=== design 1 ===
==> design_1/final_placement.png <==
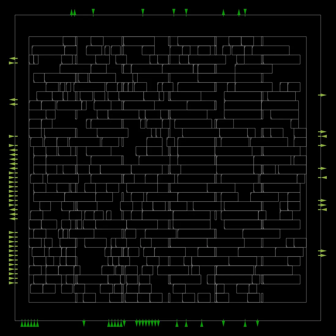
==> config.mk <==
export PLATFORM = sky130hd
export DESIGN_NAME = pixel_read_server
export DESIGN_NICKNAME = d
export VERILOG_FILES = /design/src/rtl/pixel_read_server.sv
export SDC_FILE = /design/constraint.sdc
export NUM_CORES = 1
export LEC_CHECK = 0
export ABC_AREA = 0
export CAP_MARGIN = 40
export CORE_MARGIN = 4
export CORE_UTILIZATION = 50
export DETAILED_ROUTE_END_ITERATION = 7
export HOLD_SLACK_MARGIN = 0.12
export PLACE_DENSITY_LB_ADDON = 0.05
export SLEW_MARGIN = 10
export SYNTH_ARGS = -nofsm -noshare
export SYNTH_HDL_FRONTEND = slang
export SYNTH_SLANG_ARGS = --single-unit
==> constraint.sdc <==
create_clock -name iCLK -period 3.2 [get_ports iCLK]
set_clock_uncertainty 0.2 [all_clocks]
set_input_delay 0.32 -clock iCLK [delete_from_list [all_inputs] [get_ports iCLK]]
set_output_delay 0.32 -clock iCLK [all_outputs]
set_load 0.005 [all_outputs]
==> src/rtl/pixel_read_server.sv <==
// pixel_read_server
//   Responder for (X,Y) pixel read requests. Each accepted request is mapped
//   to a linear SRAM word address (Y*IMG_W + X), the read-only SRAM port is
//   driven, and the 10-bit pixel returned SRAM_LAT cycles later is queued in
//   a show-ahead response FIFO. Responses leave strictly in accept order.
//   Out-of-bounds requests still occupy a slot and return data 0 with oob set.
//   Requests are credit-limited so the FIFO can never overflow even when the
//   consumer stalls.
//
// Ports
//   iCLK, iRST          clock, asynchronous active-high reset
//   iReq_valid/oReq_ready, iX, iY   request handshake and coordinates
//   oSRAM_ADDR, oSRAM_CE_N, oSRAM_OE_N, oSRAM_WE_N, iSRAM_DQ   SRAM read port
//   oRsp_valid/iRsp_ready, oRsp_data, oRsp_oob   response handshake (FIFO head)
//   oBusy               a request is in flight or a response is queued
module pixel_read_server #(
    parameter int IMG_W      = 512,
    parameter int IMG_H      = 384,
    parameter int ADDR_W     = 18,
    parameter int SRAM_LAT   = 2,
    parameter int FIFO_DEPTH = 4
) (
    input  logic              iCLK,
    input  logic              iRST,
    input  logic              iReq_valid,
    output logic              oReq_ready,
    input  logic [12:0]       iX,
    input  logic [12:0]       iY,
    output logic [ADDR_W-1:0] oSRAM_ADDR,
    output logic              oSRAM_CE_N,
    output logic              oSRAM_OE_N,
    output logic              oSRAM_WE_N,
    input  logic [15:0]       iSRAM_DQ,
    output logic              oRsp_valid,
    input  logic              iRsp_ready,
    output logic [9:0]        oRsp_data,
    output logic              oRsp_oob,
    output logic              oBusy
);

    localparam int PTR_W = (FIFO_DEPTH > 1) ? $clog2(FIFO_DEPTH) : 1;
    localparam int CNT_W = PTR_W + 1;
    localparam logic [CNT_W:0] DEPTH_C = (CNT_W + 1)'(FIFO_DEPTH);
    localparam logic [12:0]    IMG_W_C = 13'(IMG_W);
    localparam logic [12:0]    IMG_H_C = 13'(IMG_H);

    logic [CNT_W-1:0]    fifoCount;
    logic [CNT_W-1:0]    inflight;
    logic [CNT_W:0]      creditUsed;
    logic [PTR_W-1:0]    wrPtr;
    logic [PTR_W-1:0]    rdPtr;
    logic [10:0]         fifoMem [FIFO_DEPTH];
    logic [10:0]         fifoHead;
    logic [10:0]         wrEntry;
    logic [SRAM_LAT-1:0] tagVld;
    logic [SRAM_LAT-1:0] tagOob;
    logic                accept;
    logic                fifoWr;
    logic                fifoRd;
    logic                reqOob;
    logic [25:0]         linearAddr;
    logic                unusedBits;

    // Credit: every accepted request owns a FIFO slot from accept until pop,
    // so in-flight plus queued may never exceed the FIFO depth.
    assign creditUsed = {1'b0, fifoCount} + {1'b0, inflight};
    assign oReq_ready = !iRST && (creditUsed < DEPTH_C);
    assign accept     = iReq_valid && oReq_ready;

    // Full 26-bit product so large coordinates are judged before truncation.
    assign linearAddr = 26'(iY) * 26'(IMG_W) + 26'(iX);
    assign reqOob     = (iX >= IMG_W_C) || (iY >= IMG_H_C);
    assign unusedBits = ^{iSRAM_DQ[15:10], linearAddr[25:ADDR_W]};

    // Stage 0: address launch on accept
    always_ff @(posedge iCLK or posedge iRST) begin
        if (iRST) begin
            oSRAM_ADDR <= '0;
            oSRAM_CE_N <= 1'b1;
            oSRAM_OE_N <= 1'b1;
        end else begin
            oSRAM_CE_N <= 1'b0;
            oSRAM_OE_N <= 1'b0;
            if (accept) begin
                oSRAM_ADDR <= reqOob ? '0 : linearAddr[ADDR_W-1:0];
            end
        end
    end

    assign oSRAM_WE_N = 1'b1;

    // Stage 1..SRAM_LAT: tag travels alongside the SRAM access
    always_ff @(posedge iCLK or posedge iRST) begin
        if (iRST) begin
            tagVld <= '0;
            tagOob <= '0;
        end else begin
            tagVld[0] <= accept;
            tagOob[0] <= reqOob;
            for (int i = 1; i < SRAM_LAT; i++) begin
                tagVld[i] <= tagVld[i-1];
                tagOob[i] <= tagOob[i-1];
            end
        end
    end

    // Stage SRAM_LAT: DQ sampled into the response FIFO
    assign fifoWr  = tagVld[SRAM_LAT-1];
    assign wrEntry = tagOob[SRAM_LAT-1] ? 11'h400 : {1'b0, iSRAM_DQ[9:0]};
    assign fifoRd  = oRsp_valid && iRsp_ready;

    always_ff @(posedge iCLK) begin
        if (fifoWr) begin
            fifoMem[wrPtr] <= wrEntry;
        end
    end

    always_ff @(posedge iCLK or posedge iRST) begin
        if (iRST) begin
            wrPtr     <= '0;
            rdPtr     <= '0;
            fifoCount <= '0;
            inflight  <= '0;
        end else begin
            if (fifoWr) wrPtr <= wrPtr + PTR_W'(1);
            if (fifoRd) rdPtr <= rdPtr + PTR_W'(1);
            case ({fifoWr, fifoRd})
                2'b10:   fifoCount <= fifoCount + CNT_W'(1);
                2'b01:   fifoCount <= fifoCount - CNT_W'(1);
                default: fifoCount <= fifoCount;
            endcase
            case ({accept, fifoWr})
                2'b10:   inflight <= inflight + CNT_W'(1);
                2'b01:   inflight <= inflight - CNT_W'(1);
                default: inflight <= inflight;
            endcase
        end
    end

    // Head is gated so the outputs read 0 whenever the FIFO is empty,
    // including directly out of reset when the storage is undefined.
    assign fifoHead   = fifoMem[rdPtr];
    assign oRsp_valid = (fifoCount != '0);
    assign oRsp_data  = oRsp_valid ? fifoHead[9:0] : 10'd0;
    assign oRsp_oob   = oRsp_valid ? fifoHead[10] : 1'b0;
    assign oBusy      = (inflight != '0) || (fifoCount != '0);

endmodule

==> results_slide.txt <==
Run Summary

Outcome
  • Status: finished, final reports clean

Die
  • Core area: 0.006495 mm^2
  • Initial cell density of the core: about 53%
  • Die Width: 90.75 um
  • Die area: between 0.008 and 0.009 mm^2
  • Tap Count: roughly 77

Critical path
  • Worst path arrival time: between 2000 and 2500 ps
  • Worst Reg2Reg Path Length in Cells: 10
  • Worst Path Required: ~2700 ps
  • CP Buf/Inv Count: 1

Finish
  • Final clock-cell share: under 10%
  • CLK BUF: 9
  • Most frequent cells in the layout: 73 x clkdlybuf4s50_1, 44 x edfxtp_1, 32 x dfrtp_1, 16 x a22o_1, 16 x and2_1
  • FF+latch area: 0.002148 mm^2
  • Final #Nets: 359
  • Commonest Layout Cell: clkdlybuf4s50_1
  • Fin area: 0.004429 mm^2
  • Dominant kind of cell by area: sequential cells

Power
  • Total power: 0.003005 W
  • Max IR drop VDD: 0.0004689 V

Clocking
  • Post-CTS sizing: 0
  • Skew-Pair Late Insertion Delay: 330 ps
  • Hold buffer count at CTS: 0
  • Clock sinks: 77

STA
  • Final TNS setup: 0 ps
  • Final hold viol count: 0
  • RSZ-0062 raised after global routing: false
  • Min setup slack post-route: 383.1 ps
  • Tightest Pin Transition: 600.3 ps

Placed design
  • Post-Place Cells: roughly 360
  • RePlAce Congestion: slightly above 0.8
  • Pre-CTS WS: 541.0 ps
  • Placed cell area: 0.004208 mm^2

Synthesis
  • Syn Inst Count: 219
  • Post-synth EDFFs: 44

Global routing
  • Total grt overflow: 0
Notes on design_1/final_placement.png above:
# rows: 29
Layout fillers: 471

layer usage:
metal	track usage (%)	vias up	routed length, um
met1	20.51	944	2808
met5	0	-	0
li1	-	955	-
met2	25.82	65	2953
met3	4.917	6	379
met4	6.888	0	67
power by group through the flow:
| stage | logic (W) | clock network, W | registers (W) |
|---|---|---|---|
| 3_5_place_dp | 0.000957 | 0 | 0.00129 |
| 5_1_grt | 0.00105 | 0.000872 | 0.00129 |
| 2_1_floorplan | 0.000615 | 0 | 0.00125 |
| 6_report | 0.000934 | 0.000805 | 0.00127 |
| 4_1_cts | 0.000957 | 0.000823 | 0.00127 |
| 3_3_place_gp | 0.000945 | 0 | 0.00129 |
Yosys cell counts, types with 2 or more instances:
cell type	count	area share, %
conb_1	2	0.22
xnor2_1	6	1.5
nor2_1	3	0.33
a22o_1	16	4.1
inv_1	14	1.5
xor2_1	8	2.0
edfxtp_1	44	39
fa_1	3	1.8
nand2_1	7	0.77
dfrtp_1	32	23
mux4_2	11	7.2
ha_1	12	4.4
mux2i_1	2	0.58
o21ai_0	5	0.73
nor4_1	2	0.37
nor2b_1	11	2.0
and2_1	16	2.9
buf_4	2	0.44
a211oi_1	2	0.44
buf_6	2	0.66

=== design 2 ===
## src/rtl/conv_1d_mac_sequencer.sv

```systemverilog
`default_nettype none
// ============================================================================
// Module   : conv_1d_mac_sequencer
// Purpose  : Feeds stored samples and four kernels into a 4-lane MAC array and
//            returns one result set per output position over valid/ready.
// Revision : 1.0 - initial release
// ============================================================================
module conv_1d_mac_sequencer #(
  parameter  int KERNEL_LEN = 3,
  parameter  int SIG_LEN    = 16,
  localparam int OUT_LEN    = SIG_LEN - KERNEL_LEN + 1,
  localparam int XAW        = $clog2(SIG_LEN),
  localparam int WAW        = $clog2(KERNEL_LEN),
  localparam int IAW        = $clog2(OUT_LEN)
) (
  input  logic            clk,
  input  logic            reset_n,
  input  logic            x_wr_en,
  input  logic [XAW-1:0]  x_wr_addr,
  input  logic [7:0]      x_wr_data,
  input  logic            w_wr_en,
  input  logic [1:0]      w_wr_sel,
  input  logic [WAW-1:0]  w_wr_addr,
  input  logic [7:0]      w_wr_data,
  input  logic            start,
  output logic            busy,
  output logic            done,
  output logic            mac_clear,
  output logic            mac_valid,
  output logic [7:0]      w_out_1,
  output logic [7:0]      w_out_2,
  output logic [7:0]      w_out_3,
  output logic [7:0]      w_out_4,
  output logic [7:0]      x_out_1,
  output logic [7:0]      x_out_2,
  output logic [7:0]      x_out_3,
  output logic [7:0]      x_out_4,
  input  logic [15:0]     mac_in_1,
  input  logic [15:0]     mac_in_2,
  input  logic [15:0]     mac_in_3,
  input  logic [15:0]     mac_in_4,
  output logic            res_valid,
  input  logic            res_ready,
  output logic [IAW-1:0]  res_index,
  output logic [15:0]     res_1,
  output logic [15:0]     res_2,
  output logic [15:0]     res_3,
  output logic [15:0]     res_4
);

  typedef enum logic [2:0] {
    S_IDLE  = 3'd0,
    S_CLEAR = 3'd1,
    S_FEED  = 3'd2,
    S_DRAIN = 3'd3,
    S_OUT   = 3'd4
  } state_t;

  state_t          r_state;
  state_t          w_next;
  logic [IAW-1:0]  r_pos;
  logic [WAW-1:0]  r_tap;
  logic            r_res_valid;
  logic            r_done;
  logic [IAW-1:0]  r_res_index;
  logic [15:0]     r_res_1, r_res_2, r_res_3, r_res_4;

  logic [7:0]      r_x [SIG_LEN];
  logic [7:0]      r_k [4][KERNEL_LEN];

  logic            w_idle;
  logic            w_x_ok;
  logic            w_w_ok;
  logic            w_last_tap;
  logic            w_last_pos;
  logic            w_hs;
  logic [XAW-1:0]  w_xidx;
  logic [7:0]      w_xval;

  assign w_idle     = (r_state == S_IDLE);
  assign w_last_tap = (r_tap == WAW'(KERNEL_LEN - 1));
  assign w_last_pos = (r_pos == IAW'(OUT_LEN - 1));
  assign w_hs       = r_res_valid & res_ready;
  assign w_xidx     = XAW'(r_pos) + XAW'(r_tap);
  assign w_xval     = r_x[w_xidx];

  // A full-range address field needs no bound check (and would make a constant compare).
  generate
    if (SIG_LEN == (1 << XAW)) begin : g_x_full
      assign w_x_ok = 1'b1;
    end else begin : g_x_part
      assign w_x_ok = (x_wr_addr < XAW'(SIG_LEN));
    end
    if (KERNEL_LEN == (1 << WAW)) begin : g_w_full
      assign w_w_ok = 1'b1;
    end else begin : g_w_part
      assign w_w_ok = (w_wr_addr < WAW'(KERNEL_LEN));
    end
  endgenerate

  // Storage keeps its contents across reset.
  always_ff @(posedge clk) begin
    if (w_idle && x_wr_en && w_x_ok)
      r_x[x_wr_addr] <= x_wr_data;
    if (w_idle && w_wr_en && w_w_ok)
      r_k[w_wr_sel][w_wr_addr] <= w_wr_data;
  end

  always_ff @(posedge clk) begin
    if (!reset_n)
      r_state <= S_IDLE;
    else
      r_state <= w_next;
  end

  always_comb begin
    w_next    = r_state;
    mac_clear = 1'b0;
    mac_valid = 1'b0;
    w_out_1   = 8'h00;
    w_out_2   = 8'h00;
    w_out_3   = 8'h00;
    w_out_4   = 8'h00;
    x_out_1   = 8'h00;
    x_out_2   = 8'h00;
    x_out_3   = 8'h00;
    x_out_4   = 8'h00;
    case (r_state)
      S_IDLE:  if (start) w_next = S_CLEAR;
      S_CLEAR: begin
        mac_clear = 1'b1;
        w_next    = S_FEED;
      end
      S_FEED: begin
        mac_valid = 1'b1;
        w_out_1   = r_k[0][r_tap];
        w_out_2   = r_k[1][r_tap];
        w_out_3   = r_k[2][r_tap];
        w_out_4   = r_k[3][r_tap];
        x_out_1   = w_xval;
        x_out_2   = w_xval;
        x_out_3   = w_xval;
        x_out_4   = w_xval;
        if (w_last_tap) w_next = S_DRAIN;
      end
      S_DRAIN: w_next = S_OUT;
      S_OUT:   if (w_hs) w_next = w_last_pos ? S_IDLE : S_CLEAR;
      default: w_next = S_IDLE;
    endcase
  end

  always_ff @(posedge clk) begin
    if (!reset_n) begin
      r_pos       <= '0;
      r_tap       <= '0;
      r_res_valid <= 1'b0;
      r_done      <= 1'b0;
      r_res_index <= '0;
      r_res_1     <= 16'h0000;
      r_res_2     <= 16'h0000;
      r_res_3     <= 16'h0000;
      r_res_4     <= 16'h0000;
    end else begin
      r_done <= 1'b0;
      case (r_state)
        S_IDLE:  if (start) r_pos <= '0;
        S_CLEAR: r_tap <= '0;
        S_FEED:  r_tap <= w_last_tap ? '0 : r_tap + 1'b1;
        S_DRAIN: begin
          // The last accumulate landed at the previous edge, so mac_in_* is final here.
          r_res_1     <= mac_in_1;
          r_res_2     <= mac_in_2;
          r_res_3     <= mac_in_3;
          r_res_4     <= mac_in_4;
          r_res_index <= r_pos;
          r_res_valid <= 1'b1;
        end
        S_OUT: begin
          if (w_hs) begin
            r_res_valid <= 1'b0;
            if (w_last_pos) r_done <= 1'b1;
            else            r_pos  <= r_pos + 1'b1;
          end
        end
        default: ;
      endcase
    end
  end

  assign busy      = ~w_idle;
  assign done      = r_done;
  assign res_valid = r_res_valid;
  assign res_index = r_res_index;
  assign res_1     = r_res_1;
  assign res_2     = r_res_2;
  assign res_3     = r_res_3;
  assign res_4     = r_res_4;

endmodule
`default_nettype wire

```

## config.mk

```make
export PLATFORM = sky130hd
export DESIGN_NAME = conv_1d_mac_sequencer
export DESIGN_NICKNAME = d
export VERILOG_FILES = /design/src/rtl/conv_1d_mac_sequencer.sv
export SDC_FILE = /design/constraint.sdc
export NUM_CORES = 1
export LEC_CHECK = 0
export ABC_AREA = 1
export CAP_MARGIN = 30
export CORE_AREA = 3 3 274 195
export DETAILED_ROUTE_END_ITERATION = 16
export DIE_AREA = 0 0 277 198
export PLACE_DENSITY = 0.49
export SYNTH_ARGS = -nofsm -noshare
export SYNTH_HDL_FRONTEND = slang
export SYNTH_SLANG_ARGS = --single-unit
```

## constraint.sdc

```tcl
create_clock -name clk -period 2.25 [get_ports clk]
set_input_delay 0.225 -clock clk [delete_from_list [all_inputs] [get_ports clk]]
set_output_delay 0.225 -clock clk [all_outputs]
set_load 0.03 [all_outputs]
```

==> design_2/cell_classes.png <==
Drawn at 1 px/um.
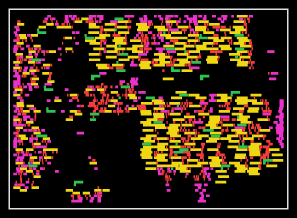
- all other logic: red (cells 786; share of their area 23%)
- clock drivers and dummy loads: green (cells 62; share of their area 6.2%)
- flip-flops: yellow (cells 303; share of their area 51%)
- other buffers and delay cells: magenta (cells 304; share of their area 20%)

==> design_2/final_placement.png <==
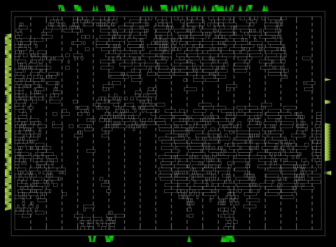
non-filler instance count after layout: 2129
Layout fillers: 5167
sequential cell area share: 48.57%

==> final cells by class <==
cell class	instances	area, um^2	area share, %
repair buffers	304	3229	18.87
clock buffers	42	880.8	5.146
clock inverters	20	123.9	0.7236
multi-input cells	740	3538	20.67
inverters	46	187.7	1.096
well taps	674	843.3	4.927
flip-flops and latches	303	8314	48.57
==> cells in the final DEF (no fill, tap or decap), types with 35 or more instances in the layout <==
master,n
nand3_1,117
edfxtp_1,224
clkbuf_16,41
nor2_1,180
dfxtp_1,76
o21ai_0,68
clkdlybuf4s50_1,162
buf_6,49
buf_4,64
inv_1,35
nand2_1,279
==> report_power, final <==
part | leakage (nW) | switching [W] | internal, W | total [W]
sequential | 2.66 | 0.000137 | 0.00627 | 0.00641
combinational | 3.36 | 0.00341 | 0.00205 | 0.00545
clock | 0.495 | 0.00228 | 0.00282 | 0.00510
==> sequential cells by signal (all words and copies together), names as in the netlist, 2 cells and up <==
signal     cells
r_k           96
r_pos          4
r_state        3
r_tap          2
r_x          128
res_1         16
res_2         16
res_3         16
res_4         16
res_index      4
==> results_slide.txt <==
Run Summary

Synthesis
  • Mapped cell area: 0.01217 mm^2
  • Main logic family: simple AND/OR/NAND/NOR gates
  • XORs/XNORs by Area: less than 1%

Min path
  • Min-delay worst type: in2reg

Critical path
  • Critical path depth in cells: 10
  • Worst Path Required: roughly 2000 ps
  • Crit-path cells: ha_4, fa_2, inv_4, clkbuf_16, nand3_1, nand3_1, nand3_2, nand2_4, nor2_4, buf_4
  • Worst path arrival time: 2590 ps

STA
  • Setup violations, final: 32
  • Min setup slack post-route: -568.2 ps
  • Relative slew margins: between 40 and 50%
  • Tightest Pin Transition: 772.5 ps

Placed design
  • # port buffers: 230

Detailed routing
  • Routed WL per cell: 17.02 um

Outcome
  • Status: finished, violations left
  • Failing checks: setup timing

=== design 3 ===
==> design_3/registers.png <==
Drawn at 2 px/um. Other sequential cells in the stronger gray, the rest of the logic in the fainter gray.
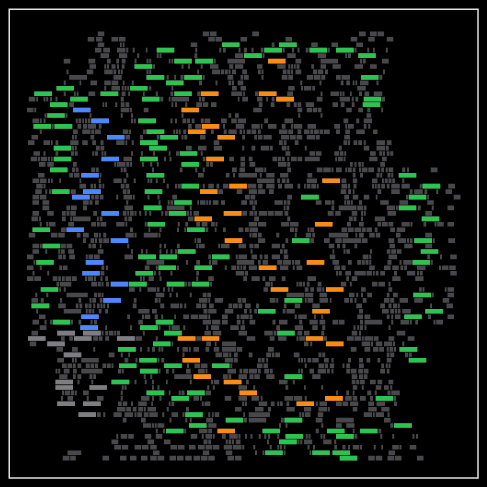
==> design_3/final_placement.png <==
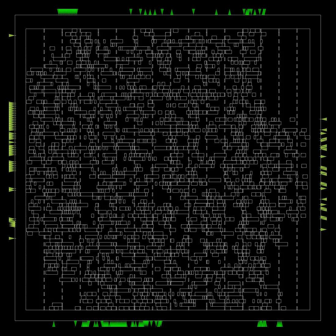
==> design_3/met3.png <==
Drawn at 1.5 px/um.
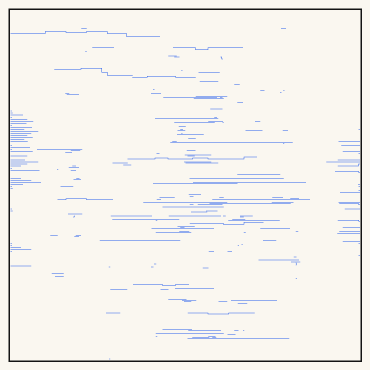
`src/rtl/nco_sweep_ctrl.sv`:
```
// Frequency-sweep sequencer for the NCO core: primes the core until out_valid,
// then steps phi_inc from start toward stop, holding each value for a programmable dwell.
module nco_sweep_ctrl #(
    parameter int unsigned APR      = 32,
    parameter int unsigned DWELL_W  = 16,
    parameter int unsigned PRIME_TO = 64
) (
    input  logic               clk,
    input  logic               reset,
    input  logic               cfg_valid,
    output logic               cfg_ready,
    input  logic [APR-1:0]     cfg_start,
    input  logic [APR-1:0]     cfg_stop,
    input  logic [APR-1:0]     cfg_step,
    input  logic [DWELL_W-1:0] cfg_dwell,
    input  logic               cfg_mode,
    input  logic               start,
    input  logic               abort,
    input  logic               nco_out_valid,
    output logic               nco_clken,
    output logic [APR-1:0]     nco_phi_inc,
    output logic               busy,
    output logic               sweep_done,
    output logic               sweep_wrap,
    output logic               err
);

    localparam int unsigned WD_W = (PRIME_TO > 1) ? $clog2(PRIME_TO) : 1;

    typedef struct packed {
        logic [APR-1:0]     start;
        logic [APR-1:0]     stop;
        logic [APR-1:0]     step;
        logic [DWELL_W-1:0] dwell;
        logic               mode;
        logic               up;
    } sweep_cfg_t;

    typedef enum logic [1:0] {
        S_IDLE  = 2'd0,
        S_PRIME = 2'd1,
        S_SWEEP = 2'd2,
        S_DONE  = 2'd3
    } state_e;

    state_e             state_q, state_d;
    sweep_cfg_t         cfg_q, cfg_d;
    logic               loaded_q, loaded_d;
    logic [WD_W-1:0]    wd_q, wd_d;
    logic [DWELL_W-1:0] dwell_q, dwell_d;
    logic               clken_q, clken_d;
    logic [APR-1:0]     phi_q, phi_d;
    logic               busy_q, busy_d;
    logic               done_q, done_d;
    logic               wrap_q, wrap_d;
    logic               err_q, err_d;

    logic               accept;
    logic [DWELL_W-1:0] dwell_rld;
    logic [APR:0]       inc_up;
    logic [APR:0]       inc_dn;
    logic               clamp;
    logic [APR-1:0]     next_inc;

    assign cfg_ready = (state_q == S_IDLE);
    assign accept    = cfg_valid && cfg_ready;
    // A programmed dwell of 0 behaves as a dwell of 1
    assign dwell_rld = (cfg_q.dwell == '0) ? '0 : DWELL_W'(cfg_q.dwell - DWELL_W'(1));

    // Next increment in APR+1 bits so overflow/underflow clamps to stop
    always_comb begin
        inc_up   = {1'b0, phi_q} + {1'b0, cfg_q.step};
        inc_dn   = {1'b0, phi_q} - {1'b0, cfg_q.step};
        clamp    = 1'b0;
        next_inc = phi_q;
        if (cfg_q.up) begin
            clamp    = (inc_up >= {1'b0, cfg_q.stop});
            next_inc = clamp ? cfg_q.stop : inc_up[APR-1:0];
        end else begin
            clamp    = inc_dn[APR] || (inc_dn[APR-1:0] <= cfg_q.stop);
            next_inc = clamp ? cfg_q.stop : inc_dn[APR-1:0];
        end
    end

    // Sequencer next-state and registered-output decode
    always_comb begin
        state_d  = state_q;
        cfg_d    = cfg_q;
        loaded_d = loaded_q;
        wd_d     = wd_q;
        dwell_d  = dwell_q;
        phi_d    = phi_q;
        err_d    = err_q;
        done_d   = 1'b0;
        wrap_d   = 1'b0;

        case (state_q)
            S_IDLE: begin
                if (accept) begin
                    cfg_d.start = cfg_start;
                    cfg_d.stop  = cfg_stop;
                    cfg_d.step  = cfg_step;
                    cfg_d.dwell = cfg_dwell;
                    cfg_d.mode  = cfg_mode;
                    cfg_d.up    = (cfg_start <= cfg_stop);
                    loaded_d    = 1'b1;
                    err_d       = 1'b0;
                end else if (start && loaded_q) begin
                    state_d = S_PRIME;
                    phi_d   = cfg_q.start;
                    wd_d    = '0;
                end
            end
            S_PRIME: begin
                if (abort) begin
                    state_d = S_IDLE;
                end else if (nco_out_valid) begin
                    state_d = S_SWEEP;
                    dwell_d = dwell_rld;
                end else if (wd_q == WD_W'(PRIME_TO - 1)) begin
                    state_d = S_IDLE;
                    err_d   = 1'b1;
                end else begin
                    wd_d = wd_q + WD_W'(1);
                end
            end
            S_SWEEP: begin
                if (abort) begin
                    state_d = S_IDLE;
                end else if (dwell_q != '0) begin
                    dwell_d = dwell_q - DWELL_W'(1);
                end else begin
                    dwell_d = dwell_rld;
                    if (phi_q != cfg_q.stop) begin
                        phi_d = next_inc;
                    end else if (cfg_q.mode) begin
                        phi_d  = cfg_q.start;
                        wrap_d = 1'b1;
                    end else begin
                        state_d = S_DONE;
                        done_d  = 1'b1;
                    end
                end
            end
            S_DONE: begin
                state_d = S_IDLE;
            end
            default: begin
                state_d = S_IDLE;
            end
        endcase

        clken_d = (state_d != S_IDLE);
        busy_d  = (state_d != S_IDLE);
    end

    always_ff @(posedge clk or posedge reset) begin
        if (reset) begin
            state_q  <= S_IDLE;
            cfg_q    <= '0;
            loaded_q <= 1'b0;
            wd_q     <= '0;
            dwell_q  <= '0;
            clken_q  <= 1'b0;
            phi_q    <= '0;
            busy_q   <= 1'b0;
            done_q   <= 1'b0;
            wrap_q   <= 1'b0;
            err_q    <= 1'b0;
        end else begin
            state_q  <= state_d;
            cfg_q    <= cfg_d;
            loaded_q <= loaded_d;
            wd_q     <= wd_d;
            dwell_q  <= dwell_d;
            clken_q  <= clken_d;
            phi_q    <= phi_d;
            busy_q   <= busy_d;
            done_q   <= done_d;
            wrap_q   <= wrap_d;
            err_q    <= err_d;
        end
    end

    assign nco_clken   = clken_q;
    assign nco_phi_inc = phi_q;
    assign busy        = busy_q;
    assign sweep_done  = done_q;
    assign sweep_wrap  = wrap_q;
    assign err         = err_q;

endmodule

```
`config.mk`:
```
export PLATFORM = sky130hd
export DESIGN_NAME = nco_sweep_ctrl
export DESIGN_NICKNAME = d
export VERILOG_FILES = /design/src/rtl/nco_sweep_ctrl.sv
export SDC_FILE = /design/constraint.sdc
export NUM_CORES = 1
export LEC_CHECK = 0
export ABC_CLOCK_PERIOD_IN_PS = 6940
export CELL_PAD_IN_SITES_DETAIL_PLACEMENT = 0
export CELL_PAD_IN_SITES_GLOBAL_PLACEMENT = 1
export CORE_MARGIN = 8
export CORE_UTILIZATION = 30
export CTS_CLUSTER_SIZE = 14
export DETAILED_ROUTE_END_ITERATION = 7
export PLACE_DENSITY = 0.58
export SLEW_MARGIN = 10
export SYNTH_ARGS = -nofsm -noshare
export SYNTH_HDL_FRONTEND = slang
export SYNTH_SLANG_ARGS = --single-unit
```
`constraint.sdc`:
```
create_clock -name clk -period 6.94 [get_ports clk]
set_input_delay 1.388 -clock clk [delete_from_list [all_inputs] [get_ports clk]]
set_output_delay 1.388 -clock clk [all_outputs]
set_load 0.03 [all_outputs]
```
==> results_slide.txt <==
Run Summary

Die
  • Initial cell density of the core: 30.45%
  • Tap Count: 607
  • Core area: approximately 0.047 mm^2
  • Num ports: 157

Synthesis
  • Cell area leaders: dfrtp_1 31%, ha_1 14%, nand2_1 8.0%
  • Mapped cell area: 0.01421 mm^2
  • Post-synth top flop: dfrtp_1
  • Mux share: 0.1497%
  • Synth async-reset ratio: 100.0%
  • Largest type area fraction: 30.83%

STA
  • Final TNS setup: 0 ps
  • Pins Over Slew Limit: 0
  • Setup violations, final: 0
  • Relative slew margins: 26.73%
  • Clock skew: ~11 ps

Outcome
  • Status: finished, final reports clean

Detailed routing
  • WL met2: 24540 um
  • Met3 wire length: ~2900 um

Power
  • Clock share of power: about 16%
  • Power Density: 393.3 mW/mm^2
  • P_sw: 0.003326 W
  • Combinational power share: 61.6%
  • Seq pwr share: 22.5%

Clocking
  • Clk root buf: clkbuf_16

Critical path
  • Kind of critical path: reg2reg
  • Crit-path cells: ha_1, and2_1, a221o_1, a221oi_1, o211a_1, o31ai_2, a2111oi_2, nor2_1, o41ai_2, or2_1, ha_1, nand4_1, nor4_1, o31a_1, or4_1, o2111ai_4, nand2_2, a221o_1, a22oi_1

Finish
  • Post-layout util: 36.48%
  • Dominant kind of cell by area: multi-input combinational cells

Global routing
  • Met1 GRT Util: between 20% and 30%
## Picture notes: design_3/registers.png
- `cfg_q`: green (placed flops 114; where widely spread)
- `nco_phi_inc`: orange (placed flops 32)
- `dwell_q`: blue (placed flops 16)
- not colored: 13
FF+latch area: 0.004379 mm^2
sequential cell area share: 25.73%

## Picture notes: design_3/final_placement.png
Seq cells: 175
# rows: 79

## Picture notes: design_3/met3.png
- nets with wire on the layer: 163
- longest straight run: 81.4 um
- main direction: horizontal

through the flow:
stage               instance area, um^2  total power [W]  hold slack, ps  worst slack (ps)
finish                            17020         0.006695           466.4             709.8
global route                      17020         0.007240           478.9             445.2
CTS                               17020         0.006712           472.9             757.7
detailed placement                16410         0.005594           454.8             775.4
global placement                  16410         0.005616           448.9             818.9
floorplan                         14210         0.004207           434.6             806.8
state kept, by name (all words and copies together), names as in the netlist:
signal       cells
sweep_wrap       1
wd_q             6
dwell_q         16
err              1
busy             1
nco_phi_inc     32
cfg_q          114
loaded_q         1
state_q          2
sweep_done       1
how the worst max path moves through the flow:
stage	startpoint	endpoint	slack (ps)	cells after the start
2_1_floorplan	reset	busy	810	1
3_3_place_gp	nco_phi_inc[14]	nco_phi_inc[0]	820	19
3_5_place_dp	nco_phi_inc[14]	nco_phi_inc[0]	780	19
4_1_cts	nco_phi_inc[14]	nco_phi_inc[0]	760	19
5_1_grt	nco_phi_inc[0]	nco_phi_inc[4]	450	21
6_report	nco_phi_inc[14]	nco_phi_inc[0]	710	19

=== design 4 ===
File: src/rtl/trace_capture_if.sv
// Read-side bundle of trace_capture: show-ahead record port, FIFO status and overflow control.
// The capture block takes the master modport and the reader takes the slave modport.
interface trace_capture_if #(
    parameter int unsigned TS_WIDTH   = 16,
    parameter int unsigned ADDR_WIDTH = 3
);
    logic                  rd_en;
    logic [TS_WIDTH+3:0]   rd_data;
    logic                  rd_valid;
    logic                  empty;
    logic                  full;
    logic [ADDR_WIDTH:0]   count;
    logic                  overflow;
    logic                  clear_ovf;

    modport master (
        input  rd_en,
        input  clear_ovf,
        output rd_data,
        output rd_valid,
        output empty,
        output full,
        output count,
        output overflow
    );

    modport slave (
        output rd_en,
        output clear_ovf,
        input  rd_data,
        input  rd_valid,
        input  empty,
        input  full,
        input  count,
        input  overflow
    );
endinterface

File: src/rtl/trace_capture.sv
// Hardware change monitor: samples {a, b, c_oe, c & c_oe} every cycle and queues
// timestamped records of each change in a show-ahead FIFO for a downstream reader.
module trace_capture #(
    parameter int unsigned TS_WIDTH   = 16,
    parameter int unsigned DEPTH      = 8,
    parameter int unsigned ADDR_WIDTH = 3
) (
    input  logic            clk,
    input  logic            reset,
    input  logic            a,
    input  logic            b,
    input  logic            c,
    input  logic            c_oe,
    trace_capture_if.master rd
);
    localparam int unsigned REC_WIDTH = TS_WIDTH + 4;
    localparam logic [ADDR_WIDTH:0] FULL_COUNT = (ADDR_WIDTH + 1)'(DEPTH);

    logic [TS_WIDTH-1:0]   ts_q, ts_d;
    logic                  first_q;
    logic [3:0]            prev_q;
    logic [3:0]            sample;
    logic [ADDR_WIDTH-1:0] wr_ptr_q, wr_ptr_d;
    logic [ADDR_WIDTH-1:0] rd_ptr_q, rd_ptr_d;
    logic [ADDR_WIDTH:0]   count_q, count_d;
    logic                  ovf_q, ovf_d;
    logic [REC_WIDTH-1:0]  mem_q [DEPTH];

    logic event_hit;
    logic is_empty;
    logic is_full;
    logic pop;
    logic push;
    logic drop;

    // c only counts while it is driven, so a floating c never produces events.
    always_comb begin
        sample = {a, b, c_oe, c & c_oe};
    end

    always_comb begin
        is_empty  = (count_q == '0);
        is_full   = (count_q == FULL_COUNT);
        event_hit = first_q || (sample != prev_q);
        pop       = rd.rd_en && !is_empty;
        // A pop in the same cycle frees the slot a full FIFO needs for the new record.
        push      = event_hit && (!is_full || pop);
        drop      = event_hit && is_full && !pop;

        ts_d     = ts_q + 1'b1;
        wr_ptr_d = push ? wr_ptr_q + 1'b1 : wr_ptr_q;
        rd_ptr_d = pop ? rd_ptr_q + 1'b1 : rd_ptr_q;

        case ({push, pop})
            2'b10:   count_d = count_q + 1'b1;
            2'b01:   count_d = count_q - 1'b1;
            default: count_d = count_q;
        endcase

        if (drop) begin
            ovf_d = 1'b1;
        end else if (rd.clear_ovf) begin
            ovf_d = 1'b0;
        end else begin
            ovf_d = ovf_q;
        end
    end

    always_ff @(posedge clk) begin
        if (reset) begin
            ts_q     <= '0;
            first_q  <= 1'b1;
            prev_q   <= '0;
            wr_ptr_q <= '0;
            rd_ptr_q <= '0;
            count_q  <= '0;
            ovf_q    <= 1'b0;
        end else begin
            ts_q     <= ts_d;
            first_q  <= 1'b0;
            prev_q   <= sample;
            wr_ptr_q <= wr_ptr_d;
            rd_ptr_q <= rd_ptr_d;
            count_q  <= count_d;
            ovf_q    <= ovf_d;
        end
    end

    // Storage is not reset; rd_data is masked while empty so stale entries never show.
    always_ff @(posedge clk) begin
        if (push && !reset) begin
            mem_q[wr_ptr_q] <= {ts_q, sample};
        end
    end

    always_comb begin
        rd.rd_data  = is_empty ? '0 : mem_q[rd_ptr_q];
        rd.rd_valid = !is_empty;
        rd.empty    = is_empty;
        rd.full     = is_full;
        rd.count    = count_q;
        rd.overflow = ovf_q;
    end
endmodule

File: src/flat_wrapper.sv
// flat-port wrapper written by rule: the top's interface ports become plain ports
module trace_capture_flat 
#(
    parameter int unsigned TS_WIDTH   = 16,
    parameter int unsigned DEPTH      = 8,
    parameter int unsigned ADDR_WIDTH = 3
)
  (clk, reset, a, b, c, c_oe, rd_rd_en, rd_clear_ovf, rd_rd_data, rd_rd_valid, rd_empty, rd_full, rd_count, rd_overflow);
  trace_capture_if #(.TS_WIDTH(TS_WIDTH), .ADDR_WIDTH(ADDR_WIDTH)) rd_i ();
  input  logic clk;
  input  logic reset;
  input  logic a;
  input  logic b;
  input  logic c;
  input  logic c_oe;
  input wire logic [$bits(rd_i.rd_en)-1:0] rd_rd_en;
  input wire logic [$bits(rd_i.clear_ovf)-1:0] rd_clear_ovf;
  output wire logic [$bits(rd_i.rd_data)-1:0] rd_rd_data;
  output wire logic [$bits(rd_i.rd_valid)-1:0] rd_rd_valid;
  output wire logic [$bits(rd_i.empty)-1:0] rd_empty;
  output wire logic [$bits(rd_i.full)-1:0] rd_full;
  output wire logic [$bits(rd_i.count)-1:0] rd_count;
  output wire logic [$bits(rd_i.overflow)-1:0] rd_overflow;
  assign rd_i.rd_en = rd_rd_en;
  assign rd_i.clear_ovf = rd_clear_ovf;
  assign rd_rd_data = rd_i.rd_data;
  assign rd_rd_valid = rd_i.rd_valid;
  assign rd_empty = rd_i.empty;
  assign rd_full = rd_i.full;
  assign rd_count = rd_i.count;
  assign rd_overflow = rd_i.overflow;
  trace_capture #(.TS_WIDTH(TS_WIDTH), .DEPTH(DEPTH), .ADDR_WIDTH(ADDR_WIDTH)) u_core (.clk(clk), .reset(reset), .a(a), .b(b), .c(c), .c_oe(c_oe), .rd(rd_i));
endmodule
File: config.mk
export PLATFORM = sky130hd
export DESIGN_NAME = trace_capture_flat
export DESIGN_NICKNAME = d
export VERILOG_FILES = /design/src/rtl/trace_capture_if.sv /design/src/rtl/trace_capture.sv /design/src/flat_wrapper.sv
export SDC_FILE = /design/constraint.sdc
export NUM_CORES = 1
export LEC_CHECK = 0
export ABC_AREA = 1
export CORE_MARGIN = 3
export CORE_UTILIZATION = 50
export DETAILED_ROUTE_END_ITERATION = 8
export PLACE_DENSITY = 0.68
export REMOVE_ABC_BUFFERS = 1
export SETUP_SLACK_MARGIN = 0.3
export SYNTH_ARGS = -nofsm -noshare
export SYNTH_HDL_FRONTEND = slang
export SYNTH_SLANG_ARGS = --single-unit
File: constraint.sdc
create_clock -name clk -period 5.8 [get_ports clk]
set_clock_uncertainty 0.2 [all_clocks]
set_input_delay 0.87 -clock clk [delete_from_list [all_inputs] [get_ports clk]]
set_output_delay 0.87 -clock clk [all_outputs]
set_load 0.01 [all_outputs]
==> results_slide.txt <==
Run Summary

Die
  • Initial cell density of the core: 51.17%
  • # rows: 45

STA
  • Tightest Pin Transition: 1249 ps
  • RSZ-0062 raised after global routing: false
  • Setup violations, final: 0

Finish
  • Invs w/o clock: 43
  • Sequential cell area share: 61.39%
  • Regs by FF count: u_core.mem_q: 160 flops, u_core.ts_q: 16 flops
  • Most frequent cells in the layout: 184 x nor2_1, 160 x edfxtp_1, 67 x o21ai_0, 41 x nand2_1
  • Commonest Layout Cell: nor2_1
  • # diodes: 0
  • Largest register by flop count: u_core.mem_q
  • Logic area: 0.002039 mm^2

Flow run
  • Number of max-cap violations: 0
  • Tool warnings: 25

Synthesis
  • Yosys stat chip area: 0.007807 mm^2
  • Fa+ha+maj area frac: 1.058%
  • Mux share: 0%
  • Mapped cell area: 0.007807 mm^2
  • Main logic family: simple AND/OR/NAND/NOR gates

Global routing
  • Total Routing Usage GR: 19.92%
  • GR Util met2: between 30 and 40%
  • Met3 GRT Util: under 10%
  • Vias in the first global route: 4930

Critical path
  • Worst Path Required: around 4700 ps
  • Crit path capture: rd_rd_data[1]

Placed design
  • # port buffers: 35

Clocking
  • Reg clk slew, reported paths: around 70 ps
  • Clk root buf: clkbuf_16
  • Total CTS buffers: 17
  • Hold buffer count at CTS: 0

Power
  • Leak pwr: 3.054 nW
  • Clock share of power: 31.2%
  • Max power group: sequential cells
  • Combinational power share: 23.9%
  • Power Density: 403.5 mW/mm^2

Detailed routing
  • WL met2: 7780 um
  • Antenna-violating nets left: 0
  • WL met1: 7006 um

Outcome
  • Status: finished, final reports clean

Min path
  • Endpoint, Worst Hold: u_core.rd.overflow
metrics by stage:
stage | setup WS, ps | cells | utilization [%]
floorplan | 1924 | 645 | -
CTS | 1709 | 932 | 58.76
finish | 1755 | 932 | 58.79
global placement | 1817 | 900 | 54.96
detailed placement | 1551 | 900 | 54.96
global route | 1485 | 932 | 58.79
worst max-delay path: stages, from the launching register on:
cell	delay (ps)
dfxtp_2	320
inv_2	570
buf_4	480
nor2_1	70
o32ai_1	210
o21ai_0	130
nor2_1	180
clkdlybuf4s50_1	560
synthesized netlist by cell type:
cell / number
a211oi_1: 1
a21oi_1: 20
a31oi_1: 2
and3_1: 1
buf_2: 7
clkbuf_1: 27
dfxtp_1: 35
edfxtp_1: 160
fa_1: 1
ha_1: 5
inv_1: 40
inv_2: 3
nand2_1: 41
nand2_2: 5
nand3_1: 9
nand3_2: 3
nand4_1: 3
nor2_1: 188
nor2_2: 3
nor2_4: 1
nor3_1: 7
nor4_1: 1
o21ai_0: 67
o21ai_1: 6
o32ai_1: 40
or2_0: 1
xnor2_1: 1
xor2_1: 1
==> design_4/registers.png <==
Drawn at 4 px/um. Other sequential cells in the stronger gray, the rest of the logic in the fainter gray.
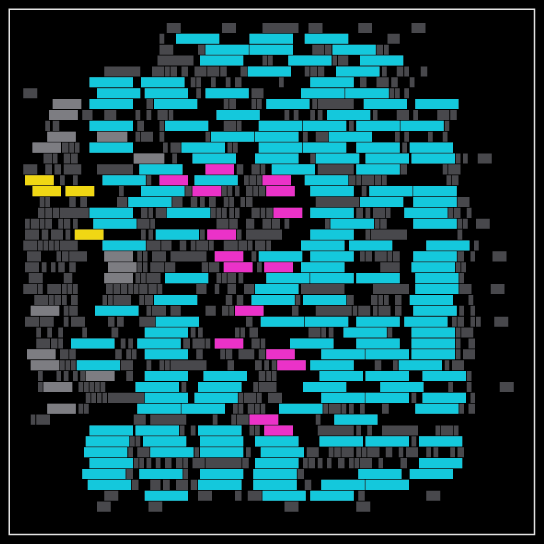
- `u_core.rd.count`: yellow (placed flops 4)
- `u_core.mem_q`: cyan (placed flops 160)
- `u_core.ts_q`: magenta (placed flops 16; where middle)

==> design_4/met3.png <==
Drawn at 3 px/um.
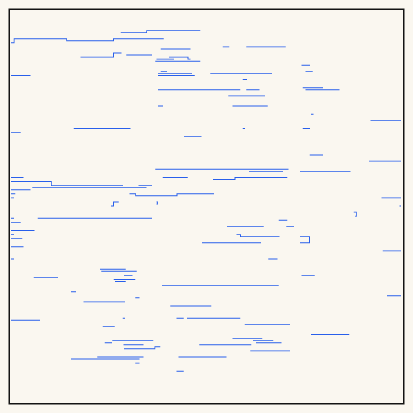
- main direction: horizontal
- nets with wire on the layer: 62
- share of all routed wire: 6.4%
- wire length on this layer: 1030 um
- longest straight run: 44.2 um


=== design 5 ===
==> design_5/met3.png <==
Drawn at 2 px/um.
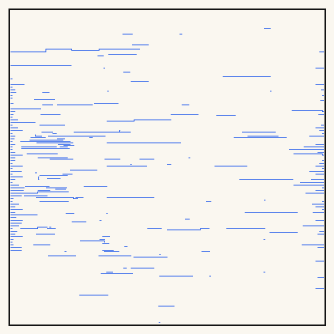
==> design_5/metal_stack.png <==
Drawn at 2 px/um. Only two layers are drawn.
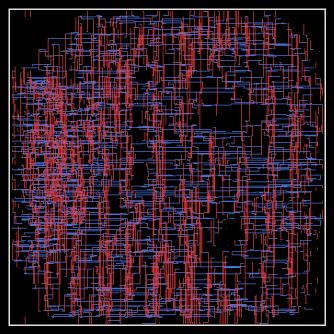
==> design_5/cell_classes.png <==
Drawn at 2 px/um.
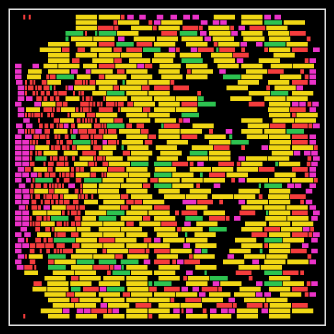
<file path="src/rtl/ifu_prefetch_if.sv">
// Fetch-stage bus: redirect/stall control, IF/ID presentation and the imem request/response channel.
// The fetch_err status bit exists only when IFU_ALIGN_CHECK_EN is defined.
interface ifu_prefetch_if;
  logic        redirect;
  logic [31:0] redirect_pc;
  logic        stall;
  logic        out_valid;
  logic [31:0] out_pc;
  logic [31:0] out_ir;
  logic        imem_req;
  logic [31:0] imem_addr;
  logic        imem_gnt;
  logic        imem_rvalid;
  logic [31:0] imem_rdata;
`ifdef IFU_ALIGN_CHECK_EN
  logic        fetch_err;
`endif

  modport master (
    input  redirect, redirect_pc, stall, imem_gnt, imem_rvalid, imem_rdata,
    output out_valid, out_pc, out_ir, imem_req, imem_addr
`ifdef IFU_ALIGN_CHECK_EN
    , output fetch_err
`endif
  );

  modport slave (
    output redirect, redirect_pc, stall, imem_gnt, imem_rvalid, imem_rdata,
    input  out_valid, out_pc, out_ir, imem_req, imem_addr
`ifdef IFU_ALIGN_CHECK_EN
    , input fetch_err
`endif
  );
endinterface

</file>
<file path="src/rtl/ifu_prefetch.sv">
// Instruction fetch stage with an in-order prefetch queue and redirect flush of stale responses.
// Optional IFU_ALIGN_CHECK_EN: misaligned redirect sets sticky fetch_err and delivers a nop first.
module ifu_prefetch #(
  parameter int          DEPTH    = 4,
  parameter int          MAX_OUT  = 2,
  parameter logic [31:0] RESET_PC = 32'h0000_0000
) (
  input  logic            clk,
  input  logic            reset,
  ifu_prefetch_if.master  bus
);

  localparam int CW = $clog2(DEPTH) + 1;
  localparam int DW = $clog2(MAX_OUT) + 1;
  localparam int QW = $clog2(DEPTH);
  localparam int PW = (MAX_OUT > 1) ? $clog2(MAX_OUT) : 1;

  logic [31:0]   r_q_pc [DEPTH];
  logic [31:0]   r_q_ir [DEPTH];
  logic [QW-1:0] r_head;
  logic [QW-1:0] r_tail;
  logic [CW-1:0] r_count;
  logic [CW-1:0] r_outstanding;
  logic [DW-1:0] r_discard;
  logic [31:0]   r_fetch_pc;
  logic [31:0]   r_tag [MAX_OUT];
  logic [PW-1:0] r_tag_wr;
  logic [PW-1:0] r_tag_rd;

  logic          w_req;
  logic          w_gnt;
  logic          w_push;
  logic          w_pop;
  logic          w_out_valid;
  logic [CW:0]   w_credit;
  logic [31:0]   w_redirect_pc;
  logic [31:0]   w_push_ir;
  logic [CW-1:0] w_count_nxt;
  logic [CW-1:0] w_outstanding_nxt;
  logic [DW-1:0] w_discard_nxt;

  function automatic logic [PW-1:0] tag_inc(input logic [PW-1:0] p);
    return (p == PW'(MAX_OUT - 1)) ? '0 : p + 1'b1;
  endfunction

  // Queue occupancy plus in-flight fetches never exceeds DEPTH, so a push always has room.
  assign w_credit      = {1'b0, r_count} + {1'b0, r_outstanding};
  assign w_req         = !reset && !bus.redirect
                         && (r_outstanding < CW'(MAX_OUT))
                         && (w_credit < (CW+1)'(DEPTH));
  assign w_gnt         = w_req && bus.imem_gnt;
  assign w_out_valid   = (r_count != '0);
  assign w_push        = bus.imem_rvalid && (r_discard == '0) && !bus.redirect;
  assign w_pop         = w_out_valid && !bus.stall && !bus.redirect;
  assign w_redirect_pc = bus.redirect_pc & ~32'h3;

  assign bus.imem_req  = w_req;
  assign bus.imem_addr = r_fetch_pc;
  assign bus.out_valid = w_out_valid;
  assign bus.out_pc    = w_out_valid ? r_q_pc[r_head] : '0;
  assign bus.out_ir    = w_out_valid ? r_q_ir[r_head] : '0;

`ifdef IFU_ALIGN_CHECK_EN
  logic r_fetch_err;
  logic r_nop_pending;
  logic w_misaligned;

  assign w_misaligned  = (bus.redirect_pc[1:0] != 2'b00);
  assign w_push_ir     = r_nop_pending ? 32'h0 : bus.imem_rdata;
  assign bus.fetch_err = r_fetch_err;

  always_ff @(posedge clk) begin
    if (reset) begin
      r_fetch_err   <= 1'b0;
      r_nop_pending <= 1'b0;
    end else if (bus.redirect) begin
      r_fetch_err   <= r_fetch_err | w_misaligned;
      r_nop_pending <= w_misaligned;
    end else if (w_push) begin
      r_nop_pending <= 1'b0;
    end
  end
`else
  assign w_push_ir = bus.imem_rdata;
`endif

  always_comb begin
    // NOTE: every always_comb output gets a default first so no path leaves it unassigned (no latch).
    w_count_nxt       = r_count;
    w_outstanding_nxt = r_outstanding + CW'(w_gnt) - CW'(bus.imem_rvalid);
    w_discard_nxt     = r_discard;
    if (bus.redirect) begin
      w_count_nxt   = '0;
      // Everything still in flight after this cycle's accounting belongs to the old stream.
      w_discard_nxt = DW'(w_outstanding_nxt);
    end else begin
      w_count_nxt = r_count + CW'(w_push) - CW'(w_pop);
      if (bus.imem_rvalid && (r_discard != '0))
        w_discard_nxt = r_discard - 1'b1;
    end
  end

  // NOTE: sequential state uses non-blocking assignments so every register samples pre-edge values.
  always_ff @(posedge clk) begin
    if (reset) begin
      r_head        <= '0;
      r_tail        <= '0;
      r_count       <= '0;
      r_outstanding <= '0;
      r_discard     <= '0;
      r_fetch_pc    <= RESET_PC;
      r_tag_wr      <= '0;
      r_tag_rd      <= '0;
    end else begin
      r_count       <= w_count_nxt;
      r_outstanding <= w_outstanding_nxt;
      r_discard     <= w_discard_nxt;
      if (w_gnt)            r_tag_wr <= tag_inc(r_tag_wr);
      if (bus.imem_rvalid)  r_tag_rd <= tag_inc(r_tag_rd);
      if (bus.redirect) begin
        r_head     <= '0;
        r_tail     <= '0;
        r_fetch_pc <= w_redirect_pc;
      end else begin
        if (w_push) r_tail <= r_tail + 1'b1;
        if (w_pop)  r_head <= r_head + 1'b1;
        if (w_gnt)  r_fetch_pc <= r_fetch_pc + 32'd4;
      end
    end
  end

  // NOTE: storage arrays are not reset; pointers and count decide what is valid and outputs are gated by out_valid.
  always_ff @(posedge clk) begin
    if (w_gnt)
      r_tag[r_tag_wr] <= r_fetch_pc;
    if (w_push) begin
      r_q_pc[r_tail] <= r_tag[r_tag_rd];
      r_q_ir[r_tail] <= w_push_ir;
    end
  end

endmodule
</file>
<file path="src/flat_wrapper.sv">
// flat-port wrapper written by rule: the top's interface ports become plain ports
module ifu_prefetch_flat 
#(
  parameter int          DEPTH    = 4,
  parameter int          MAX_OUT  = 2,
  parameter logic [31:0] RESET_PC = 32'h0000_0000
)
  (clk, reset, bus_redirect, bus_redirect_pc, bus_stall, bus_imem_gnt, bus_imem_rvalid, bus_imem_rdata, bus_out_valid, bus_out_pc, bus_out_ir, bus_imem_req, bus_imem_addr);
  ifu_prefetch_if bus_i ();
  input  logic clk;
  input  logic reset;
  input wire logic [$bits(bus_i.redirect)-1:0] bus_redirect;
  input wire logic [$bits(bus_i.redirect_pc)-1:0] bus_redirect_pc;
  input wire logic [$bits(bus_i.stall)-1:0] bus_stall;
  input wire logic [$bits(bus_i.imem_gnt)-1:0] bus_imem_gnt;
  input wire logic [$bits(bus_i.imem_rvalid)-1:0] bus_imem_rvalid;
  input wire logic [$bits(bus_i.imem_rdata)-1:0] bus_imem_rdata;
  output wire logic [$bits(bus_i.out_valid)-1:0] bus_out_valid;
  output wire logic [$bits(bus_i.out_pc)-1:0] bus_out_pc;
  output wire logic [$bits(bus_i.out_ir)-1:0] bus_out_ir;
  output wire logic [$bits(bus_i.imem_req)-1:0] bus_imem_req;
  output wire logic [$bits(bus_i.imem_addr)-1:0] bus_imem_addr;
  assign bus_i.redirect = bus_redirect;
  assign bus_i.redirect_pc = bus_redirect_pc;
  assign bus_i.stall = bus_stall;
  assign bus_i.imem_gnt = bus_imem_gnt;
  assign bus_i.imem_rvalid = bus_imem_rvalid;
  assign bus_i.imem_rdata = bus_imem_rdata;
  assign bus_out_valid = bus_i.out_valid;
  assign bus_out_pc = bus_i.out_pc;
  assign bus_out_ir = bus_i.out_ir;
  assign bus_imem_req = bus_i.imem_req;
  assign bus_imem_addr = bus_i.imem_addr;
  ifu_prefetch #(.DEPTH(DEPTH), .MAX_OUT(MAX_OUT), .RESET_PC(RESET_PC)) u_core (.clk(clk), .reset(reset), .bus(bus_i));
endmodule
</file>
<file path="config.mk">
export PLATFORM = sky130hd
export DESIGN_NAME = ifu_prefetch_flat
export DESIGN_NICKNAME = d
export VERILOG_FILES = /design/src/rtl/ifu_prefetch_if.sv /design/src/rtl/ifu_prefetch.sv /design/src/flat_wrapper.sv
export SDC_FILE = /design/constraint.sdc
export NUM_CORES = 1
export LEC_CHECK = 0
export CAP_MARGIN = 25
export CORE_MARGIN = 2
export CORE_UTILIZATION = 60
export CTS_CLUSTER_SIZE = 28
export DETAILED_ROUTE_END_ITERATION = 8
export PLACE_DENSITY = 0.89
export SYNTH_ARGS = -nofsm -noshare
export SYNTH_HDL_FRONTEND = slang
export SYNTH_SLANG_ARGS = --single-unit
</file>
<file path="constraint.sdc">
create_clock -name clk -period 5.4 [get_ports clk]
set_input_delay 1.35 -clock clk [delete_from_list [all_inputs] [get_ports clk]]
set_output_delay 1.35 -clock clk [all_outputs]
set_load 0.01 [all_outputs]
</file>
==> results_slide.txt <==
Run Summary

Outcome
  • Status: finished, final reports clean

STA
  • Clock skew: roughly 22 ps
  • Final period util: ~81%
  • Tightest Pin Transition: 1000 ps
  • RSZ-0062 raised after global routing: false
  • Max Clock Freq: around 0.23 GHz
  • Relative slew margins: roughly a third
  • Min setup slack post-route: 1013 ps
  • Hold WS: around 530 ps

Synthesis
  • Basic Gates by Area: 7.958%
  • Post-synth seq share: 72.33%
  • Most frequent cell after synthesis: edfxtp_1
  • Cell type with the largest total area: edfxtp_1
  • Yosys stat chip area: 0.01409 mm^2
  • Aoi share: 2.141%
  • Syn Inst Count: between 700 and 800
  • Fa+ha+maj area frac: 1.439%
  • Count of cell types in the netlist: 40

Finish
  • Fin area: 0.01727 mm^2
  • Final #Nets: 1049
  • Commonest Layout Cell: edfxtp_1
  • Layout cells sized above 1: ~18%
  • Regs by FF count: u_core.r_q_ir: 128 flops, u_core.r_q_pc: 120 flops, u_core.r_tag: 60 flops
  • FF+latch area: 0.01020 mm^2

Placed design
  • # port buffers: 161
  • Post-Place Cells: 1245
  • RePlAce Congestion: 0.8230

Global routing
  • Largest net degree at the start of global routing: 64
  • Total Routing Usage GR: 21.98%
  • Vias in the first global route: approximately 7800

Critical path
  • Crit Reg-Reg Endpoint: u_core.r_discard[1]
  • Worst Path Required: 4050 ps
  • Kind of critical path: in2out
  • Reg2reg start: u_core.r_count[2]

Flow run
  • Tool warnings: 31
  • Number of max-cap violations: 0

Power
  • Internal: between 0.004 and 0.005 W
  • Leak pwr: 5.457 nW
  • P_sw: between 0.001 and 0.0015 W

Clocking
  • Post-CTS Setup Bufs: 0
  • Reg clk slew, reported paths: 60 ps

Die
  • Num ports: 168

Detailed routing
  • Vias: 7581
  • Initial DRC Count: 466

Min path
  • Hold_sp: u_core.r_tag_rd
Notes on design_5/met3.png above:
- main direction: horizontal
- wire length on this layer: 1610 um

Notes on design_5/metal_stack.png above:
- met1: blue (wire length 11300 um)
- met2: red (wire length 13100 um)

Notes on design_5/cell_classes.png above:
- all other logic: red (cells 402; share of their area 22%)
- flip-flops: yellow (cells 355; share of their area 60%)
- other buffers and delay cells: magenta (cells 169; share of their area 10%)
- clock drivers and dummy loads: green (cells 66; share of their area 7.4%)
post-layout util: 74.22%
# rows: 56
core area: 0.02326 mm^2

==> per-layer routing <==
metal | GRT usage (%) | wire length [um]
met4 | 7.273 | 565
met5 | 0 | 0
met2 | 36.93 | 13140
met3 | 3.937 | 1614
met1 | 29.53 | 11270
==> cell type report <==
type                    count  area share (%)
flip-flops and latches    355           59.06
repair buffers            169           9.754
well taps                 319           2.312
multi-input cells         382           21.23
clock inverters            17           1.029
inverters                  20          0.4348
clock buffers              49           6.174
==> power groups by stage <==
stage	registers [W]	clock network [W]	logic, W
2_1_floorplan	0.00321	0	0.000300
3_3_place_gp	0.00321	0	0.000521
4_1_cts	0.00317	0.00258	0.000544
6_report	0.00317	0.00254	0.000537
3_5_place_dp	0.00322	0	0.000537
5_1_grt	0.00317	0.00268	0.000586
==> logic make-up (layout without fill, tap and decap cells) <==
logic type | after synthesis | count (layout)
DFF | 355 | 355
and+or+nand+nor | 196 | 196
muxes | 93 | 93
buffers and inverters | 61 | 255
AOI/OAI and AO/OA | 44 | 44
xor gates and xnor gates | 30 | 30
adders and majority gates | 15 | 15
other | 1 | 4
==> worst max-delay path, cell delays in order <==
cell and delay, ps:
clkdlybuf4s50_1 400, buf_4 200, nor2_1 320, and3_1 220, clkdlybuf4s50_1 540

=== design 6 ===
==> design_6/cell_classes.png <==
Drawn at 2 px/um.
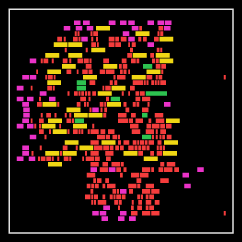
==> design_6/registers.png <==
Drawn at 4 px/um. Other sequential cells in the stronger gray, the rest of the logic in the fainter gray.
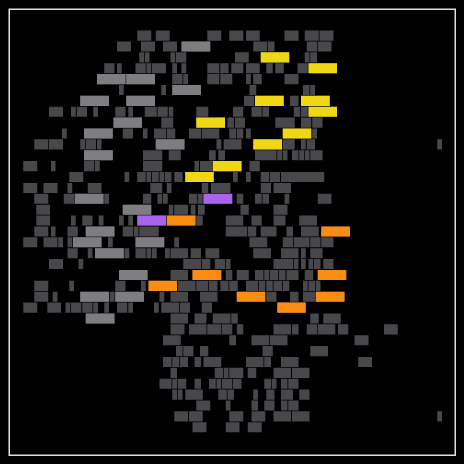
==> design_6/met3.png <==
Drawn at 3 px/um.
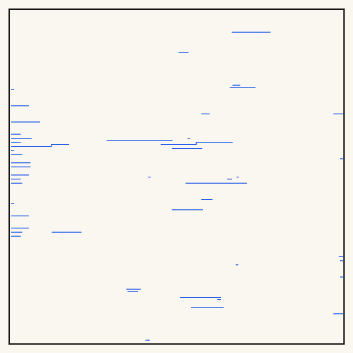
==> src/rtl/pix_scan_if.sv <==
// Output beat bus of the raster coordinate generator: valid/ready handshake
// plus the beat payload (lane-0 x, row y, per-lane mask, row/frame markers).
interface pix_scan_if #(
  parameter int NUM_X_BITS = 10,
  parameter int NUM_Y_BITS = 10,
  parameter int LANES      = 4
);
  logic                  out_valid;
  logic                  out_ready;
  logic [NUM_X_BITS-1:0] x_value;
  logic [NUM_Y_BITS-1:0] y_value;
  logic [LANES-1:0]      lane_mask;
  logic                  row_last;
  logic                  frame_last;

  modport master (
    output out_valid, x_value, y_value, lane_mask, row_last, frame_last,
    input  out_ready
  );

  modport slave (
    input  out_valid, x_value, y_value, lane_mask, row_last, frame_last,
    output out_ready
  );
endinterface

==> src/rtl/pix_scan_gen.sv <==
// Raster coordinate generator: scans a (x_max+1) x (y_max+1) frame and emits
// LANES horizontally adjacent pixels per beat over a valid/ready bus.
// Optional feature macro: PIX_SCAN_SERPENTINE_EN (odd rows scan right-to-left).
module pix_scan_gen #(
  parameter int NUM_X_BITS = 10,
  parameter int NUM_Y_BITS = 10,
  parameter int LANES      = 4
) (
  input  logic                  clk,
  input  logic                  n_rst,
  input  logic                  start,
  input  logic                  clear,
  input  logic [NUM_X_BITS-1:0] x_max,
  input  logic [NUM_Y_BITS-1:0] y_max,
  output logic                  busy,
  output logic                  done,
  pix_scan_if.master            bus
);

  // One extra bit so x + LANES never wraps when x_max is all-ones.
  localparam int XW1 = NUM_X_BITS + 1;

  typedef enum logic [1:0] {
    ST_IDLE = 2'd0,
    ST_RUN  = 2'd1,
    ST_DONE = 2'd2
  } state_t;

  state_t                state_r;
  state_t                state_nxt_s;
  logic [NUM_X_BITS-1:0] x_r;
  logic [NUM_Y_BITS-1:0] y_r;
  logic [NUM_X_BITS-1:0] x_max_r;
  logic [NUM_Y_BITS-1:0] y_max_r;
  logic [NUM_X_BITS-1:0] x_nxt_s;
  logic [NUM_Y_BITS-1:0] y_nxt_s;
  logic [XW1-1:0]        x_ext_s;
  logic [XW1-1:0]        x_max_ext_s;
  logic [XW1-1:0]        x_end_s;
  logic [LANES-1:0]      mask_s;
  logic                  row_last_s;
  logic                  frame_last_s;
  logic                  hs_s;

  assign x_ext_s      = {1'b0, x_r};
  assign x_max_ext_s  = {1'b0, x_max_r};
  assign x_end_s      = x_ext_s + XW1'(LANES);
  assign frame_last_s = row_last_s & (y_r == y_max_r);
  assign hs_s         = (state_r == ST_RUN) & bus.out_ready;
  assign bus.x_value  = x_r;
  assign bus.y_value  = y_r;

`ifdef PIX_SCAN_SERPENTINE_EN
  localparam logic [NUM_X_BITS-1:0] LANE_LOW_MASK = NUM_X_BITS'(LANES - 1);

  logic                  odd_row_s;
  logic [NUM_X_BITS-1:0] rev_base_s;

  assign odd_row_s  = y_r[0];
  // Lane-0 x of the rightmost beat of a row: x_max rounded down to a LANES multiple.
  assign rev_base_s = x_max_r & ~LANE_LOW_MASK;

  // Row end detection and beat-to-beat coordinate stepping in both scan directions.
  always_comb begin
    row_last_s = 1'b0;
    x_nxt_s    = x_r;
    y_nxt_s    = y_r;
    if (odd_row_s) begin
      row_last_s = (x_r == {NUM_X_BITS{1'b0}});
    end else begin
      row_last_s = (x_end_s > x_max_ext_s);
    end
    if (row_last_s) begin
      y_nxt_s = y_r + {{(NUM_Y_BITS-1){1'b0}}, 1'b1};
      if (odd_row_s) begin
        x_nxt_s = {NUM_X_BITS{1'b0}};
      end else begin
        x_nxt_s = rev_base_s;
      end
    end else begin
      if (odd_row_s) begin
        x_nxt_s = x_r - NUM_X_BITS'(LANES);
      end else begin
        x_nxt_s = x_r + NUM_X_BITS'(LANES);
      end
    end
  end
`else
  // Row end detection and left-to-right coordinate stepping.
  always_comb begin
    row_last_s = (x_end_s > x_max_ext_s);
    x_nxt_s    = x_r;
    y_nxt_s    = y_r;
    if (row_last_s) begin
      x_nxt_s = {NUM_X_BITS{1'b0}};
      y_nxt_s = y_r + {{(NUM_Y_BITS-1){1'b0}}, 1'b1};
    end else begin
      x_nxt_s = x_r + NUM_X_BITS'(LANES);
    end
  end
`endif

  // Per-lane validity: lane i is real iff x_value + i stays within x_max.
  always_comb begin
    mask_s = {LANES{1'b0}};
    for (int i = 0; i < LANES; i++) begin
      mask_s[i] = ((x_ext_s + XW1'(i)) <= x_max_ext_s);
    end
  end

  // FSM state register.
  always_ff @(posedge clk) begin
    if (!n_rst) begin
      state_r <= ST_IDLE;
    end else begin
      state_r <= state_nxt_s;
    end
  end

  // FSM next-state logic; clear wins over start and over the handshake.
  always_comb begin
    state_nxt_s = state_r;
    case (state_r)
      ST_IDLE: begin
        if (clear) begin
          state_nxt_s = ST_IDLE;
        end else if (start) begin
          state_nxt_s = ST_RUN;
        end else begin
          state_nxt_s = ST_IDLE;
        end
      end
      ST_RUN: begin
        if (clear) begin
          state_nxt_s = ST_IDLE;
        end else if (hs_s && frame_last_s) begin
          state_nxt_s = ST_DONE;
        end else begin
          state_nxt_s = ST_RUN;
        end
      end
      ST_DONE: begin
        state_nxt_s = ST_IDLE;
      end
      default: begin
        state_nxt_s = ST_IDLE;
      end
    endcase
  end

  // FSM outputs; payload markers are forced low outside RUN.
  always_comb begin
    bus.out_valid  = 1'b0;
    bus.lane_mask  = {LANES{1'b0}};
    bus.row_last   = 1'b0;
    bus.frame_last = 1'b0;
    busy           = 1'b0;
    done           = 1'b0;
    case (state_r)
      ST_RUN: begin
        bus.out_valid  = 1'b1;
        bus.lane_mask  = mask_s;
        bus.row_last   = row_last_s;
        bus.frame_last = frame_last_s;
        busy           = 1'b1;
      end
      ST_DONE: begin
        done = 1'b1;
      end
      default: begin
        done = 1'b0;
      end
    endcase
  end

  // Coordinate and frame-limit registers; limits are captured only on an accepted start.
  always_ff @(posedge clk) begin
    if (!n_rst) begin
      x_r     <= {NUM_X_BITS{1'b0}};
      y_r     <= {NUM_Y_BITS{1'b0}};
      x_max_r <= {NUM_X_BITS{1'b0}};
      y_max_r <= {NUM_Y_BITS{1'b0}};
    end else if (clear) begin
      x_r <= {NUM_X_BITS{1'b0}};
      y_r <= {NUM_Y_BITS{1'b0}};
    end else if ((state_r == ST_IDLE) && start) begin
      x_r     <= {NUM_X_BITS{1'b0}};
      y_r     <= {NUM_Y_BITS{1'b0}};
      x_max_r <= x_max;
      y_max_r <= y_max;
    end else if (hs_s && !frame_last_s) begin
      x_r <= x_nxt_s;
      y_r <= y_nxt_s;
    end else begin
      x_r <= x_r;
      y_r <= y_r;
    end
  end

endmodule

==> src/flat_wrapper.sv <==
// flat-port wrapper written by rule: the top's interface ports become plain ports
module pix_scan_gen_flat 
#(
  parameter int NUM_X_BITS = 10,
  parameter int NUM_Y_BITS = 10,
  parameter int LANES      = 4
)
  (clk, n_rst, start, clear, x_max, y_max, busy, done, bus_out_valid, bus_x_value, bus_y_value, bus_lane_mask, bus_row_last, bus_frame_last, bus_out_ready);
  pix_scan_if #(.NUM_X_BITS(NUM_X_BITS), .NUM_Y_BITS(NUM_Y_BITS), .LANES(LANES)) bus_i ();
  input  logic clk;
  input  logic n_rst;
  input  logic start;
  input  logic clear;
  input  logic [NUM_X_BITS-1:0] x_max;
  input  logic [NUM_Y_BITS-1:0] y_max;
  output logic busy;
  output logic done;
  output wire logic [$bits(bus_i.out_valid)-1:0] bus_out_valid;
  output wire logic [$bits(bus_i.x_value)-1:0] bus_x_value;
  output wire logic [$bits(bus_i.y_value)-1:0] bus_y_value;
  output wire logic [$bits(bus_i.lane_mask)-1:0] bus_lane_mask;
  output wire logic [$bits(bus_i.row_last)-1:0] bus_row_last;
  output wire logic [$bits(bus_i.frame_last)-1:0] bus_frame_last;
  input wire logic [$bits(bus_i.out_ready)-1:0] bus_out_ready;
  assign bus_out_valid = bus_i.out_valid;
  assign bus_x_value = bus_i.x_value;
  assign bus_y_value = bus_i.y_value;
  assign bus_lane_mask = bus_i.lane_mask;
  assign bus_row_last = bus_i.row_last;
  assign bus_frame_last = bus_i.frame_last;
  assign bus_i.out_ready = bus_out_ready;
  pix_scan_gen #(.NUM_X_BITS(NUM_X_BITS), .NUM_Y_BITS(NUM_Y_BITS), .LANES(LANES)) u_core (.clk(clk), .n_rst(n_rst), .start(start), .clear(clear), .x_max(x_max), .y_max(y_max), .busy(busy), .done(done), .bus(bus_i));
endmodule
==> config.mk <==
export PLATFORM = sky130hd
export DESIGN_NAME = pix_scan_gen_flat
export DESIGN_NICKNAME = d
export VERILOG_FILES = /design/src/rtl/pix_scan_if.sv /design/src/rtl/pix_scan_gen.sv /design/src/flat_wrapper.sv
export SDC_FILE = /design/constraint.sdc
export NUM_CORES = 1
export LEC_CHECK = 0
export CAP_MARGIN = 15
export CORE_MARGIN = 3
export CORE_UTILIZATION = 25
export DETAILED_ROUTE_END_ITERATION = 8
export PLACE_DENSITY = 0.52
export SETUP_SLACK_MARGIN = 0.5
export SKIP_LAST_GASP = 1
export SLEW_MARGIN = 20
export SYNTH_ARGS = -nofsm -noshare
export SYNTH_HDL_FRONTEND = slang
export SYNTH_SLANG_ARGS = --single-unit
==> constraint.sdc <==
create_clock -name clk -period 9.3 [get_ports clk]
set_input_delay 2.325 -clock clk [delete_from_list [all_inputs] [get_ports clk]]
set_output_delay 2.325 -clock clk [all_outputs]
set_load 0.02 [all_outputs]
==> results_slide.txt <==
Run Summary

STA
  • Clock skew: 2.436 ps
  • Final hold viol count: 0
  • RSZ-0062 raised after global routing: false
  • Final period util: about three fifths

Clocking
  • Total CTS buffers: 5
  • Clk root buf: clkbuf_8
  • Post-CTS sizing: 0
  • H-tree depth: 2
  • Clk buf depth: 2

Finish
  • Final #Nets: 438
  • Layout fillers: 1133
  • Commonest Layout Cell: nand2_1
  • Most frequent cells in the layout: 62 x nand2_1, 51 x clkdlybuf4s50_1, 40 x dfxtp_1, 32 x ha_1, 22 x a21oi_1

Die
  • Die Y: between 100 and 150 um

Power
  • Switching Share: 26.64%
  • P_sw: approximately 0.00011 W
  • Leak pwr: between 1 and 1.5 nW
  • Combinational power share: 17.3%
  • Internal: 0.0002953 W
  • Power Density: 116.2 mW/mm^2
  • P_clk: 0.000154 W
  • Max IR drop VDD: 0.00005882 V

Placed design
  • Post-detail-place hpwl: a little under 6000 um

Critical path
  • Worst path arrival time: around 3400 ps
  • CP Launch Point: u_core.bus.x_value[2]
  • Kind of critical path: reg2out

Synthesis
  • Syn Inst Count: 345
  • Synth cell count leaders: 62 x nand2_1, 40 x dfxtp_1, 32 x ha_1
  • Cell type with the largest total area: dfxtp_1
  • Yosys cell count: 345
  • Cell area leaders: dfxtp_1 29%, ha_1 14%, nand2_1 8.4%

Detailed routing
  • WL met1: 3803 um

Global routing
  • Total Routing Usage GR: 12.08%

Outcome
  • Status: finished, final reports clean

Flow run
  • Tool warnings: 27
About design_6/cell_classes.png:
- clock drivers and dummy loads: green (cells 8; share of their area 3.7%)
- flip-flops: yellow (cells 40; share of their area 24%)
- all other logic: red (cells 283; share of their area 57%)
- other buffers and delay cells: magenta (cells 51; share of their area 15%)
core area: 0.01056 mm^2
fin area: 0.003465 mm^2
# rows: 37
sequential cell area share: 23.11%

About design_6/registers.png:
- `u_core.bus.y_value`: yellow (placed flops 10; where top middle)
- `u_core.state_r`: purple (placed flops 2)
- `u_core.bus.x_value`: orange (placed flops 8)
post-layout util: 32.82%
FF+latch area: 800.8 um^2
sequential power: 0.000179 W

About design_6/met3.png:
- nets with wire on the layer: 41
- share of all routed wire: 3.7%
- wire length on this layer: 269 um
- main direction: horizontal
- longest straight run: 21.6 um
met3 GRT Util: 1.856%
final wirelength: 7344 um

## metrics by stage
step	hold WS (ps)	instances	instance area [um^2]
after CTS	474.5	518	3465
after detailed placement	462.6	510	3343
final	471.6	518	3465
after global placement	458.5	510	3341
after global routing	506.7	518	3465
after floorplan	443.5	346	2766
## critical path: stages (launching register included)
cell	delay [ps]
dfxtp_1	460
ha_1	220
and3_1	240
nand3_1	150
xnor2_1	180
ha_1	300
and3_4	180
and3_4	170
a211oi_2	290
nor2_1	120
nor2_1	180
clkdlybuf4s50_1	640
## cell families (layout without fill, tap and decap cells)
logic type | Yosys count | in the layout | synth area share, %
simple gates | 129 | 129 | 22.96
compound gates | 91 | 91 | 23.10
flops | 40 | 40 | 28.99
buf+inv | 38 | 74 | 5.887
fa+ha+maj | 32 | 32 | 14.49
xor+xnor | 14 | 14 | 4.438
other cells | 1 | 2 | 0.1357
## layout make-up
cell class	count	share of cell area, %
multi-input combinational	268	52.11
sequential	40	23.11
timing repair buffer	51	14.73
tap	136	4.912
clock buffer	6	2.384
inverter	15	1.625
clock inverter	2	1.120

=== design 7 ===
==> design_7/final_placement.png <==
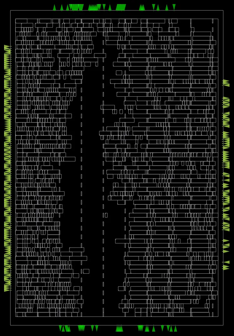
==> design_7/registers.png <==
Drawn at 3 px/um. Other sequential cells in the stronger gray, the rest of the logic in the fainter gray.
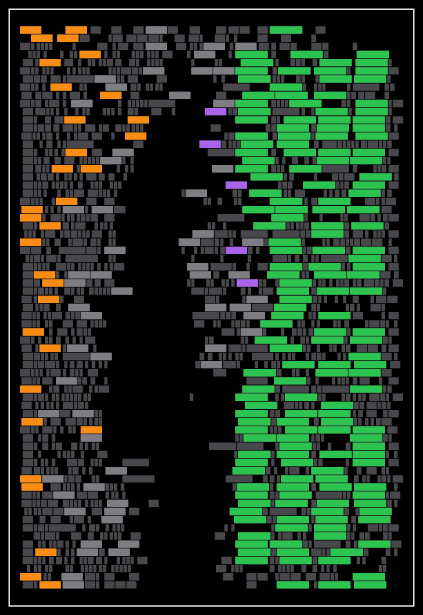
===== config.mk =====
export PLATFORM = sky130hd
export DESIGN_NAME = fpu_issue_seq_32
export DESIGN_NICKNAME = d
export VERILOG_FILES = /design/src/rtl/fpu_issue_seq_32.sv
export SDC_FILE = /design/constraint.sdc
export NUM_CORES = 1
export LEC_CHECK = 0
export ABC_AREA = 1
export ABC_CLOCK_PERIOD_IN_PS = 5800
export CAP_MARGIN = 20
export CORE_ASPECT_RATIO = 1.5
export CORE_MARGIN = 3
export CORE_UTILIZATION = 45
export CTS_CLUSTER_DIAMETER = 200
export DETAILED_ROUTE_END_ITERATION = 12
export GPL_TIMING_DRIVEN = 0
export PLACE_DENSITY = 0.81
export SLEW_MARGIN = 25
export SYNTH_ARGS = -nofsm -noshare
export SYNTH_HDL_FRONTEND = slang
export SYNTH_SLANG_ARGS = --single-unit

===== constraint.sdc =====
create_clock -name clk -period 5.8 [get_ports clk]
set_input_delay 0.87 -clock clk [delete_from_list [all_inputs] [get_ports clk]]
set_output_delay 0.87 -clock clk [all_outputs]
set_load 0.01 [all_outputs]

===== src/rtl/fpu_issue_seq_32.sv =====
// Issue sequencer in front of fpu_top_32: credit-checked valid/ready requests, in-order tagged
// responses through a small FIFO, local qNaN service for DIV, and sticky exception flags.
module fpu_issue_seq_32 #(
    parameter int BIT_WIDTH = 32,
    parameter int TAG_W     = 4,
    parameter int FPU_LAT   = 1,
    parameter int RSP_DEPTH = 4
) (
    input  logic                 clk,
    input  logic                 rst,
    input  logic                 i_req_valid,
    output logic                 o_req_ready,
    input  logic [1:0]           i_req_op,
    input  logic [2:0]           i_req_mode,
    input  logic [BIT_WIDTH-1:0] i_req_a,
    input  logic [BIT_WIDTH-1:0] i_req_b,
    input  logic [TAG_W-1:0]     i_req_tag,
    output logic                 o_fpu_valid,
    output logic [2:0]           o_fpu_mode,
    output logic [1:0]           o_fpu_operation,
    output logic [BIT_WIDTH-1:0] o_fpu_inputA,
    output logic [BIT_WIDTH-1:0] o_fpu_inputB,
    input  logic [BIT_WIDTH-1:0] i_fpu_output,
    input  logic [4:0]           i_fpu_exeption,
    output logic                 o_rsp_valid,
    input  logic                 i_rsp_ready,
    output logic [BIT_WIDTH-1:0] o_rsp_data,
    output logic [4:0]           o_rsp_exc,
    output logic [TAG_W-1:0]     o_rsp_tag,
    input  logic                 i_sticky_clr,
    output logic [4:0]           o_sticky_exc
);

    localparam int STAGES = 1 + FPU_LAT;
    localparam int PTR_W  = $clog2(RSP_DEPTH);
    localparam int CNT_W  = $clog2(RSP_DEPTH + STAGES + 1) + 1;
    localparam logic [1:0]           OP_DIV   = 2'b11;
    localparam logic [BIT_WIDTH-1:0] QNAN     = BIT_WIDTH'(32'h7FC0_0000);
    localparam logic [4:0]           EXC_DIV  = 5'b00010;

    typedef struct packed {
        logic [BIT_WIDTH-1:0] data;
        logic [4:0]           exc;
        logic [TAG_W-1:0]     tag;
    } rsp_t;

    logic [STAGES:1]            vld_pipe;
    logic [STAGES:1]            loc_pipe;
    logic [STAGES:1][TAG_W-1:0] tag_pipe;

    rsp_t             fifo_mem [RSP_DEPTH];
    logic [PTR_W-1:0] wr_ptr, rd_ptr;
    logic [PTR_W:0]   fifo_count;
    logic [CNT_W-1:0] inflight;
    logic [4:0]       sticky;

    logic accept, is_div, push, pop;
    rsp_t push_ent, head;

    // Credits come from registered state only, so a pop frees its slot one cycle later.
    always_comb begin
        inflight = '0;
        for (int i = 1; i <= STAGES; i++)
            inflight = inflight + CNT_W'(vld_pipe[i]);
    end

    assign o_req_ready = (inflight + CNT_W'(fifo_count)) < CNT_W'(RSP_DEPTH);
    assign accept      = i_req_valid & o_req_ready;
    assign is_div      = (i_req_op == OP_DIV);

    assign push = vld_pipe[STAGES];
    always_comb begin
        push_ent.tag = tag_pipe[STAGES];
        if (loc_pipe[STAGES]) begin
            push_ent.data = QNAN;
            push_ent.exc  = EXC_DIV;
        end else begin
            push_ent.data = i_fpu_output;
            push_ent.exc  = i_fpu_exeption;
        end
    end

    always_ff @(posedge clk) begin
        if (rst) begin
            vld_pipe <= '0;
            loc_pipe <= '0;
            tag_pipe <= '0;
        end else begin
            vld_pipe <= {vld_pipe[STAGES-1:1], accept};
            loc_pipe <= {loc_pipe[STAGES-1:1], is_div};
            tag_pipe <= {tag_pipe[STAGES-1:1], i_req_tag};
        end
    end

    // DIV never reaches the FPU; its issue registers keep the previous operation.
    always_ff @(posedge clk) begin
        if (rst) begin
            o_fpu_valid     <= 1'b0;
            o_fpu_mode      <= '0;
            o_fpu_operation <= '0;
            o_fpu_inputA    <= '0;
            o_fpu_inputB    <= '0;
        end else begin
            o_fpu_valid <= accept & ~is_div;
            if (accept & ~is_div) begin
                o_fpu_mode      <= i_req_mode;
                o_fpu_operation <= i_req_op;
                o_fpu_inputA    <= i_req_a;
                o_fpu_inputB    <= i_req_b;
            end
        end
    end

    assign o_rsp_valid = (fifo_count != '0);
    assign pop         = o_rsp_valid & i_rsp_ready;
    assign head        = fifo_mem[rd_ptr];

    always_ff @(posedge clk) begin
        if (push)
            fifo_mem[wr_ptr] <= push_ent;
    end

    always_ff @(posedge clk) begin
        if (rst) begin
            wr_ptr     <= '0;
            rd_ptr     <= '0;
            fifo_count <= '0;
        end else begin
            if (push) wr_ptr <= wr_ptr + 1'b1;
            if (pop)  rd_ptr <= rd_ptr + 1'b1;
            fifo_count <= fifo_count + {{PTR_W{1'b0}}, push} - {{PTR_W{1'b0}}, pop};
        end
    end

    assign o_rsp_data = o_rsp_valid ? head.data : '0;
    assign o_rsp_exc  = o_rsp_valid ? head.exc  : '0;
    assign o_rsp_tag  = o_rsp_valid ? head.tag  : '0;

    // A clear coinciding with a push keeps the pushed bits.
    always_ff @(posedge clk) begin
        if (rst) sticky <= '0;
        else     sticky <= (i_sticky_clr ? 5'b0 : sticky) | (push ? push_ent.exc : 5'b0);
    end
    assign o_sticky_exc = sticky;

    a_no_full_push: assert property (@(posedge clk) disable iff (rst)
        !(push && fifo_count == (PTR_W+1)'(RSP_DEPTH)));

endmodule


==> results_slide.txt <==
Run Summary

Synthesis
  • Cell area leaders: edfxtp_1 44%, dfxtp_1 17%, nor2_1 9.3%
  • Post-Syn Nets: 1387
  • Most frequent cell after synthesis: nor2_1
  • Yosys warnings: 0

Power
  • Switching Share: 31.58%
  • Combinational power share: 32.5%
  • Seq pwr share: 39.1%

Outcome
  • Status: finished, final reports clean

Global routing
  • Met1 GRT Util: between 20% and 30%
  • GR Util met2: 39.59%
  • Total grt overflow: 0

STA
  • Min setup slack post-route: 2176 ps
  • Max Clock Freq: roughly 0.28 GHz
  • Clock skew: 9.175 ps

Critical path
  • Worst path arrival time: 2750 ps
  • Crit path capture: o_rsp_data[7]
  • CP Launch Point: fifo_count[1]

Clocking
  • Reg clk slew, reported paths: 60 ps

Finish
  • Final #Nets: 1648
  • Fin area: 0.01469 mm^2

Die
  • Initial cell density of the core: 46.29%

Detailed routing
  • Pre-antenna DRT Iters: 5
About design_7/final_placement.png:
Seq cells: 260
non-filler instance count after layout: 1860
sequential cell area share: 46.61%
Tap Count: 319
core area: 0.02400 mm^2

About design_7/registers.png:
- `o_fpu_inputA`: orange (placed flops 32; where a vertical strip on the left)
- `fifo_mem`: green (placed flops 164)
- `o_sticky_exc`: purple (placed flops 5)
- not colored: 59

-- worst min path at each step --
stage | endpoint | from | cells past startpoint
after floorplan | loc_pipe[2] | loc_pipe[1] | 2
after global placement | loc_pipe[2] | loc_pipe[1] | 2
after detailed placement | loc_pipe[2] | loc_pipe[1] | 2
after CTS | push_ent[1] | tag_pipe[1] | 2
after global routing | loc_pipe[2] | loc_pipe[1] | 2
final | push_ent[1] | tag_pipe[1] | 2
-- power by group through the flow --
stage / combinational [W] / sequential (W) / clock, W
after floorplan: 0.000871 / 0.00225 / 0
after global placement: 0.00176 / 0.00221 / 0
after detailed placement: 0.00180 / 0.00221 / 0
after CTS: 0.00181 / 0.00217 / 0.00160
after global routing: 0.00199 / 0.00219 / 0.00168
final: 0.00181 / 0.00217 / 0.00158
-- layer usage --
layer	routed length, um	up-vias
li1	-	4463
met1	10090	4054
met2	15090	420
met3	2779	56
met4	667	4
met5	15	-
-- logic make-up after synthesis --
family	Yosys count	synth area share [%]
compound gates	139	6.261
xor+xnor	1	0.07884
fa+ha+maj	9	1.081
buf+inv	337	11.63
flops	260	61.62
simple gates	517	19.32

=== design 8 ===
==> design_8/met3.png <==
Drawn at 2 px/um.
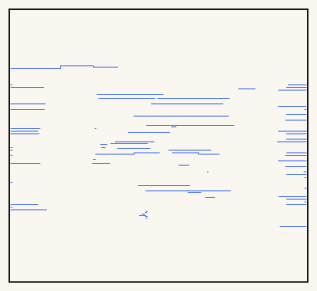
==> design_8/cell_classes.png <==
Drawn at 2 px/um.
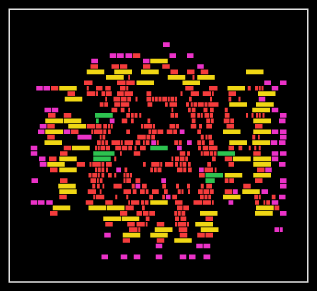
==> design_8/final_placement.png <==
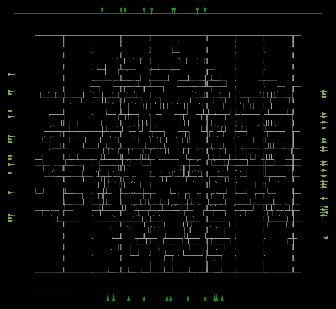
**src/rtl/alu_logic_pkg.sv**
```systemverilog
// Shared opcode definitions for the ALU logic-operation lane.
package alu_logic_pkg;

   localparam int unsigned OP_W = 3;

   localparam logic [OP_W-1:0] OP_NOT  = 3'd0;
   localparam logic [OP_W-1:0] OP_AND  = 3'd1;
   localparam logic [OP_W-1:0] OP_OR   = 3'd2;
   localparam logic [OP_W-1:0] OP_XOR  = 3'd3;
   localparam logic [OP_W-1:0] OP_NAND = 3'd4;
   localparam logic [OP_W-1:0] OP_NOR  = 3'd5;
   localparam logic [OP_W-1:0] OP_XNOR = 3'd6;
   localparam logic [OP_W-1:0] OP_NEG  = 3'd7;

endpackage

```
**src/rtl/logic_unit_core.sv**
```systemverilog
// Combinational bitwise/negate datapath with result status flags.
module logic_unit_core
   import alu_logic_pkg::*;
#(
   parameter int unsigned WIDTH = 16
) (
   input  logic [OP_W-1:0]  op,
   input  logic [WIDTH-1:0] a,
   input  logic [WIDTH-1:0] b,
   output logic [WIDTH-1:0] result,
   output logic             zero,
   output logic             neg,
   output logic             ovf
);

   localparam logic [WIDTH-1:0] MOST_NEG = {1'b1, {(WIDTH - 1){1'b0}}};

   always_comb begin
      result = '0;
      case (op)
         OP_NOT:  result = ~a;
         OP_AND:  result = a & b;
         OP_OR:   result = a | b;
         OP_XOR:  result = a ^ b;
         OP_NAND: result = ~(a & b);
         OP_NOR:  result = ~(a | b);
         OP_XNOR: result = ~(a ^ b);
         OP_NEG:  result = ~a + WIDTH'(1);
         default: result = '0;
      endcase
      zero = (result == '0);
      neg  = result[WIDTH-1];
      // Negating the most-negative value wraps back onto itself.
      ovf  = (op == OP_NEG) && (a == MOST_NEG);
   end

endmodule

```
**src/rtl/logic_unit_pipe.sv**
```systemverilog
// Two-stage valid/ready pipeline around logic_unit_core: S1 holds operands, S2 holds result+flags.
module logic_unit_pipe
   import alu_logic_pkg::*;
#(
   parameter int unsigned WIDTH = 16
) (
   input  logic             clk,
   input  logic             rst_n,
   input  logic             in_valid,
   output logic             in_ready,
   input  logic [OP_W-1:0]  in_op,
   input  logic [WIDTH-1:0] in_a,
   input  logic [WIDTH-1:0] in_b,
   output logic             out_valid,
   input  logic             out_ready,
   output logic [WIDTH-1:0] out_data,
   output logic             out_zero,
   output logic             out_neg,
   output logic             out_ovf
);

   logic             s1_valid_q, s1_valid_d;
   logic [OP_W-1:0]  s1_op_q,    s1_op_d;
   logic [WIDTH-1:0] s1_a_q,     s1_a_d;
   logic [WIDTH-1:0] s1_b_q,     s1_b_d;

   logic             s2_valid_q, s2_valid_d;
   logic [WIDTH-1:0] s2_data_q,  s2_data_d;
   logic             s2_zero_q,  s2_zero_d;
   logic             s2_neg_q,   s2_neg_d;
   logic             s2_ovf_q,   s2_ovf_d;

   logic             s2_adv;
   logic             s1_adv;
   logic             in_fire;

   logic [WIDTH-1:0] core_result;
   logic             core_zero;
   logic             core_neg;
   logic             core_ovf;

   logic_unit_core #(
      .WIDTH (WIDTH)
   ) u_core (
      .op     (s1_op_q),
      .a      (s1_a_q),
      .b      (s1_b_q),
      .result (core_result),
      .zero   (core_zero),
      .neg    (core_neg),
      .ovf    (core_ovf)
   );

   // Handshake and next-state for both stages; in_ready is the only comb path (from out_ready).
   always_comb begin
      s2_adv     = !s2_valid_q || out_ready;
      s1_adv     = s1_valid_q && s2_adv;
      in_ready   = !s1_valid_q || s2_adv;
      in_fire    = in_valid && in_ready;

      s1_valid_d = s1_valid_q;
      s1_op_d    = s1_op_q;
      s1_a_d     = s1_a_q;
      s1_b_d     = s1_b_q;
      s2_valid_d = s2_valid_q;
      s2_data_d  = s2_data_q;
      s2_zero_d  = s2_zero_q;
      s2_neg_d   = s2_neg_q;
      s2_ovf_d   = s2_ovf_q;

      if (in_fire) begin
         s1_valid_d = 1'b1;
         s1_op_d    = in_op;
         s1_a_d     = in_a;
         s1_b_d     = in_b;
      end else if (s1_adv) begin
         s1_valid_d = 1'b0;
      end

      // Bubbles clear the valid but leave the last result on the data lines.
      if (s2_adv) begin
         s2_valid_d = s1_valid_q;
      end
      if (s1_adv) begin
         s2_data_d = core_result;
         s2_zero_d = core_zero;
         s2_neg_d  = core_neg;
         s2_ovf_d  = core_ovf;
      end
   end

   always_ff @(posedge clk or negedge rst_n) begin
      if (!rst_n) begin
         s1_valid_q <= 1'b0;
         s1_op_q    <= '0;
         s1_a_q     <= '0;
         s1_b_q     <= '0;
         s2_valid_q <= 1'b0;
         s2_data_q  <= '0;
         s2_zero_q  <= 1'b0;
         s2_neg_q   <= 1'b0;
         s2_ovf_q   <= 1'b0;
      end else begin
         s1_valid_q <= s1_valid_d;
         s1_op_q    <= s1_op_d;
         s1_a_q     <= s1_a_d;
         s1_b_q     <= s1_b_d;
         s2_valid_q <= s2_valid_d;
         s2_data_q  <= s2_data_d;
         s2_zero_q  <= s2_zero_d;
         s2_neg_q   <= s2_neg_d;
         s2_ovf_q   <= s2_ovf_d;
      end
   end

   assign out_valid = s2_valid_q;
   assign out_data  = s2_data_q;
   assign out_zero  = s2_zero_q;
   assign out_neg   = s2_neg_q;
   assign out_ovf   = s2_ovf_q;

endmodule

```
**config.mk**
```make
export PLATFORM = sky130hd
export DESIGN_NAME = logic_unit_pipe
export DESIGN_NICKNAME = d
export VERILOG_FILES = /design/src/rtl/alu_logic_pkg.sv /design/src/rtl/logic_unit_core.sv /design/src/rtl/logic_unit_pipe.sv
export SDC_FILE = /design/constraint.sdc
export NUM_CORES = 1
export LEC_CHECK = 0
export CORE_ASPECT_RATIO = 0.9
export CORE_MARGIN = 10
export CORE_UTILIZATION = 26
export CTS_CLUSTER_SIZE = 16
export DETAILED_ROUTE_END_ITERATION = 8
export GPL_TIMING_DRIVEN = 1
export HOLD_SLACK_MARGIN = 0.02
export PLACE_DENSITY = 0.52
export SETUP_SLACK_MARGIN = 0.2
export SLEW_MARGIN = 25
export SYNTH_ARGS = -nofsm -noshare
export SYNTH_HDL_FRONTEND = slang
export SYNTH_SLANG_ARGS = --single-unit
```
**constraint.sdc**
```tcl
create_clock -name clk -period 3.75 [get_ports clk]
set_clock_uncertainty 0.2 [all_clocks]
set_input_delay 0.9375 -clock clk [delete_from_list [all_inputs] [get_ports clk]]
set_output_delay 0.9375 -clock clk [all_outputs]
set_load 0.03 [all_outputs]
```
==> results_slide.txt <==
Run Summary

Detailed routing
  • Top Metal Used: met4
  • Final wirelength: 10730 um
  • Pre-antenna DRT Iters: 6

Finish
  • # diodes: 0
  • Final clock-cell share: 3.553%
  • Logic area: 0.002262 mm^2
  • Comb area share: 46.22%
  • Invs w/o clock: 35
  • Layout fillers: 1510
  • Final non-clock buffer share: roughly 14%

Global routing
  • First-pass GRT wire length: 17680 um
  • Met1 GRT Util: approximately 15%
  • Initial antenna violation count: 0
  • Vias in the first global route: 3288

Critical path
  • Crit path capture: in_ready
  • Critical path's top delay family: buffers and inverters
  • Crit path top cell by count: clkdlybuf4s50_1
  • Slowest-stage cell, CP: clkdlybuf4s50_1
  • CP Buf/Inv Count: 2
  • Worst path arrival time: around 2200 ps

Outcome
  • Status: finished, final reports clean

Placed design
  • Post-detail-place hpwl: 8321 um
  • RePlAce Congestion: 0.8389
  • Pre-CTS WS: 371.2 ps

Die
  • Die Y: 135.7 um
  • Die area: 0.02015 mm^2
  • # rows: between 40 and 50

Synthesis
  • Ys flops: 55
  • Syn Inst Count: 411
  • Post-synth seq share: 35.61%
  • Mux share: 13.11%

Power
  • Seq pwr share: 33.8%
  • Total power: 0.002522 W
  • P_comb: 0.00113 W

STA
  • RSZ-0062 raised after global routing: false

Min path
  • Endpoint, Worst Hold: out_data[11]

Clocking
  • Post-CTS sizing: 0
About design_8/met3.png:
- share of all routed wire: 8.5%
- nets with wire on the layer: 65

About design_8/cell_classes.png:
- all other logic: red (cells 332; share of their area 52%)
- other buffers and delay cells: magenta (cells 73; share of their area 15%)
- clock drivers and dummy loads: green (cells 8; share of their area 3.7%)
- flip-flops: yellow (cells 55; share of their area 30%)

About design_8/final_placement.png:
Seq cells: 55
core area: 0.01466 mm^2

==> synthesized netlist by cell type (3+ instances only) <==
library cell | instances | area share (%)
a211oi_1 | 8 | 1.6
a21oi_1 | 25 | 3.2
a221oi_1 | 4 | 0.91
a32o_1 | 4 | 1.0
and2_1 | 3 | 0.49
clkbuf_1 | 21 | 2.0
clkinv_1 | 3 | 0.29
dfrtp_1 | 55 | 36
ha_1 | 33 | 11
inv_1 | 32 | 3.1
mux2_2 | 45 | 13
nand2_1 | 31 | 3.0
nand2b_1 | 23 | 3.7
nand3_1 | 15 | 1.9
nand4b_1 | 3 | 0.68
nor2_1 | 8 | 0.78
nor2b_1 | 3 | 0.49
nor3_1 | 4 | 0.52
nor4_1 | 6 | 0.97
o211ai_1 | 4 | 0.78
o21ai_0 | 21 | 2.7
o221ai_1 | 3 | 0.68
o22a_1 | 4 | 0.91
o22ai_1 | 10 | 1.6
o2bb2ai_1 | 4 | 0.91
o31ai_1 | 3 | 0.58
o32ai_1 | 6 | 1.4
or3_1 | 3 | 0.49
==> state kept, by name, summed over array words and instances, names as in the netlist <==
register and flops:
out_data 16, out_ovf 1, out_valid 1, out_zero 1, s1_a_q 16, s1_b_q 16, s1_op_q 3, s1_valid_q 1

=== design 9 ===
==> design_9/metal_stack.png <==
Drawn at 3 px/um. Only two layers are drawn.
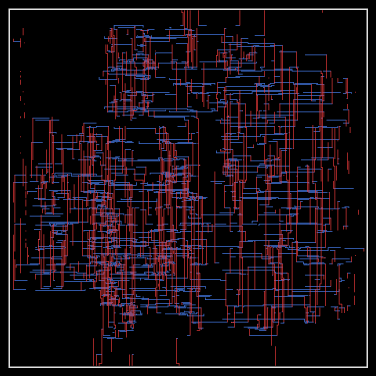
==> design_9/registers.png <==
Drawn at 4 px/um. Other sequential cells in the stronger gray, the rest of the logic in the fainter gray.
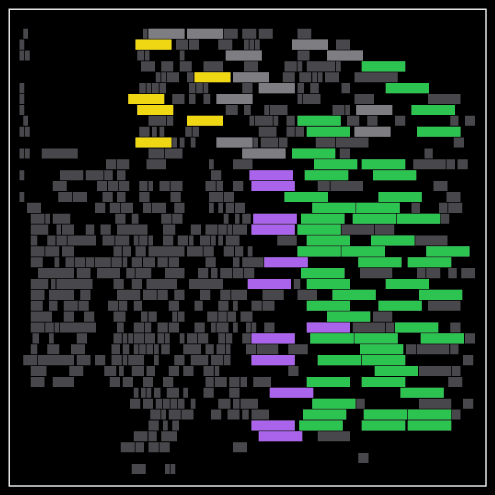
**src/rtl/qnr_round_stage.sv**
```systemverilog
// qnr_round_stage
//   Final stage of the JPEG quantizer: rounds the divider's quotient (round
//   half away from zero), applies the coefficient sign, clamps to the 12-bit
//   signed range, buffers results in a 4-entry first-word-fall-through FIFO,
//   and tracks 8x8 block framing through a 64-coefficient sequence checker.
//
//   Ports
//     clk, rst          clock, asynchronous active-high reset
//     div_valid         divider result valid this cycle
//     div_quot          unsigned quotient magnitude (DATA_W bits)
//     div_rem           remainder (COEF_W bits)
//     div_divisor       quantizer divisor that produced the quotient
//     div_sign          sign of the original coefficient (1 = negative)
//     div_last          marks coefficient 63 of a block
//     in_ready          stage can take a result this cycle
//     out_valid/ready   output handshake
//     out_data          signed quantized coefficient
//     out_last          block-end marker aligned with out_data
//     ovf_err           sticky: input offered while in_ready was low
//     seq_err           sticky: div_last seen at the wrong coefficient index
//     sat_cnt           count of clamped coefficients (16-bit, saturating)
//
//   Build option
//     QNR_ROUND_STAT_EN  when defined, sat_cnt counts clamped results that
//                        enter the FIFO; otherwise sat_cnt is tied to zero.

module qnr_round_stage #(
    parameter int DATA_W = 12,
    parameter int COEF_W = 8
) (
    input  logic                     clk,
    input  logic                     rst,
    input  logic                     div_valid,
    input  logic [DATA_W-1:0]        div_quot,
    input  logic [COEF_W-1:0]        div_rem,
    input  logic [COEF_W-1:0]        div_divisor,
    input  logic                     div_sign,
    input  logic                     div_last,
    output logic                     in_ready,
    output logic                     out_valid,
    input  logic                     out_ready,
    output logic signed [DATA_W-1:0] out_data,
    output logic                     out_last,
    output logic                     ovf_err,
    output logic                     seq_err,
    output logic [15:0]              sat_cnt
);

    localparam logic [DATA_W:0]   POS_MAX = {2'b00, {(DATA_W-1){1'b1}}};
    localparam logic [DATA_W:0]   NEG_MAX = {2'b01, {(DATA_W-1){1'b0}}};
    localparam logic [DATA_W:0]   ONE_MAG = {{DATA_W{1'b0}}, 1'b1};
    localparam logic [DATA_W-1:0] ONE_DAT = {{(DATA_W-1){1'b0}}, 1'b1};

    // Magnitude is one bit wider than the quotient so the round-up of an
    // all-ones quotient is not lost. A zero divisor forces the largest
    // magnitude so the result always clamps.
    function automatic logic [DATA_W:0] round_mag(
        input logic [DATA_W-1:0] quot,
        input logic [COEF_W-1:0] rem,
        input logic [COEF_W-1:0] divisor
    );
        logic [DATA_W:0] mag;
        if (divisor == '0)
            mag = {1'b0, {DATA_W{1'b1}}};
        else if ({rem, 1'b0} >= {1'b0, divisor})
            mag = {1'b0, quot} + ONE_MAG;
        else
            mag = {1'b0, quot};
        return mag;
    endfunction

    // The negative range reaches one step further than the positive range.
    // Negating a zero magnitude naturally yields zero.
    function automatic logic signed [DATA_W-1:0] saturate(
        input logic [DATA_W:0] mag,
        input logic            sign
    );
        logic signed [DATA_W-1:0] res;
        if (!sign)
            res = (mag > POS_MAX) ? POS_MAX[DATA_W-1:0] : mag[DATA_W-1:0];
        else if (mag > NEG_MAX)
            res = {1'b1, {(DATA_W-1){1'b0}}};
        else
            res = (~mag[DATA_W-1:0]) + ONE_DAT;
        return res;
    endfunction

`ifdef QNR_ROUND_STAT_EN
    function automatic logic clamps(
        input logic [DATA_W:0] mag,
        input logic            sign
    );
        return sign ? (mag > NEG_MAX) : (mag > POS_MAX);
    endfunction
`endif

    typedef enum logic {
        EXPECT_BODY,
        EXPECT_LAST
    } seq_state_t;

    logic                     accept_p0;
    logic [DATA_W:0]          mag_p0;
    logic signed [DATA_W-1:0] data_p0;

    logic                     vld_p1;
    logic signed [DATA_W-1:0] data_p1;
    logic                     last_p1;

    logic [DATA_W:0]          fifo_mem [4];
    logic [1:0]               wr_ptr;
    logic [1:0]               rd_ptr;
    logic [2:0]               count;
    logic [2:0]               occ;
    logic                     pop_p2;
    logic [DATA_W:0]          head_p2;

    seq_state_t               state, state_nxt;
    logic [5:0]               idx, idx_nxt;
    logic                     seq_hit;

    // ---- p0: input acceptance, rounding and clamping ----
    assign occ       = count + {2'b00, vld_p1};
    assign in_ready  = (occ < 3'd4);
    assign accept_p0 = div_valid & in_ready;
    assign mag_p0    = round_mag(div_quot, div_rem, div_divisor);
    assign data_p0   = saturate(mag_p0, div_sign);

    // ---- p1: single-entry result register ----
    // S1 always drains into the FIFO the following cycle; the in_ready
    // occupancy test guarantees the FIFO has room for it.
    always_ff @(posedge clk or posedge rst) begin
        if (rst) begin
            vld_p1 <= 1'b0;
            wr_ptr <= '0;
            rd_ptr <= '0;
            count  <= '0;
        end else begin
            vld_p1 <= accept_p0;
            if (vld_p1)
                wr_ptr <= wr_ptr + 2'd1;
            if (pop_p2)
                rd_ptr <= rd_ptr + 2'd1;
            case ({vld_p1, pop_p2})
                2'b10:   count <= count + 3'd1;
                2'b01:   count <= count - 3'd1;
                default: count <= count;
            endcase
        end
    end

    always_ff @(posedge clk) begin
        if (accept_p0) begin
            data_p1 <= data_p0;
            last_p1 <= div_last;
        end
        if (vld_p1)
            fifo_mem[wr_ptr] <= {last_p1, data_p1};
    end

    // ---- p2: FIFO head presented to the output ----
    assign out_valid = (count != 3'd0);
    assign pop_p2    = out_valid & out_ready;
    assign head_p2   = fifo_mem[rd_ptr];
    assign out_data  = out_valid ? head_p2[DATA_W-1:0] : '0;
    assign out_last  = out_valid ? head_p2[DATA_W] : 1'b0;

    // Block framing: the index only advances on accepted inputs. A marker
    // always restarts the block, whether or not it arrived on time.
    always_comb begin
        state_nxt = state;
        idx_nxt   = idx;
        seq_hit   = 1'b0;
        if (accept_p0) begin
            if (div_last) begin
                seq_hit   = (state == EXPECT_BODY);
                idx_nxt   = '0;
                state_nxt = EXPECT_BODY;
            end else begin
                seq_hit   = (state == EXPECT_LAST);
                idx_nxt   = idx + 6'd1;
                state_nxt = (idx_nxt == 6'd63) ? EXPECT_LAST : EXPECT_BODY;
            end
        end
    end

    always_ff @(posedge clk or posedge rst) begin
        if (rst) begin
            state   <= EXPECT_BODY;
            idx     <= '0;
            ovf_err <= 1'b0;
            seq_err <= 1'b0;
        end else begin
            state <= state_nxt;
            idx   <= idx_nxt;
            if (div_valid && !in_ready)
                ovf_err <= 1'b1;
            if (seq_hit)
                seq_err <= 1'b1;
        end
    end

`ifdef QNR_ROUND_STAT_EN
    logic sat_p1;

    always_ff @(posedge clk) begin
        if (accept_p0)
            sat_p1 <= clamps(mag_p0, div_sign);
    end

    always_ff @(posedge clk or posedge rst) begin
        if (rst)
            sat_cnt <= '0;
        else if (vld_p1 && sat_p1 && (sat_cnt != 16'hFFFF))
            sat_cnt <= sat_cnt + 16'd1;
    end
`else
    assign sat_cnt = '0;
`endif

endmodule

```
**config.mk**
```make
export PLATFORM = sky130hd
export DESIGN_NAME = qnr_round_stage
export DESIGN_NICKNAME = d
export VERILOG_FILES = /design/src/rtl/qnr_round_stage.sv
export SDC_FILE = /design/constraint.sdc
export NUM_CORES = 1
export LEC_CHECK = 0
export ABC_CLOCK_PERIOD_IN_PS = 2800
export CORE_MARGIN = 2
export CORE_UTILIZATION = 35
export CTS_BUF_LIST = sky130_fd_sc_hd__clkbuf_2 sky130_fd_sc_hd__clkbuf_4 sky130_fd_sc_hd__clkbuf_8
export DETAILED_ROUTE_END_ITERATION = 16
export PLACE_DENSITY = 0.56
export SLEW_MARGIN = 10
export SYNTH_ARGS = -nofsm -noshare
export SYNTH_HDL_FRONTEND = slang
export SYNTH_SLANG_ARGS = --single-unit
```
**constraint.sdc**
```tcl
create_clock -name clk -period 2.8 [get_ports clk]
set_input_delay 0.28 -clock clk [delete_from_list [all_inputs] [get_ports clk]]
set_output_delay 0.28 -clock clk [all_outputs]
set_load 0.05 [all_outputs]
```
==> results_slide.txt <==
Run Summary

Detailed routing
  • Routed WL per cell: 14.10 um
  • Pre-antenna DRT Iters: 4
  • Vias per cell: between 4 and 5

Finish
  • Most frequent cells in the layout: 84 x buf_4, 65 x edfxtp_1, 32 x nand2_1, 28 x clkdlybuf4s50_1, 23 x and2_1
  • Final clock-cell share: 3.068%
  • Dominant kind of cell by area: sequential cells
  • # diodes: 0
  • Post-layout util: 48.08%
  • Layout fillers: 1201
  • Final non-clock buffer share: 17.43%

Synthesis
  • Largest type area fraction: 42.30%
  • Most frequent cell after synthesis: edfxtp_1
  • Mapped cell area: 0.004614 mm^2
  • Cell type with the largest total area: edfxtp_1
  • Yosys warnings: 0
  • Synth async-reset ratio: 20.73%
  • Post-synth top flop: edfxtp_1
  • Yosys stat chip area: 0.004614 mm^2

Placed design
  • Post-detail-place hpwl: 7321 um
  • RePlAce Congestion: 0.8325

Clocking
  • Clock sinks: 82
  • Hold buffer count at CTS: 0
  • Total CTS buffers: 9
  • Clk buf depth: 2
  • CTS tree: built

Die
  • Die Y: 118.8 um

STA
  • Final hold viol count: 0
  • Final period util: 97.02%
  • RSZ-0062 raised after global routing: true
  • Final TNS setup: 0 ps

Critical path
  • Critical path's top delay family: simple AND/OR/NAND/NOR gates
  • Critical path depth in cells: 11
  • CP Buf/Inv Count: 2
  • Crit-path max FO: 5
  • CP Launch Point: div_quot[1]

Power
  • Leak pwr: ~2.4 nW
  • Power Density: around 780 mW/mm^2

Outcome
  • Status: finished, final reports clean

Global routing
  • Initial antenna violation count: 0
  • Total Routing Usage GR: between 10% and 20%
  • Met1 GRT Util: between 10% and 20%
Notes on design_9/metal_stack.png above:
- met1: blue (wire length 4030 um)
- met2: red (wire length 4890 um)

Notes on design_9/registers.png above:
- `fifo_mem`: green (placed flops 52)
- `idx`: yellow (placed flops 6)
- `data_p1`: purple (placed flops 12)
- not colored: 12

==> registers in the layout (all words and copies together) (netlist names) <==
register,cells
idx,6
rd_ptr,2
last_p1,1
count,3
ovf_err,1
wr_ptr,2
data_p1,12
state,1
vld_p1,1
seq_err,1
fifo_mem,52
==> where the power goes <==
part | internal, W | leakage, nW | total, W | switching (W)
combinational | 0.000859 | 1.49 | 0.00211 | 0.00125
clock | 0.000415 | 0.0955 | 0.000811 | 0.000396
sequential | 0.00166 | 0.799 | 0.00185 | 0.000190
==> how the worst min path moves through the flow <==
stage / slack [ps] / cells after the start / startpoint / endpoint
6_report: 330 / 2 / rst / seq_err
5_1_grt: 370 / 2 / rst / ovf_err
4_1_cts: 340 / 2 / rst / ovf_err
3_5_place_dp: 460 / 1 / seq_err / seq_err
3_3_place_gp: 460 / 1 / seq_err / seq_err
2_1_floorplan: 210 / 1 / rst / count[0]
==> cell families after synthesis <==
logic type | after synthesis | synth area share, %
compound gates | 59 | 10.22
xor+xnor | 23 | 4.365
fa+ha+maj | 17 | 4.772
buf+inv | 51 | 5.613
flops | 82 | 51.52
mux | 22 | 8.324
other cells | 1 | 0.08127
simple gates | 128 | 15.10

=== design 10 ===
==> design_10/cell_classes.png <==
Drawn at 1 px/um.
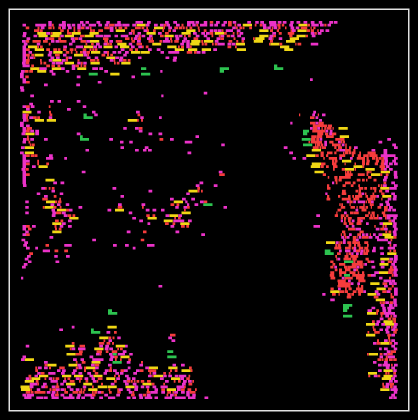
--- src/rtl/head_sram_pkg.sv ---
// Shared head_sram geometry and write-width encoding used by the head-side
// SRAM access logic.
package head_sram_pkg;

    localparam int unsigned HEAD_ADDR_W  = 9;
    localparam int unsigned HEAD_BANK_AW = 5;

    typedef enum logic [1:0] {
        WFLAG_FULL = 2'd0,
        WFLAG_BYTE = 2'd1,
        WFLAG_WORD = 2'd2
    } wflag_t;

endpackage

--- src/rtl/rr_arbiter.sv ---
// Round-robin arbiter: search starts at the pointer, skips masked requesters,
// pointer moves to winner+1 only when a grant is issued.
module rr_arbiter #(
    parameter int unsigned N = 4
) (
    input  logic         clk,
    input  logic         rstn,
    input  logic [N-1:0] req,
    input  logic [N-1:0] mask,
    output logic [N-1:0] gnt
);

    localparam int unsigned PW = (N > 1) ? $clog2(N) : 1;

    logic [PW-1:0] ptr;
    logic [PW-1:0] ptr_nxt;
    logic          found;

    always_comb begin
        int unsigned idx;
        gnt     = '0;
        ptr_nxt = ptr;
        found   = 1'b0;
        idx     = 0;
        for (int unsigned k = 0; k < N; k++) begin
            idx = (32'(ptr) + k) % N;
            if (!found && req[idx] && !mask[idx]) begin
                gnt[idx] = 1'b1;
                found    = 1'b1;
                ptr_nxt  = (idx == N - 1) ? '0 : PW'(idx + 1);
            end
        end
    end

    always_ff @(posedge clk or negedge rstn) begin
        if (!rstn) begin
            ptr <= '0;
        end else if (found) begin
            ptr <= ptr_nxt;
        end
    end

endmodule

--- src/rtl/head_sram_arbiter.sv ---
// Shares one head_sram read/write port pair between NUM_REQ head cores:
// round-robin grants, registered SRAM commands, tagged read return, RAW stall.
module head_sram_arbiter
    import head_sram_pkg::*;
#(
    parameter int unsigned NUM_REQ    = 4,
    parameter int unsigned DATA_WIDTH = 128,
    parameter int unsigned ADDR_WIDTH = HEAD_ADDR_W,
    parameter int unsigned BANK_AW    = HEAD_BANK_AW,
    parameter int unsigned RD_LAT     = 1
) (
    input  logic                          clk,
    input  logic                          rstn,
    input  logic [NUM_REQ-1:0]            rd_req,
    input  logic [NUM_REQ*ADDR_WIDTH-1:0] rd_addr,
    output logic [NUM_REQ-1:0]            rd_gnt,
    output logic [NUM_REQ-1:0]            rd_rvalid,
    output logic [DATA_WIDTH-1:0]         rd_rdata,
    input  logic [NUM_REQ-1:0]            wr_req,
    input  logic [NUM_REQ*ADDR_WIDTH-1:0] wr_addr,
    input  logic [NUM_REQ*DATA_WIDTH-1:0] wr_data,
    input  logic [NUM_REQ*2-1:0]          wr_flag,
    output logic [NUM_REQ-1:0]            wr_gnt,
    input  logic                          intf_busy,
    output logic                          sram_ren,
    output logic [ADDR_WIDTH-1:0]         sram_raddr,
    output logic                          sram_wen,
    output logic [ADDR_WIDTH-1:0]         sram_waddr,
    output logic [DATA_WIDTH-1:0]         sram_wdata,
    output logic [1:0]                    sram_wflag,
    input  logic [DATA_WIDTH-1:0]         sram_rdata
);

    localparam int unsigned IDW = $clog2(NUM_REQ);

    logic [NUM_REQ-1:0]    rd_mask;
    logic [NUM_REQ-1:0]    rd_raw_mask;
    logic [NUM_REQ-1:0]    wr_mask;
    logic                  rd_any;
    logic                  wr_any;
    logic [ADDR_WIDTH-1:0] rd_sel_addr;
    logic [IDW-1:0]        rd_sel_id;
    logic [ADDR_WIDTH-1:0] wr_sel_addr;
    logic [DATA_WIDTH-1:0] wr_sel_data;
    logic [1:0]            wr_sel_flag;

    logic                  ren_q;
    logic [ADDR_WIDTH-1:0] raddr_q;
    logic                  wen_q;
    logic [ADDR_WIDTH-1:0] waddr_q;
    logic [DATA_WIDTH-1:0] wdata_q;
    wflag_t                wflag_q;

    logic [RD_LAT:0]       tag_v;
    logic [IDW-1:0]        tag_id [RD_LAT+1];

    // While the host interface owns the SRAM nobody is granted and pointers hold.
    assign wr_mask = {NUM_REQ{intf_busy}};
    assign rd_mask = rd_raw_mask | {NUM_REQ{intf_busy}};

    rr_arbiter #(.N(NUM_REQ)) u_wr_arb (
        .clk  (clk),
        .rstn (rstn),
        .req  (wr_req),
        .mask (wr_mask),
        .gnt  (wr_gnt)
    );

    rr_arbiter #(.N(NUM_REQ)) u_rd_arb (
        .clk  (clk),
        .rstn (rstn),
        .req  (rd_req),
        .mask (rd_mask),
        .gnt  (rd_gnt)
    );

    always_comb begin
        wr_any      = 1'b0;
        wr_sel_addr = '0;
        wr_sel_data = '0;
        wr_sel_flag = '0;
        for (int unsigned i = 0; i < NUM_REQ; i++) begin
            if (wr_gnt[i]) begin
                wr_any      = 1'b1;
                wr_sel_addr = wr_addr[i*ADDR_WIDTH +: ADDR_WIDTH];
                wr_sel_data = wr_data[i*DATA_WIDTH +: DATA_WIDTH];
                wr_sel_flag = wr_flag[i*2 +: 2];
            end
        end
    end

    // head_sram commits one cycle after wen, so both this cycle's write grant and
    // the write currently on the SRAM port can still shadow a read of that bank_addr.
    always_comb begin
        logic [BANK_AW-1:0] ba;
        rd_raw_mask = '0;
        ba          = '0;
        for (int unsigned i = 0; i < NUM_REQ; i++) begin
            ba             = rd_addr[i*ADDR_WIDTH +: BANK_AW];
            rd_raw_mask[i] = (wr_any && (ba == wr_sel_addr[BANK_AW-1:0])) ||
                             (wen_q  && (ba == waddr_q[BANK_AW-1:0]));
        end
    end

    always_comb begin
        rd_any      = 1'b0;
        rd_sel_addr = '0;
        rd_sel_id   = '0;
        for (int unsigned i = 0; i < NUM_REQ; i++) begin
            if (rd_gnt[i]) begin
                rd_any      = 1'b1;
                rd_sel_addr = rd_addr[i*ADDR_WIDTH +: ADDR_WIDTH];
                rd_sel_id   = IDW'(i);
            end
        end
    end

    always_ff @(posedge clk or negedge rstn) begin
        if (!rstn) begin
            ren_q   <= 1'b0;
            raddr_q <= '0;
            wen_q   <= 1'b0;
            waddr_q <= '0;
            wdata_q <= '0;
            wflag_q <= WFLAG_FULL;
        end else begin
            ren_q <= rd_any;
            wen_q <= wr_any;
            if (rd_any) begin
                raddr_q <= rd_sel_addr;
            end
            if (wr_any) begin
                waddr_q <= wr_sel_addr;
                wdata_q <= wr_sel_data;
                wflag_q <= wflag_t'(wr_sel_flag);
            end
        end
    end

    always_ff @(posedge clk or negedge rstn) begin
        if (!rstn) begin
            tag_v <= '0;
            for (int unsigned k = 0; k <= RD_LAT; k++) begin
                tag_id[k] <= '0;
            end
        end else begin
            tag_v[0]  <= rd_any;
            tag_id[0] <= rd_sel_id;
            for (int unsigned k = 1; k <= RD_LAT; k++) begin
                tag_v[k]  <= tag_v[k-1];
                tag_id[k] <= tag_id[k-1];
            end
        end
    end

    always_comb begin
        rd_rvalid = '0;
        if (tag_v[RD_LAT]) begin
            rd_rvalid[tag_id[RD_LAT]] = 1'b1;
        end
    end

    assign rd_rdata   = sram_rdata;
    assign sram_ren   = ren_q;
    assign sram_raddr = raddr_q;
    assign sram_wen   = wen_q;
    assign sram_waddr = waddr_q;
    assign sram_wdata = wdata_q;
    assign sram_wflag = wflag_q;

endmodule

--- config.mk ---
export PLATFORM = sky130hd
export DESIGN_NAME = head_sram_arbiter
export DESIGN_NICKNAME = d
export VERILOG_FILES = /design/src/rtl/head_sram_pkg.sv /design/src/rtl/rr_arbiter.sv /design/src/rtl/head_sram_arbiter.sv
export SDC_FILE = /design/constraint.sdc
export NUM_CORES = 1
export LEC_CHECK = 0
export CORE_AREA = 10 10 388 390
export DETAILED_ROUTE_END_ITERATION = 7
export DIE_AREA = 0 0 398 400
export RECOVER_POWER = 100
export SYNTH_ARGS = -nofsm -noshare
export SYNTH_HDL_FRONTEND = slang
export SYNTH_SLANG_ARGS = --single-unit
--- constraint.sdc ---
create_clock -name clk -period 7.2 [get_ports clk]
set_input_delay 1.08 -clock clk [delete_from_list [all_inputs] [get_ports clk]]
set_output_delay 1.08 -clock clk [all_outputs]
set_load 0.005 [all_outputs]
==> results_slide.txt <==
Run Summary

Finish
  • Fin area: 0.02208 mm^2
  • Logic Gate Count: 905
  • Non-CTS buffers: 853

Synthesis
  • Largest type area fraction: between 30% and 40%
  • Count of cell types in the netlist: 84
  • Fa+ha+maj area frac: under 10%

Flow run
  • Number of max-cap violations: 6
  • Tool warnings: 40

STA
  • Pins Over Slew Limit: 389

Outcome
  • Failing checks: capacitance limit, slew limit
  • Status: finished, violations left

Critical path
  • Kind of critical path: in2out
  • CP Buf/Inv Count: 8

Clocking
  • Post-CTS Setup Bufs: 2

Min path
  • Hold Path Stages: 0

Detailed routing
  • Vias: 14977
## Picture notes: design_10/cell_classes.png
- all other logic: red (cells 940; share of their area 34%)
- clock drivers and dummy loads: green (cells 32; share of their area 3.1%)
- flip-flops: yellow (cells 159; share of their area 20%)
- other buffers and delay cells: magenta (cells 853; share of their area 42%)

layout by cell type, fill, tap and decap left out, drive strengths merged, types with 5 or more instances in the layout:
cell type      instances
nor3                  16
nand4                  7
xnor2                  8
a211oi                 7
dfrtp                159
clkdlybuf4s50        600
o32ai                  5
a2111o                 5
clkinv                 6
nor2                  25
o41ai                  5
xor2                  22
inv                   41
o2bb2ai               10
nand2                 38
and3b                  5
mux2i                 14
nor4                   9
buf                   76
nor2b                  6
a21oi                 18
and3                  16
o21ai                282
o22ai                 11
mux2                   7
clkbuf                32
nand3                 13
a22oi                138
diode                 25
a221o                135
ha                    11
a2111oi               13
dlygate4sd3          158
nand2b                 7
a31oi                  6
per-layer routing:
layer,GRT usage [%],wire length [um]
met1,14.53,40700
met2,22.38,54020
met3,8.701,16740
met4,4.352,3344
met5,0,300
where the power goes:
| group | internal [W] | switching (W) | leakage (nW) |
|---|---|---|---|
| registers | 0.00145 | 0.000357 | 1.91 |
| logic | 0.00299 | 0.00418 | 5.83 |
| clock network | 0.000479 | 0.000592 | 0.290 |

=== design 11 ===
`src/rtl/keypad_time_entry.sv`:
```
// Keypad receiver: debounces priority-encoder presses into a four-digit BCD MM:SS
// entry register and hands the entry to the cook timer with a one-cycle loadn strobe.
module keypad_time_entry #(
  parameter int unsigned DEBOUNCE_CYCLES = 4
) (
  input  logic       clk,
  input  logic       rst,
  input  logic [3:0] digit,
  input  logic       validn,
  input  logic       clear,
  input  logic       start,
  output logic [3:0] min_tens,
  output logic [3:0] min_ones,
  output logic [3:0] sec_tens,
  output logic [3:0] sec_ones,
  output logic [2:0] digit_count,
  output logic       beep,
  output logic       loadn
);

  typedef enum logic [1:0] {
    IDLE,
    PRESS,
    HELD,
    RELEASE
  } state_e;

  localparam logic [7:0] LAST = 8'(DEBOUNCE_CYCLES - 1);

  state_e      state_q, state_d;
  logic [7:0]  cnt_q, cnt_d;
  logic [3:0]  cap_q, cap_d;

  logic [15:0] time_q, time_d;
  logic [2:0]  count_q, count_d;
  logic        beep_q, beep_d;
  logic        loadn_q, loadn_d;
  logic        pend_q, pend_d;

  logic        key_ok;
  logic        match;
  logic        stall;
  logic        accept;
  logic        shift;
  logic        start_go;

  assign key_ok = !validn && (digit <= 4'd9);
  assign match  = key_ok && (digit == cap_q);
  // The press detector freezes while the timer captures, so an accept lands after the clear.
  assign stall  = !loadn_q;

  always_ff @(posedge clk) begin
    if (rst) begin
      state_q <= IDLE;
      cnt_q   <= '0;
      cap_q   <= '0;
    end else begin
      state_q <= state_d;
      cnt_q   <= cnt_d;
      cap_q   <= cap_d;
    end
  end

  always_comb begin
    state_d = state_q;
    cnt_d   = cnt_q;
    cap_d   = cap_q;
    case (state_q)
      IDLE: begin
        if (key_ok) begin
          cap_d   = digit;
          cnt_d   = 8'd1;
          state_d = PRESS;
        end
      end
      PRESS: begin
        if (!stall) begin
          if (match) begin
            if (cnt_q == LAST) begin
              cnt_d   = '0;
              state_d = HELD;
            end else begin
              cnt_d = cnt_q + 8'd1;
            end
          end else begin
            cnt_d   = '0;
            state_d = IDLE;
          end
        end
      end
      HELD: begin
        if (validn) begin
          cnt_d   = 8'd1;
          state_d = RELEASE;
        end
      end
      RELEASE: begin
        if (!validn) begin
          cnt_d   = '0;
          state_d = HELD;
        end else if (cnt_q == LAST) begin
          cnt_d   = '0;
          state_d = IDLE;
        end else begin
          cnt_d = cnt_q + 8'd1;
        end
      end
      default: begin
        cnt_d   = '0;
        state_d = IDLE;
      end
    endcase
  end

  always_comb begin
    accept = (state_q == PRESS) && !stall && match && (cnt_q == LAST);
  end

  assign shift    = accept && (count_q < 3'd4) && !clear;
  assign start_go = start && !clear && !pend_q && loadn_q &&
                    ((count_q != 3'd0) || shift);

  always_comb begin
    time_d  = time_q;
    count_d = count_q;
    if (clear || !loadn_q) begin
      time_d  = '0;
      count_d = '0;
    end else if (shift) begin
      time_d  = {time_q[11:0], digit};
      count_d = count_q + 3'd1;
    end
    beep_d  = shift;
    loadn_d = !(pend_q && !clear);
    pend_d  = start_go;
  end

  always_ff @(posedge clk) begin
    if (rst) begin
      time_q  <= '0;
      count_q <= '0;
      beep_q  <= 1'b0;
      loadn_q <= 1'b1;
      pend_q  <= 1'b0;
    end else begin
      time_q  <= time_d;
      count_q <= count_d;
      beep_q  <= beep_d;
      loadn_q <= loadn_d;
      pend_q  <= pend_d;
    end
  end

  assign min_tens    = time_q[15:12];
  assign min_ones    = time_q[11:8];
  assign sec_tens    = time_q[7:4];
  assign sec_ones    = time_q[3:0];
  assign digit_count = count_q;
  assign beep        = beep_q;
  assign loadn       = loadn_q;

endmodule
```
`config.mk`:
```
export PLATFORM = sky130hd
export DESIGN_NAME = keypad_time_entry
export DESIGN_NICKNAME = d
export VERILOG_FILES = /design/src/rtl/keypad_time_entry.sv
export SDC_FILE = /design/constraint.sdc
export NUM_CORES = 1
export LEC_CHECK = 0
export ABC_AREA = 1
export CAP_MARGIN = 20
export CORE_UTILIZATION = 56
export DETAILED_ROUTE_END_ITERATION = 16
export PLACE_DENSITY = 0.95
export SYNTH_ARGS = -nofsm -noshare
export SYNTH_HDL_FRONTEND = slang
export SYNTH_SLANG_ARGS = --single-unit
```
`constraint.sdc`:
```
create_clock -name clk -period 2.05 [get_ports clk]
set_input_delay 0.41 -clock clk [delete_from_list [all_inputs] [get_ports clk]]
set_output_delay 0.41 -clock clk [all_outputs]
set_load 0.005 [all_outputs]
```
==> design_11/cell_classes.png <==
Drawn at 4 px/um.
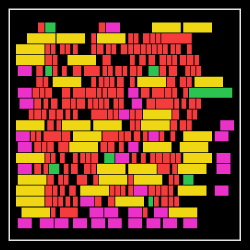
- other buffers and delay cells: magenta (cells 34; share of their area 16%)
- flip-flops: yellow (cells 36; share of their area 35%)
- all other logic: red (cells 197; share of their area 45%)
- clock drivers and dummy loads: green (cells 8; share of their area 3.7%)

==> design_11/registers.png <==
Drawn at 10 px/um. Other sequential cells in the stronger gray, the rest of the logic in the fainter gray.
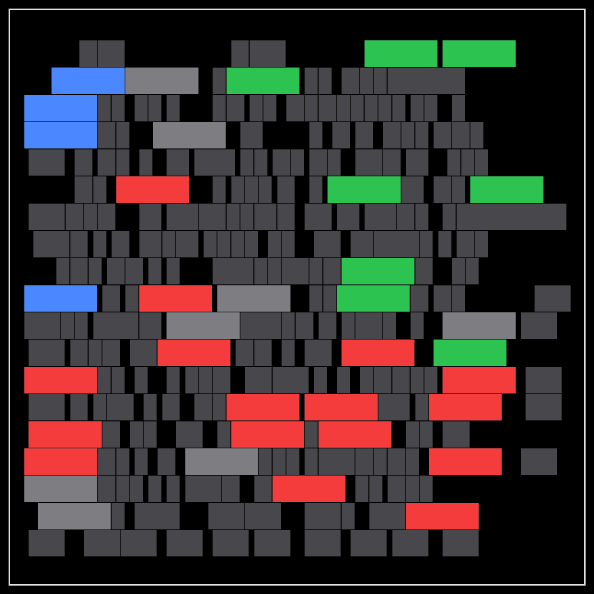
- `cap_q`: blue (placed flops 4; where top left)
- `time_q`: red (placed flops 16)
- `cnt_q`: green (placed flops 8)
- not colored: 8
post-layout util: 73.95%
sequential cell area share: 34.45%
sequential power: 0.000725 W

synth_stat cells:
master / count
a31oi_1: 2
xor2_1: 1
ha_1: 3
nand3_1: 13
buf_2: 1
nor2_1: 52
o21ai_1: 12
nor3_1: 2
buf_6: 3
clkbuf_1: 2
buf_12: 1
a21boi_0: 1
inv_2: 3
dfxtp_1: 36
nand2_1: 35
nand4_4: 1
nor2_2: 3
nor2_4: 1
a21oi_2: 1
nand2_4: 2
nand3b_1: 2
nand4_1: 3
o21ai_0: 18
buf_1: 1
inv_6: 1
nand2_2: 3
inv_1: 28
a21oi_1: 10
routing by layer:
| layer | track usage [%] | wire (um) |
|---|---|---|
| met1 | 25.50 | 1551 |
| met2 | 39.20 | 1685 |
| met3 | 8.390 | 175 |
| met4 | 12.20 | 60 |
| met5 | 0 | 0 |
kinds of logic (layout without fill, tap and decap cells):
logic type | count (synthesis) | count (layout) | share of synthesized area, %
adders and majority gates | 3 | 3 | 2.184
and+or+nand+nor | 117 | 117 | 30.71
buffers and inverters | 40 | 74 | 11.35
DFF | 36 | 36 | 41.92
xor gates and xnor gates | 1 | 1 | 0.5096
AOI/OAI and AO/OA | 44 | 44 | 13.32
==> results_slide.txt <==
Run Summary

Outcome
  • Status: finished, final reports clean

Critical path
  • Crit-path cells: clkdlybuf4s50_1
  • Setup slack, reg-to-reg: 450 ps
  • Critical path depth in cells: 1
  • Reg2reg start: cnt_q[0]
  • Worst Reg2Reg Path Length in Cells: 7

Detailed routing
  • Final wirelength: 3473 um
  • Vias per cell: 5.154
  • Vias: 1577

STA
  • Clock skew: 5.976 ps
  • Minimum clock period: 1678 ps
  • Hold WS: 423.8 ps

Power
  • Internal: 0.001028 W

Finish
  • Invs w/o clock: 32
  • Regs by FF count: time_q: 16 flops, cnt_q: 8 flops, cap_q: 4 flops
  • # diodes: 0
  • Dominant kind of cell by area: multi-input combinational cells
  • Largest register by flop count: time_q
  • Logic Gate Count: around 170
  • Max reg flops: 16

Die
  • Core area: 0.002829 mm^2
  • # rows: 19

Clocking
  • Total CTS buffers: 5
  • Reg clk slew, reported paths: ~100 ps
  • Skew-Pair Late Insertion Delay: ~350 ps
  • Clk buf depth: 2

Global routing
  • First-pass GRT wire length: 5685 um

Synthesis
  • Mapped cell area: between 0.0015 and 0.002 mm^2
  • Cell type with the largest total area: dfxtp_1


==> layout pictures side by side <==
Register map, names as in the netlist.
image #1
Drawn at 2 px/um. Other sequential cells in the stronger gray, the rest of the logic in the fainter gray.
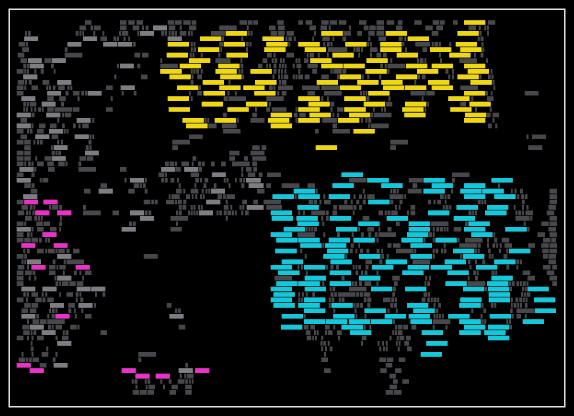
image #2
Drawn at 1.5 px/um. Other sequential cells in the stronger gray, the rest of the logic in the fainter gray.
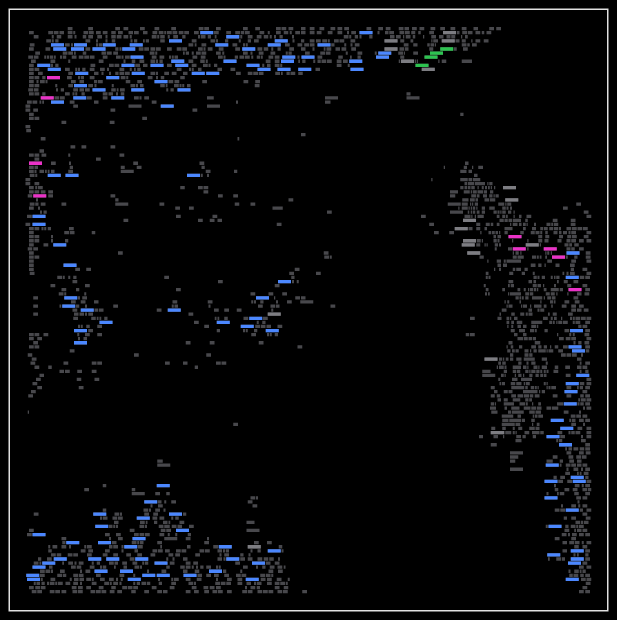
image #3
Drawn at 4 px/um. Other sequential cells in the stronger gray, the rest of the logic in the fainter gray.
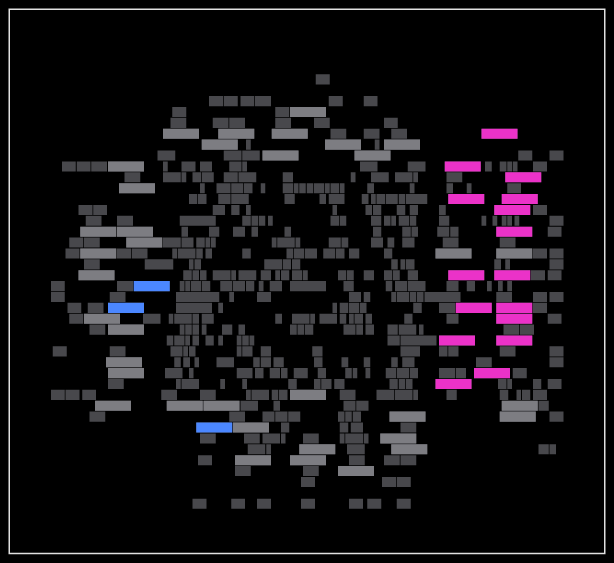
image #4
Drawn at 6 px/um. Other sequential cells in the stronger gray, the rest of the logic in the fainter gray.
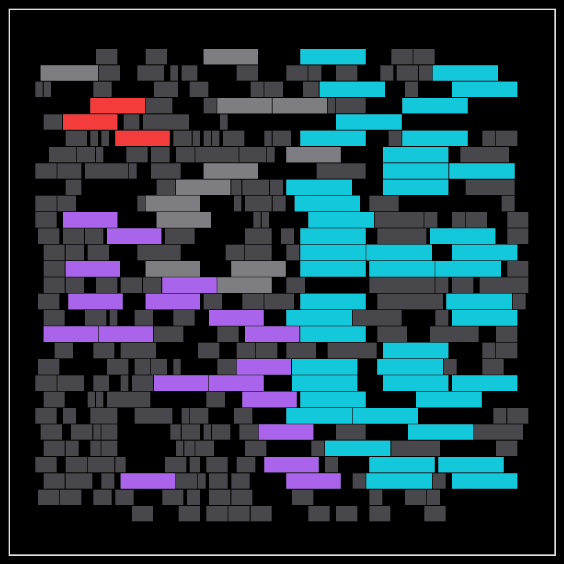
image #5
Drawn at 4 px/um. Other sequential cells in the stronger gray, the rest of the logic in the fainter gray.
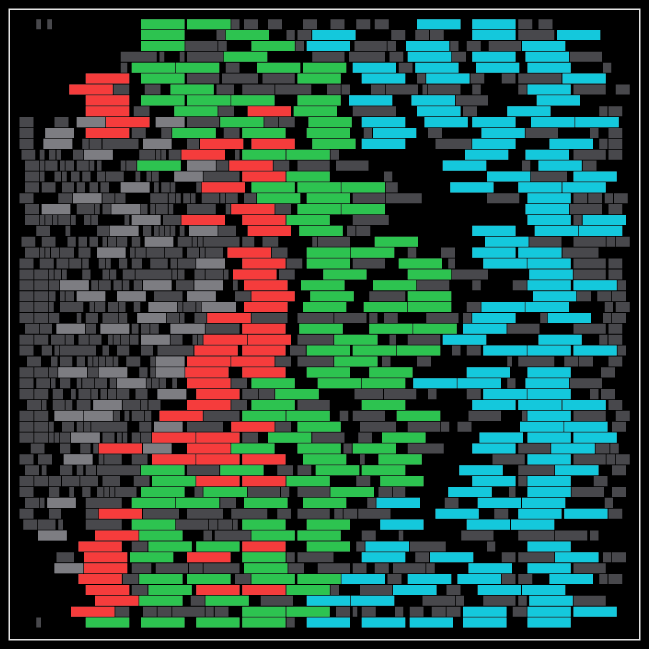
design 8: image #3
design 10: image #2
design 1: image #4
design 2: image #1
design 5: image #5


## Gallery

Placed standard cells.
picture 1
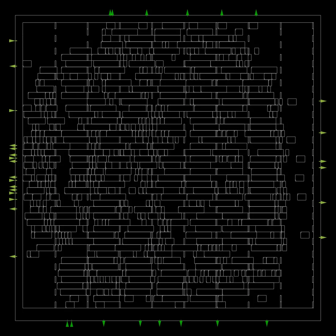
picture 2
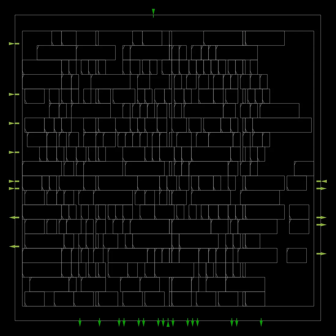
picture 3
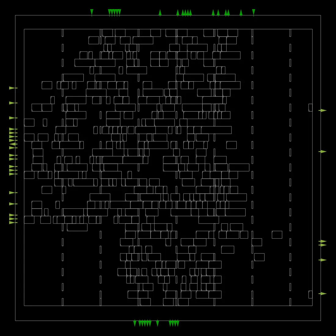
picture 4
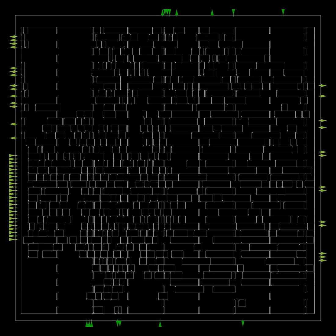
picture 5
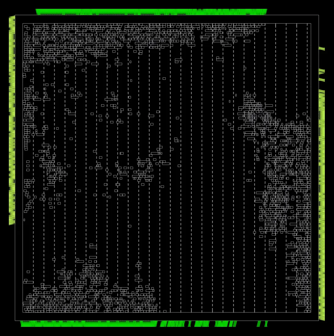
picture 6
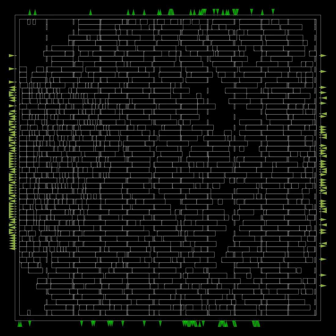
| from | picture |
|---|---|
| design 11 | picture 2 |
| design 4 | picture 1 |
| design 5 | picture 6 |
| design 10 | picture 5 |
| design 6 | picture 3 |
| design 9 | picture 4 |
Of these, most sequential cells: picture 6
Of these, most cells: picture 5

Power is estimated from default activity; no workload was simulated.
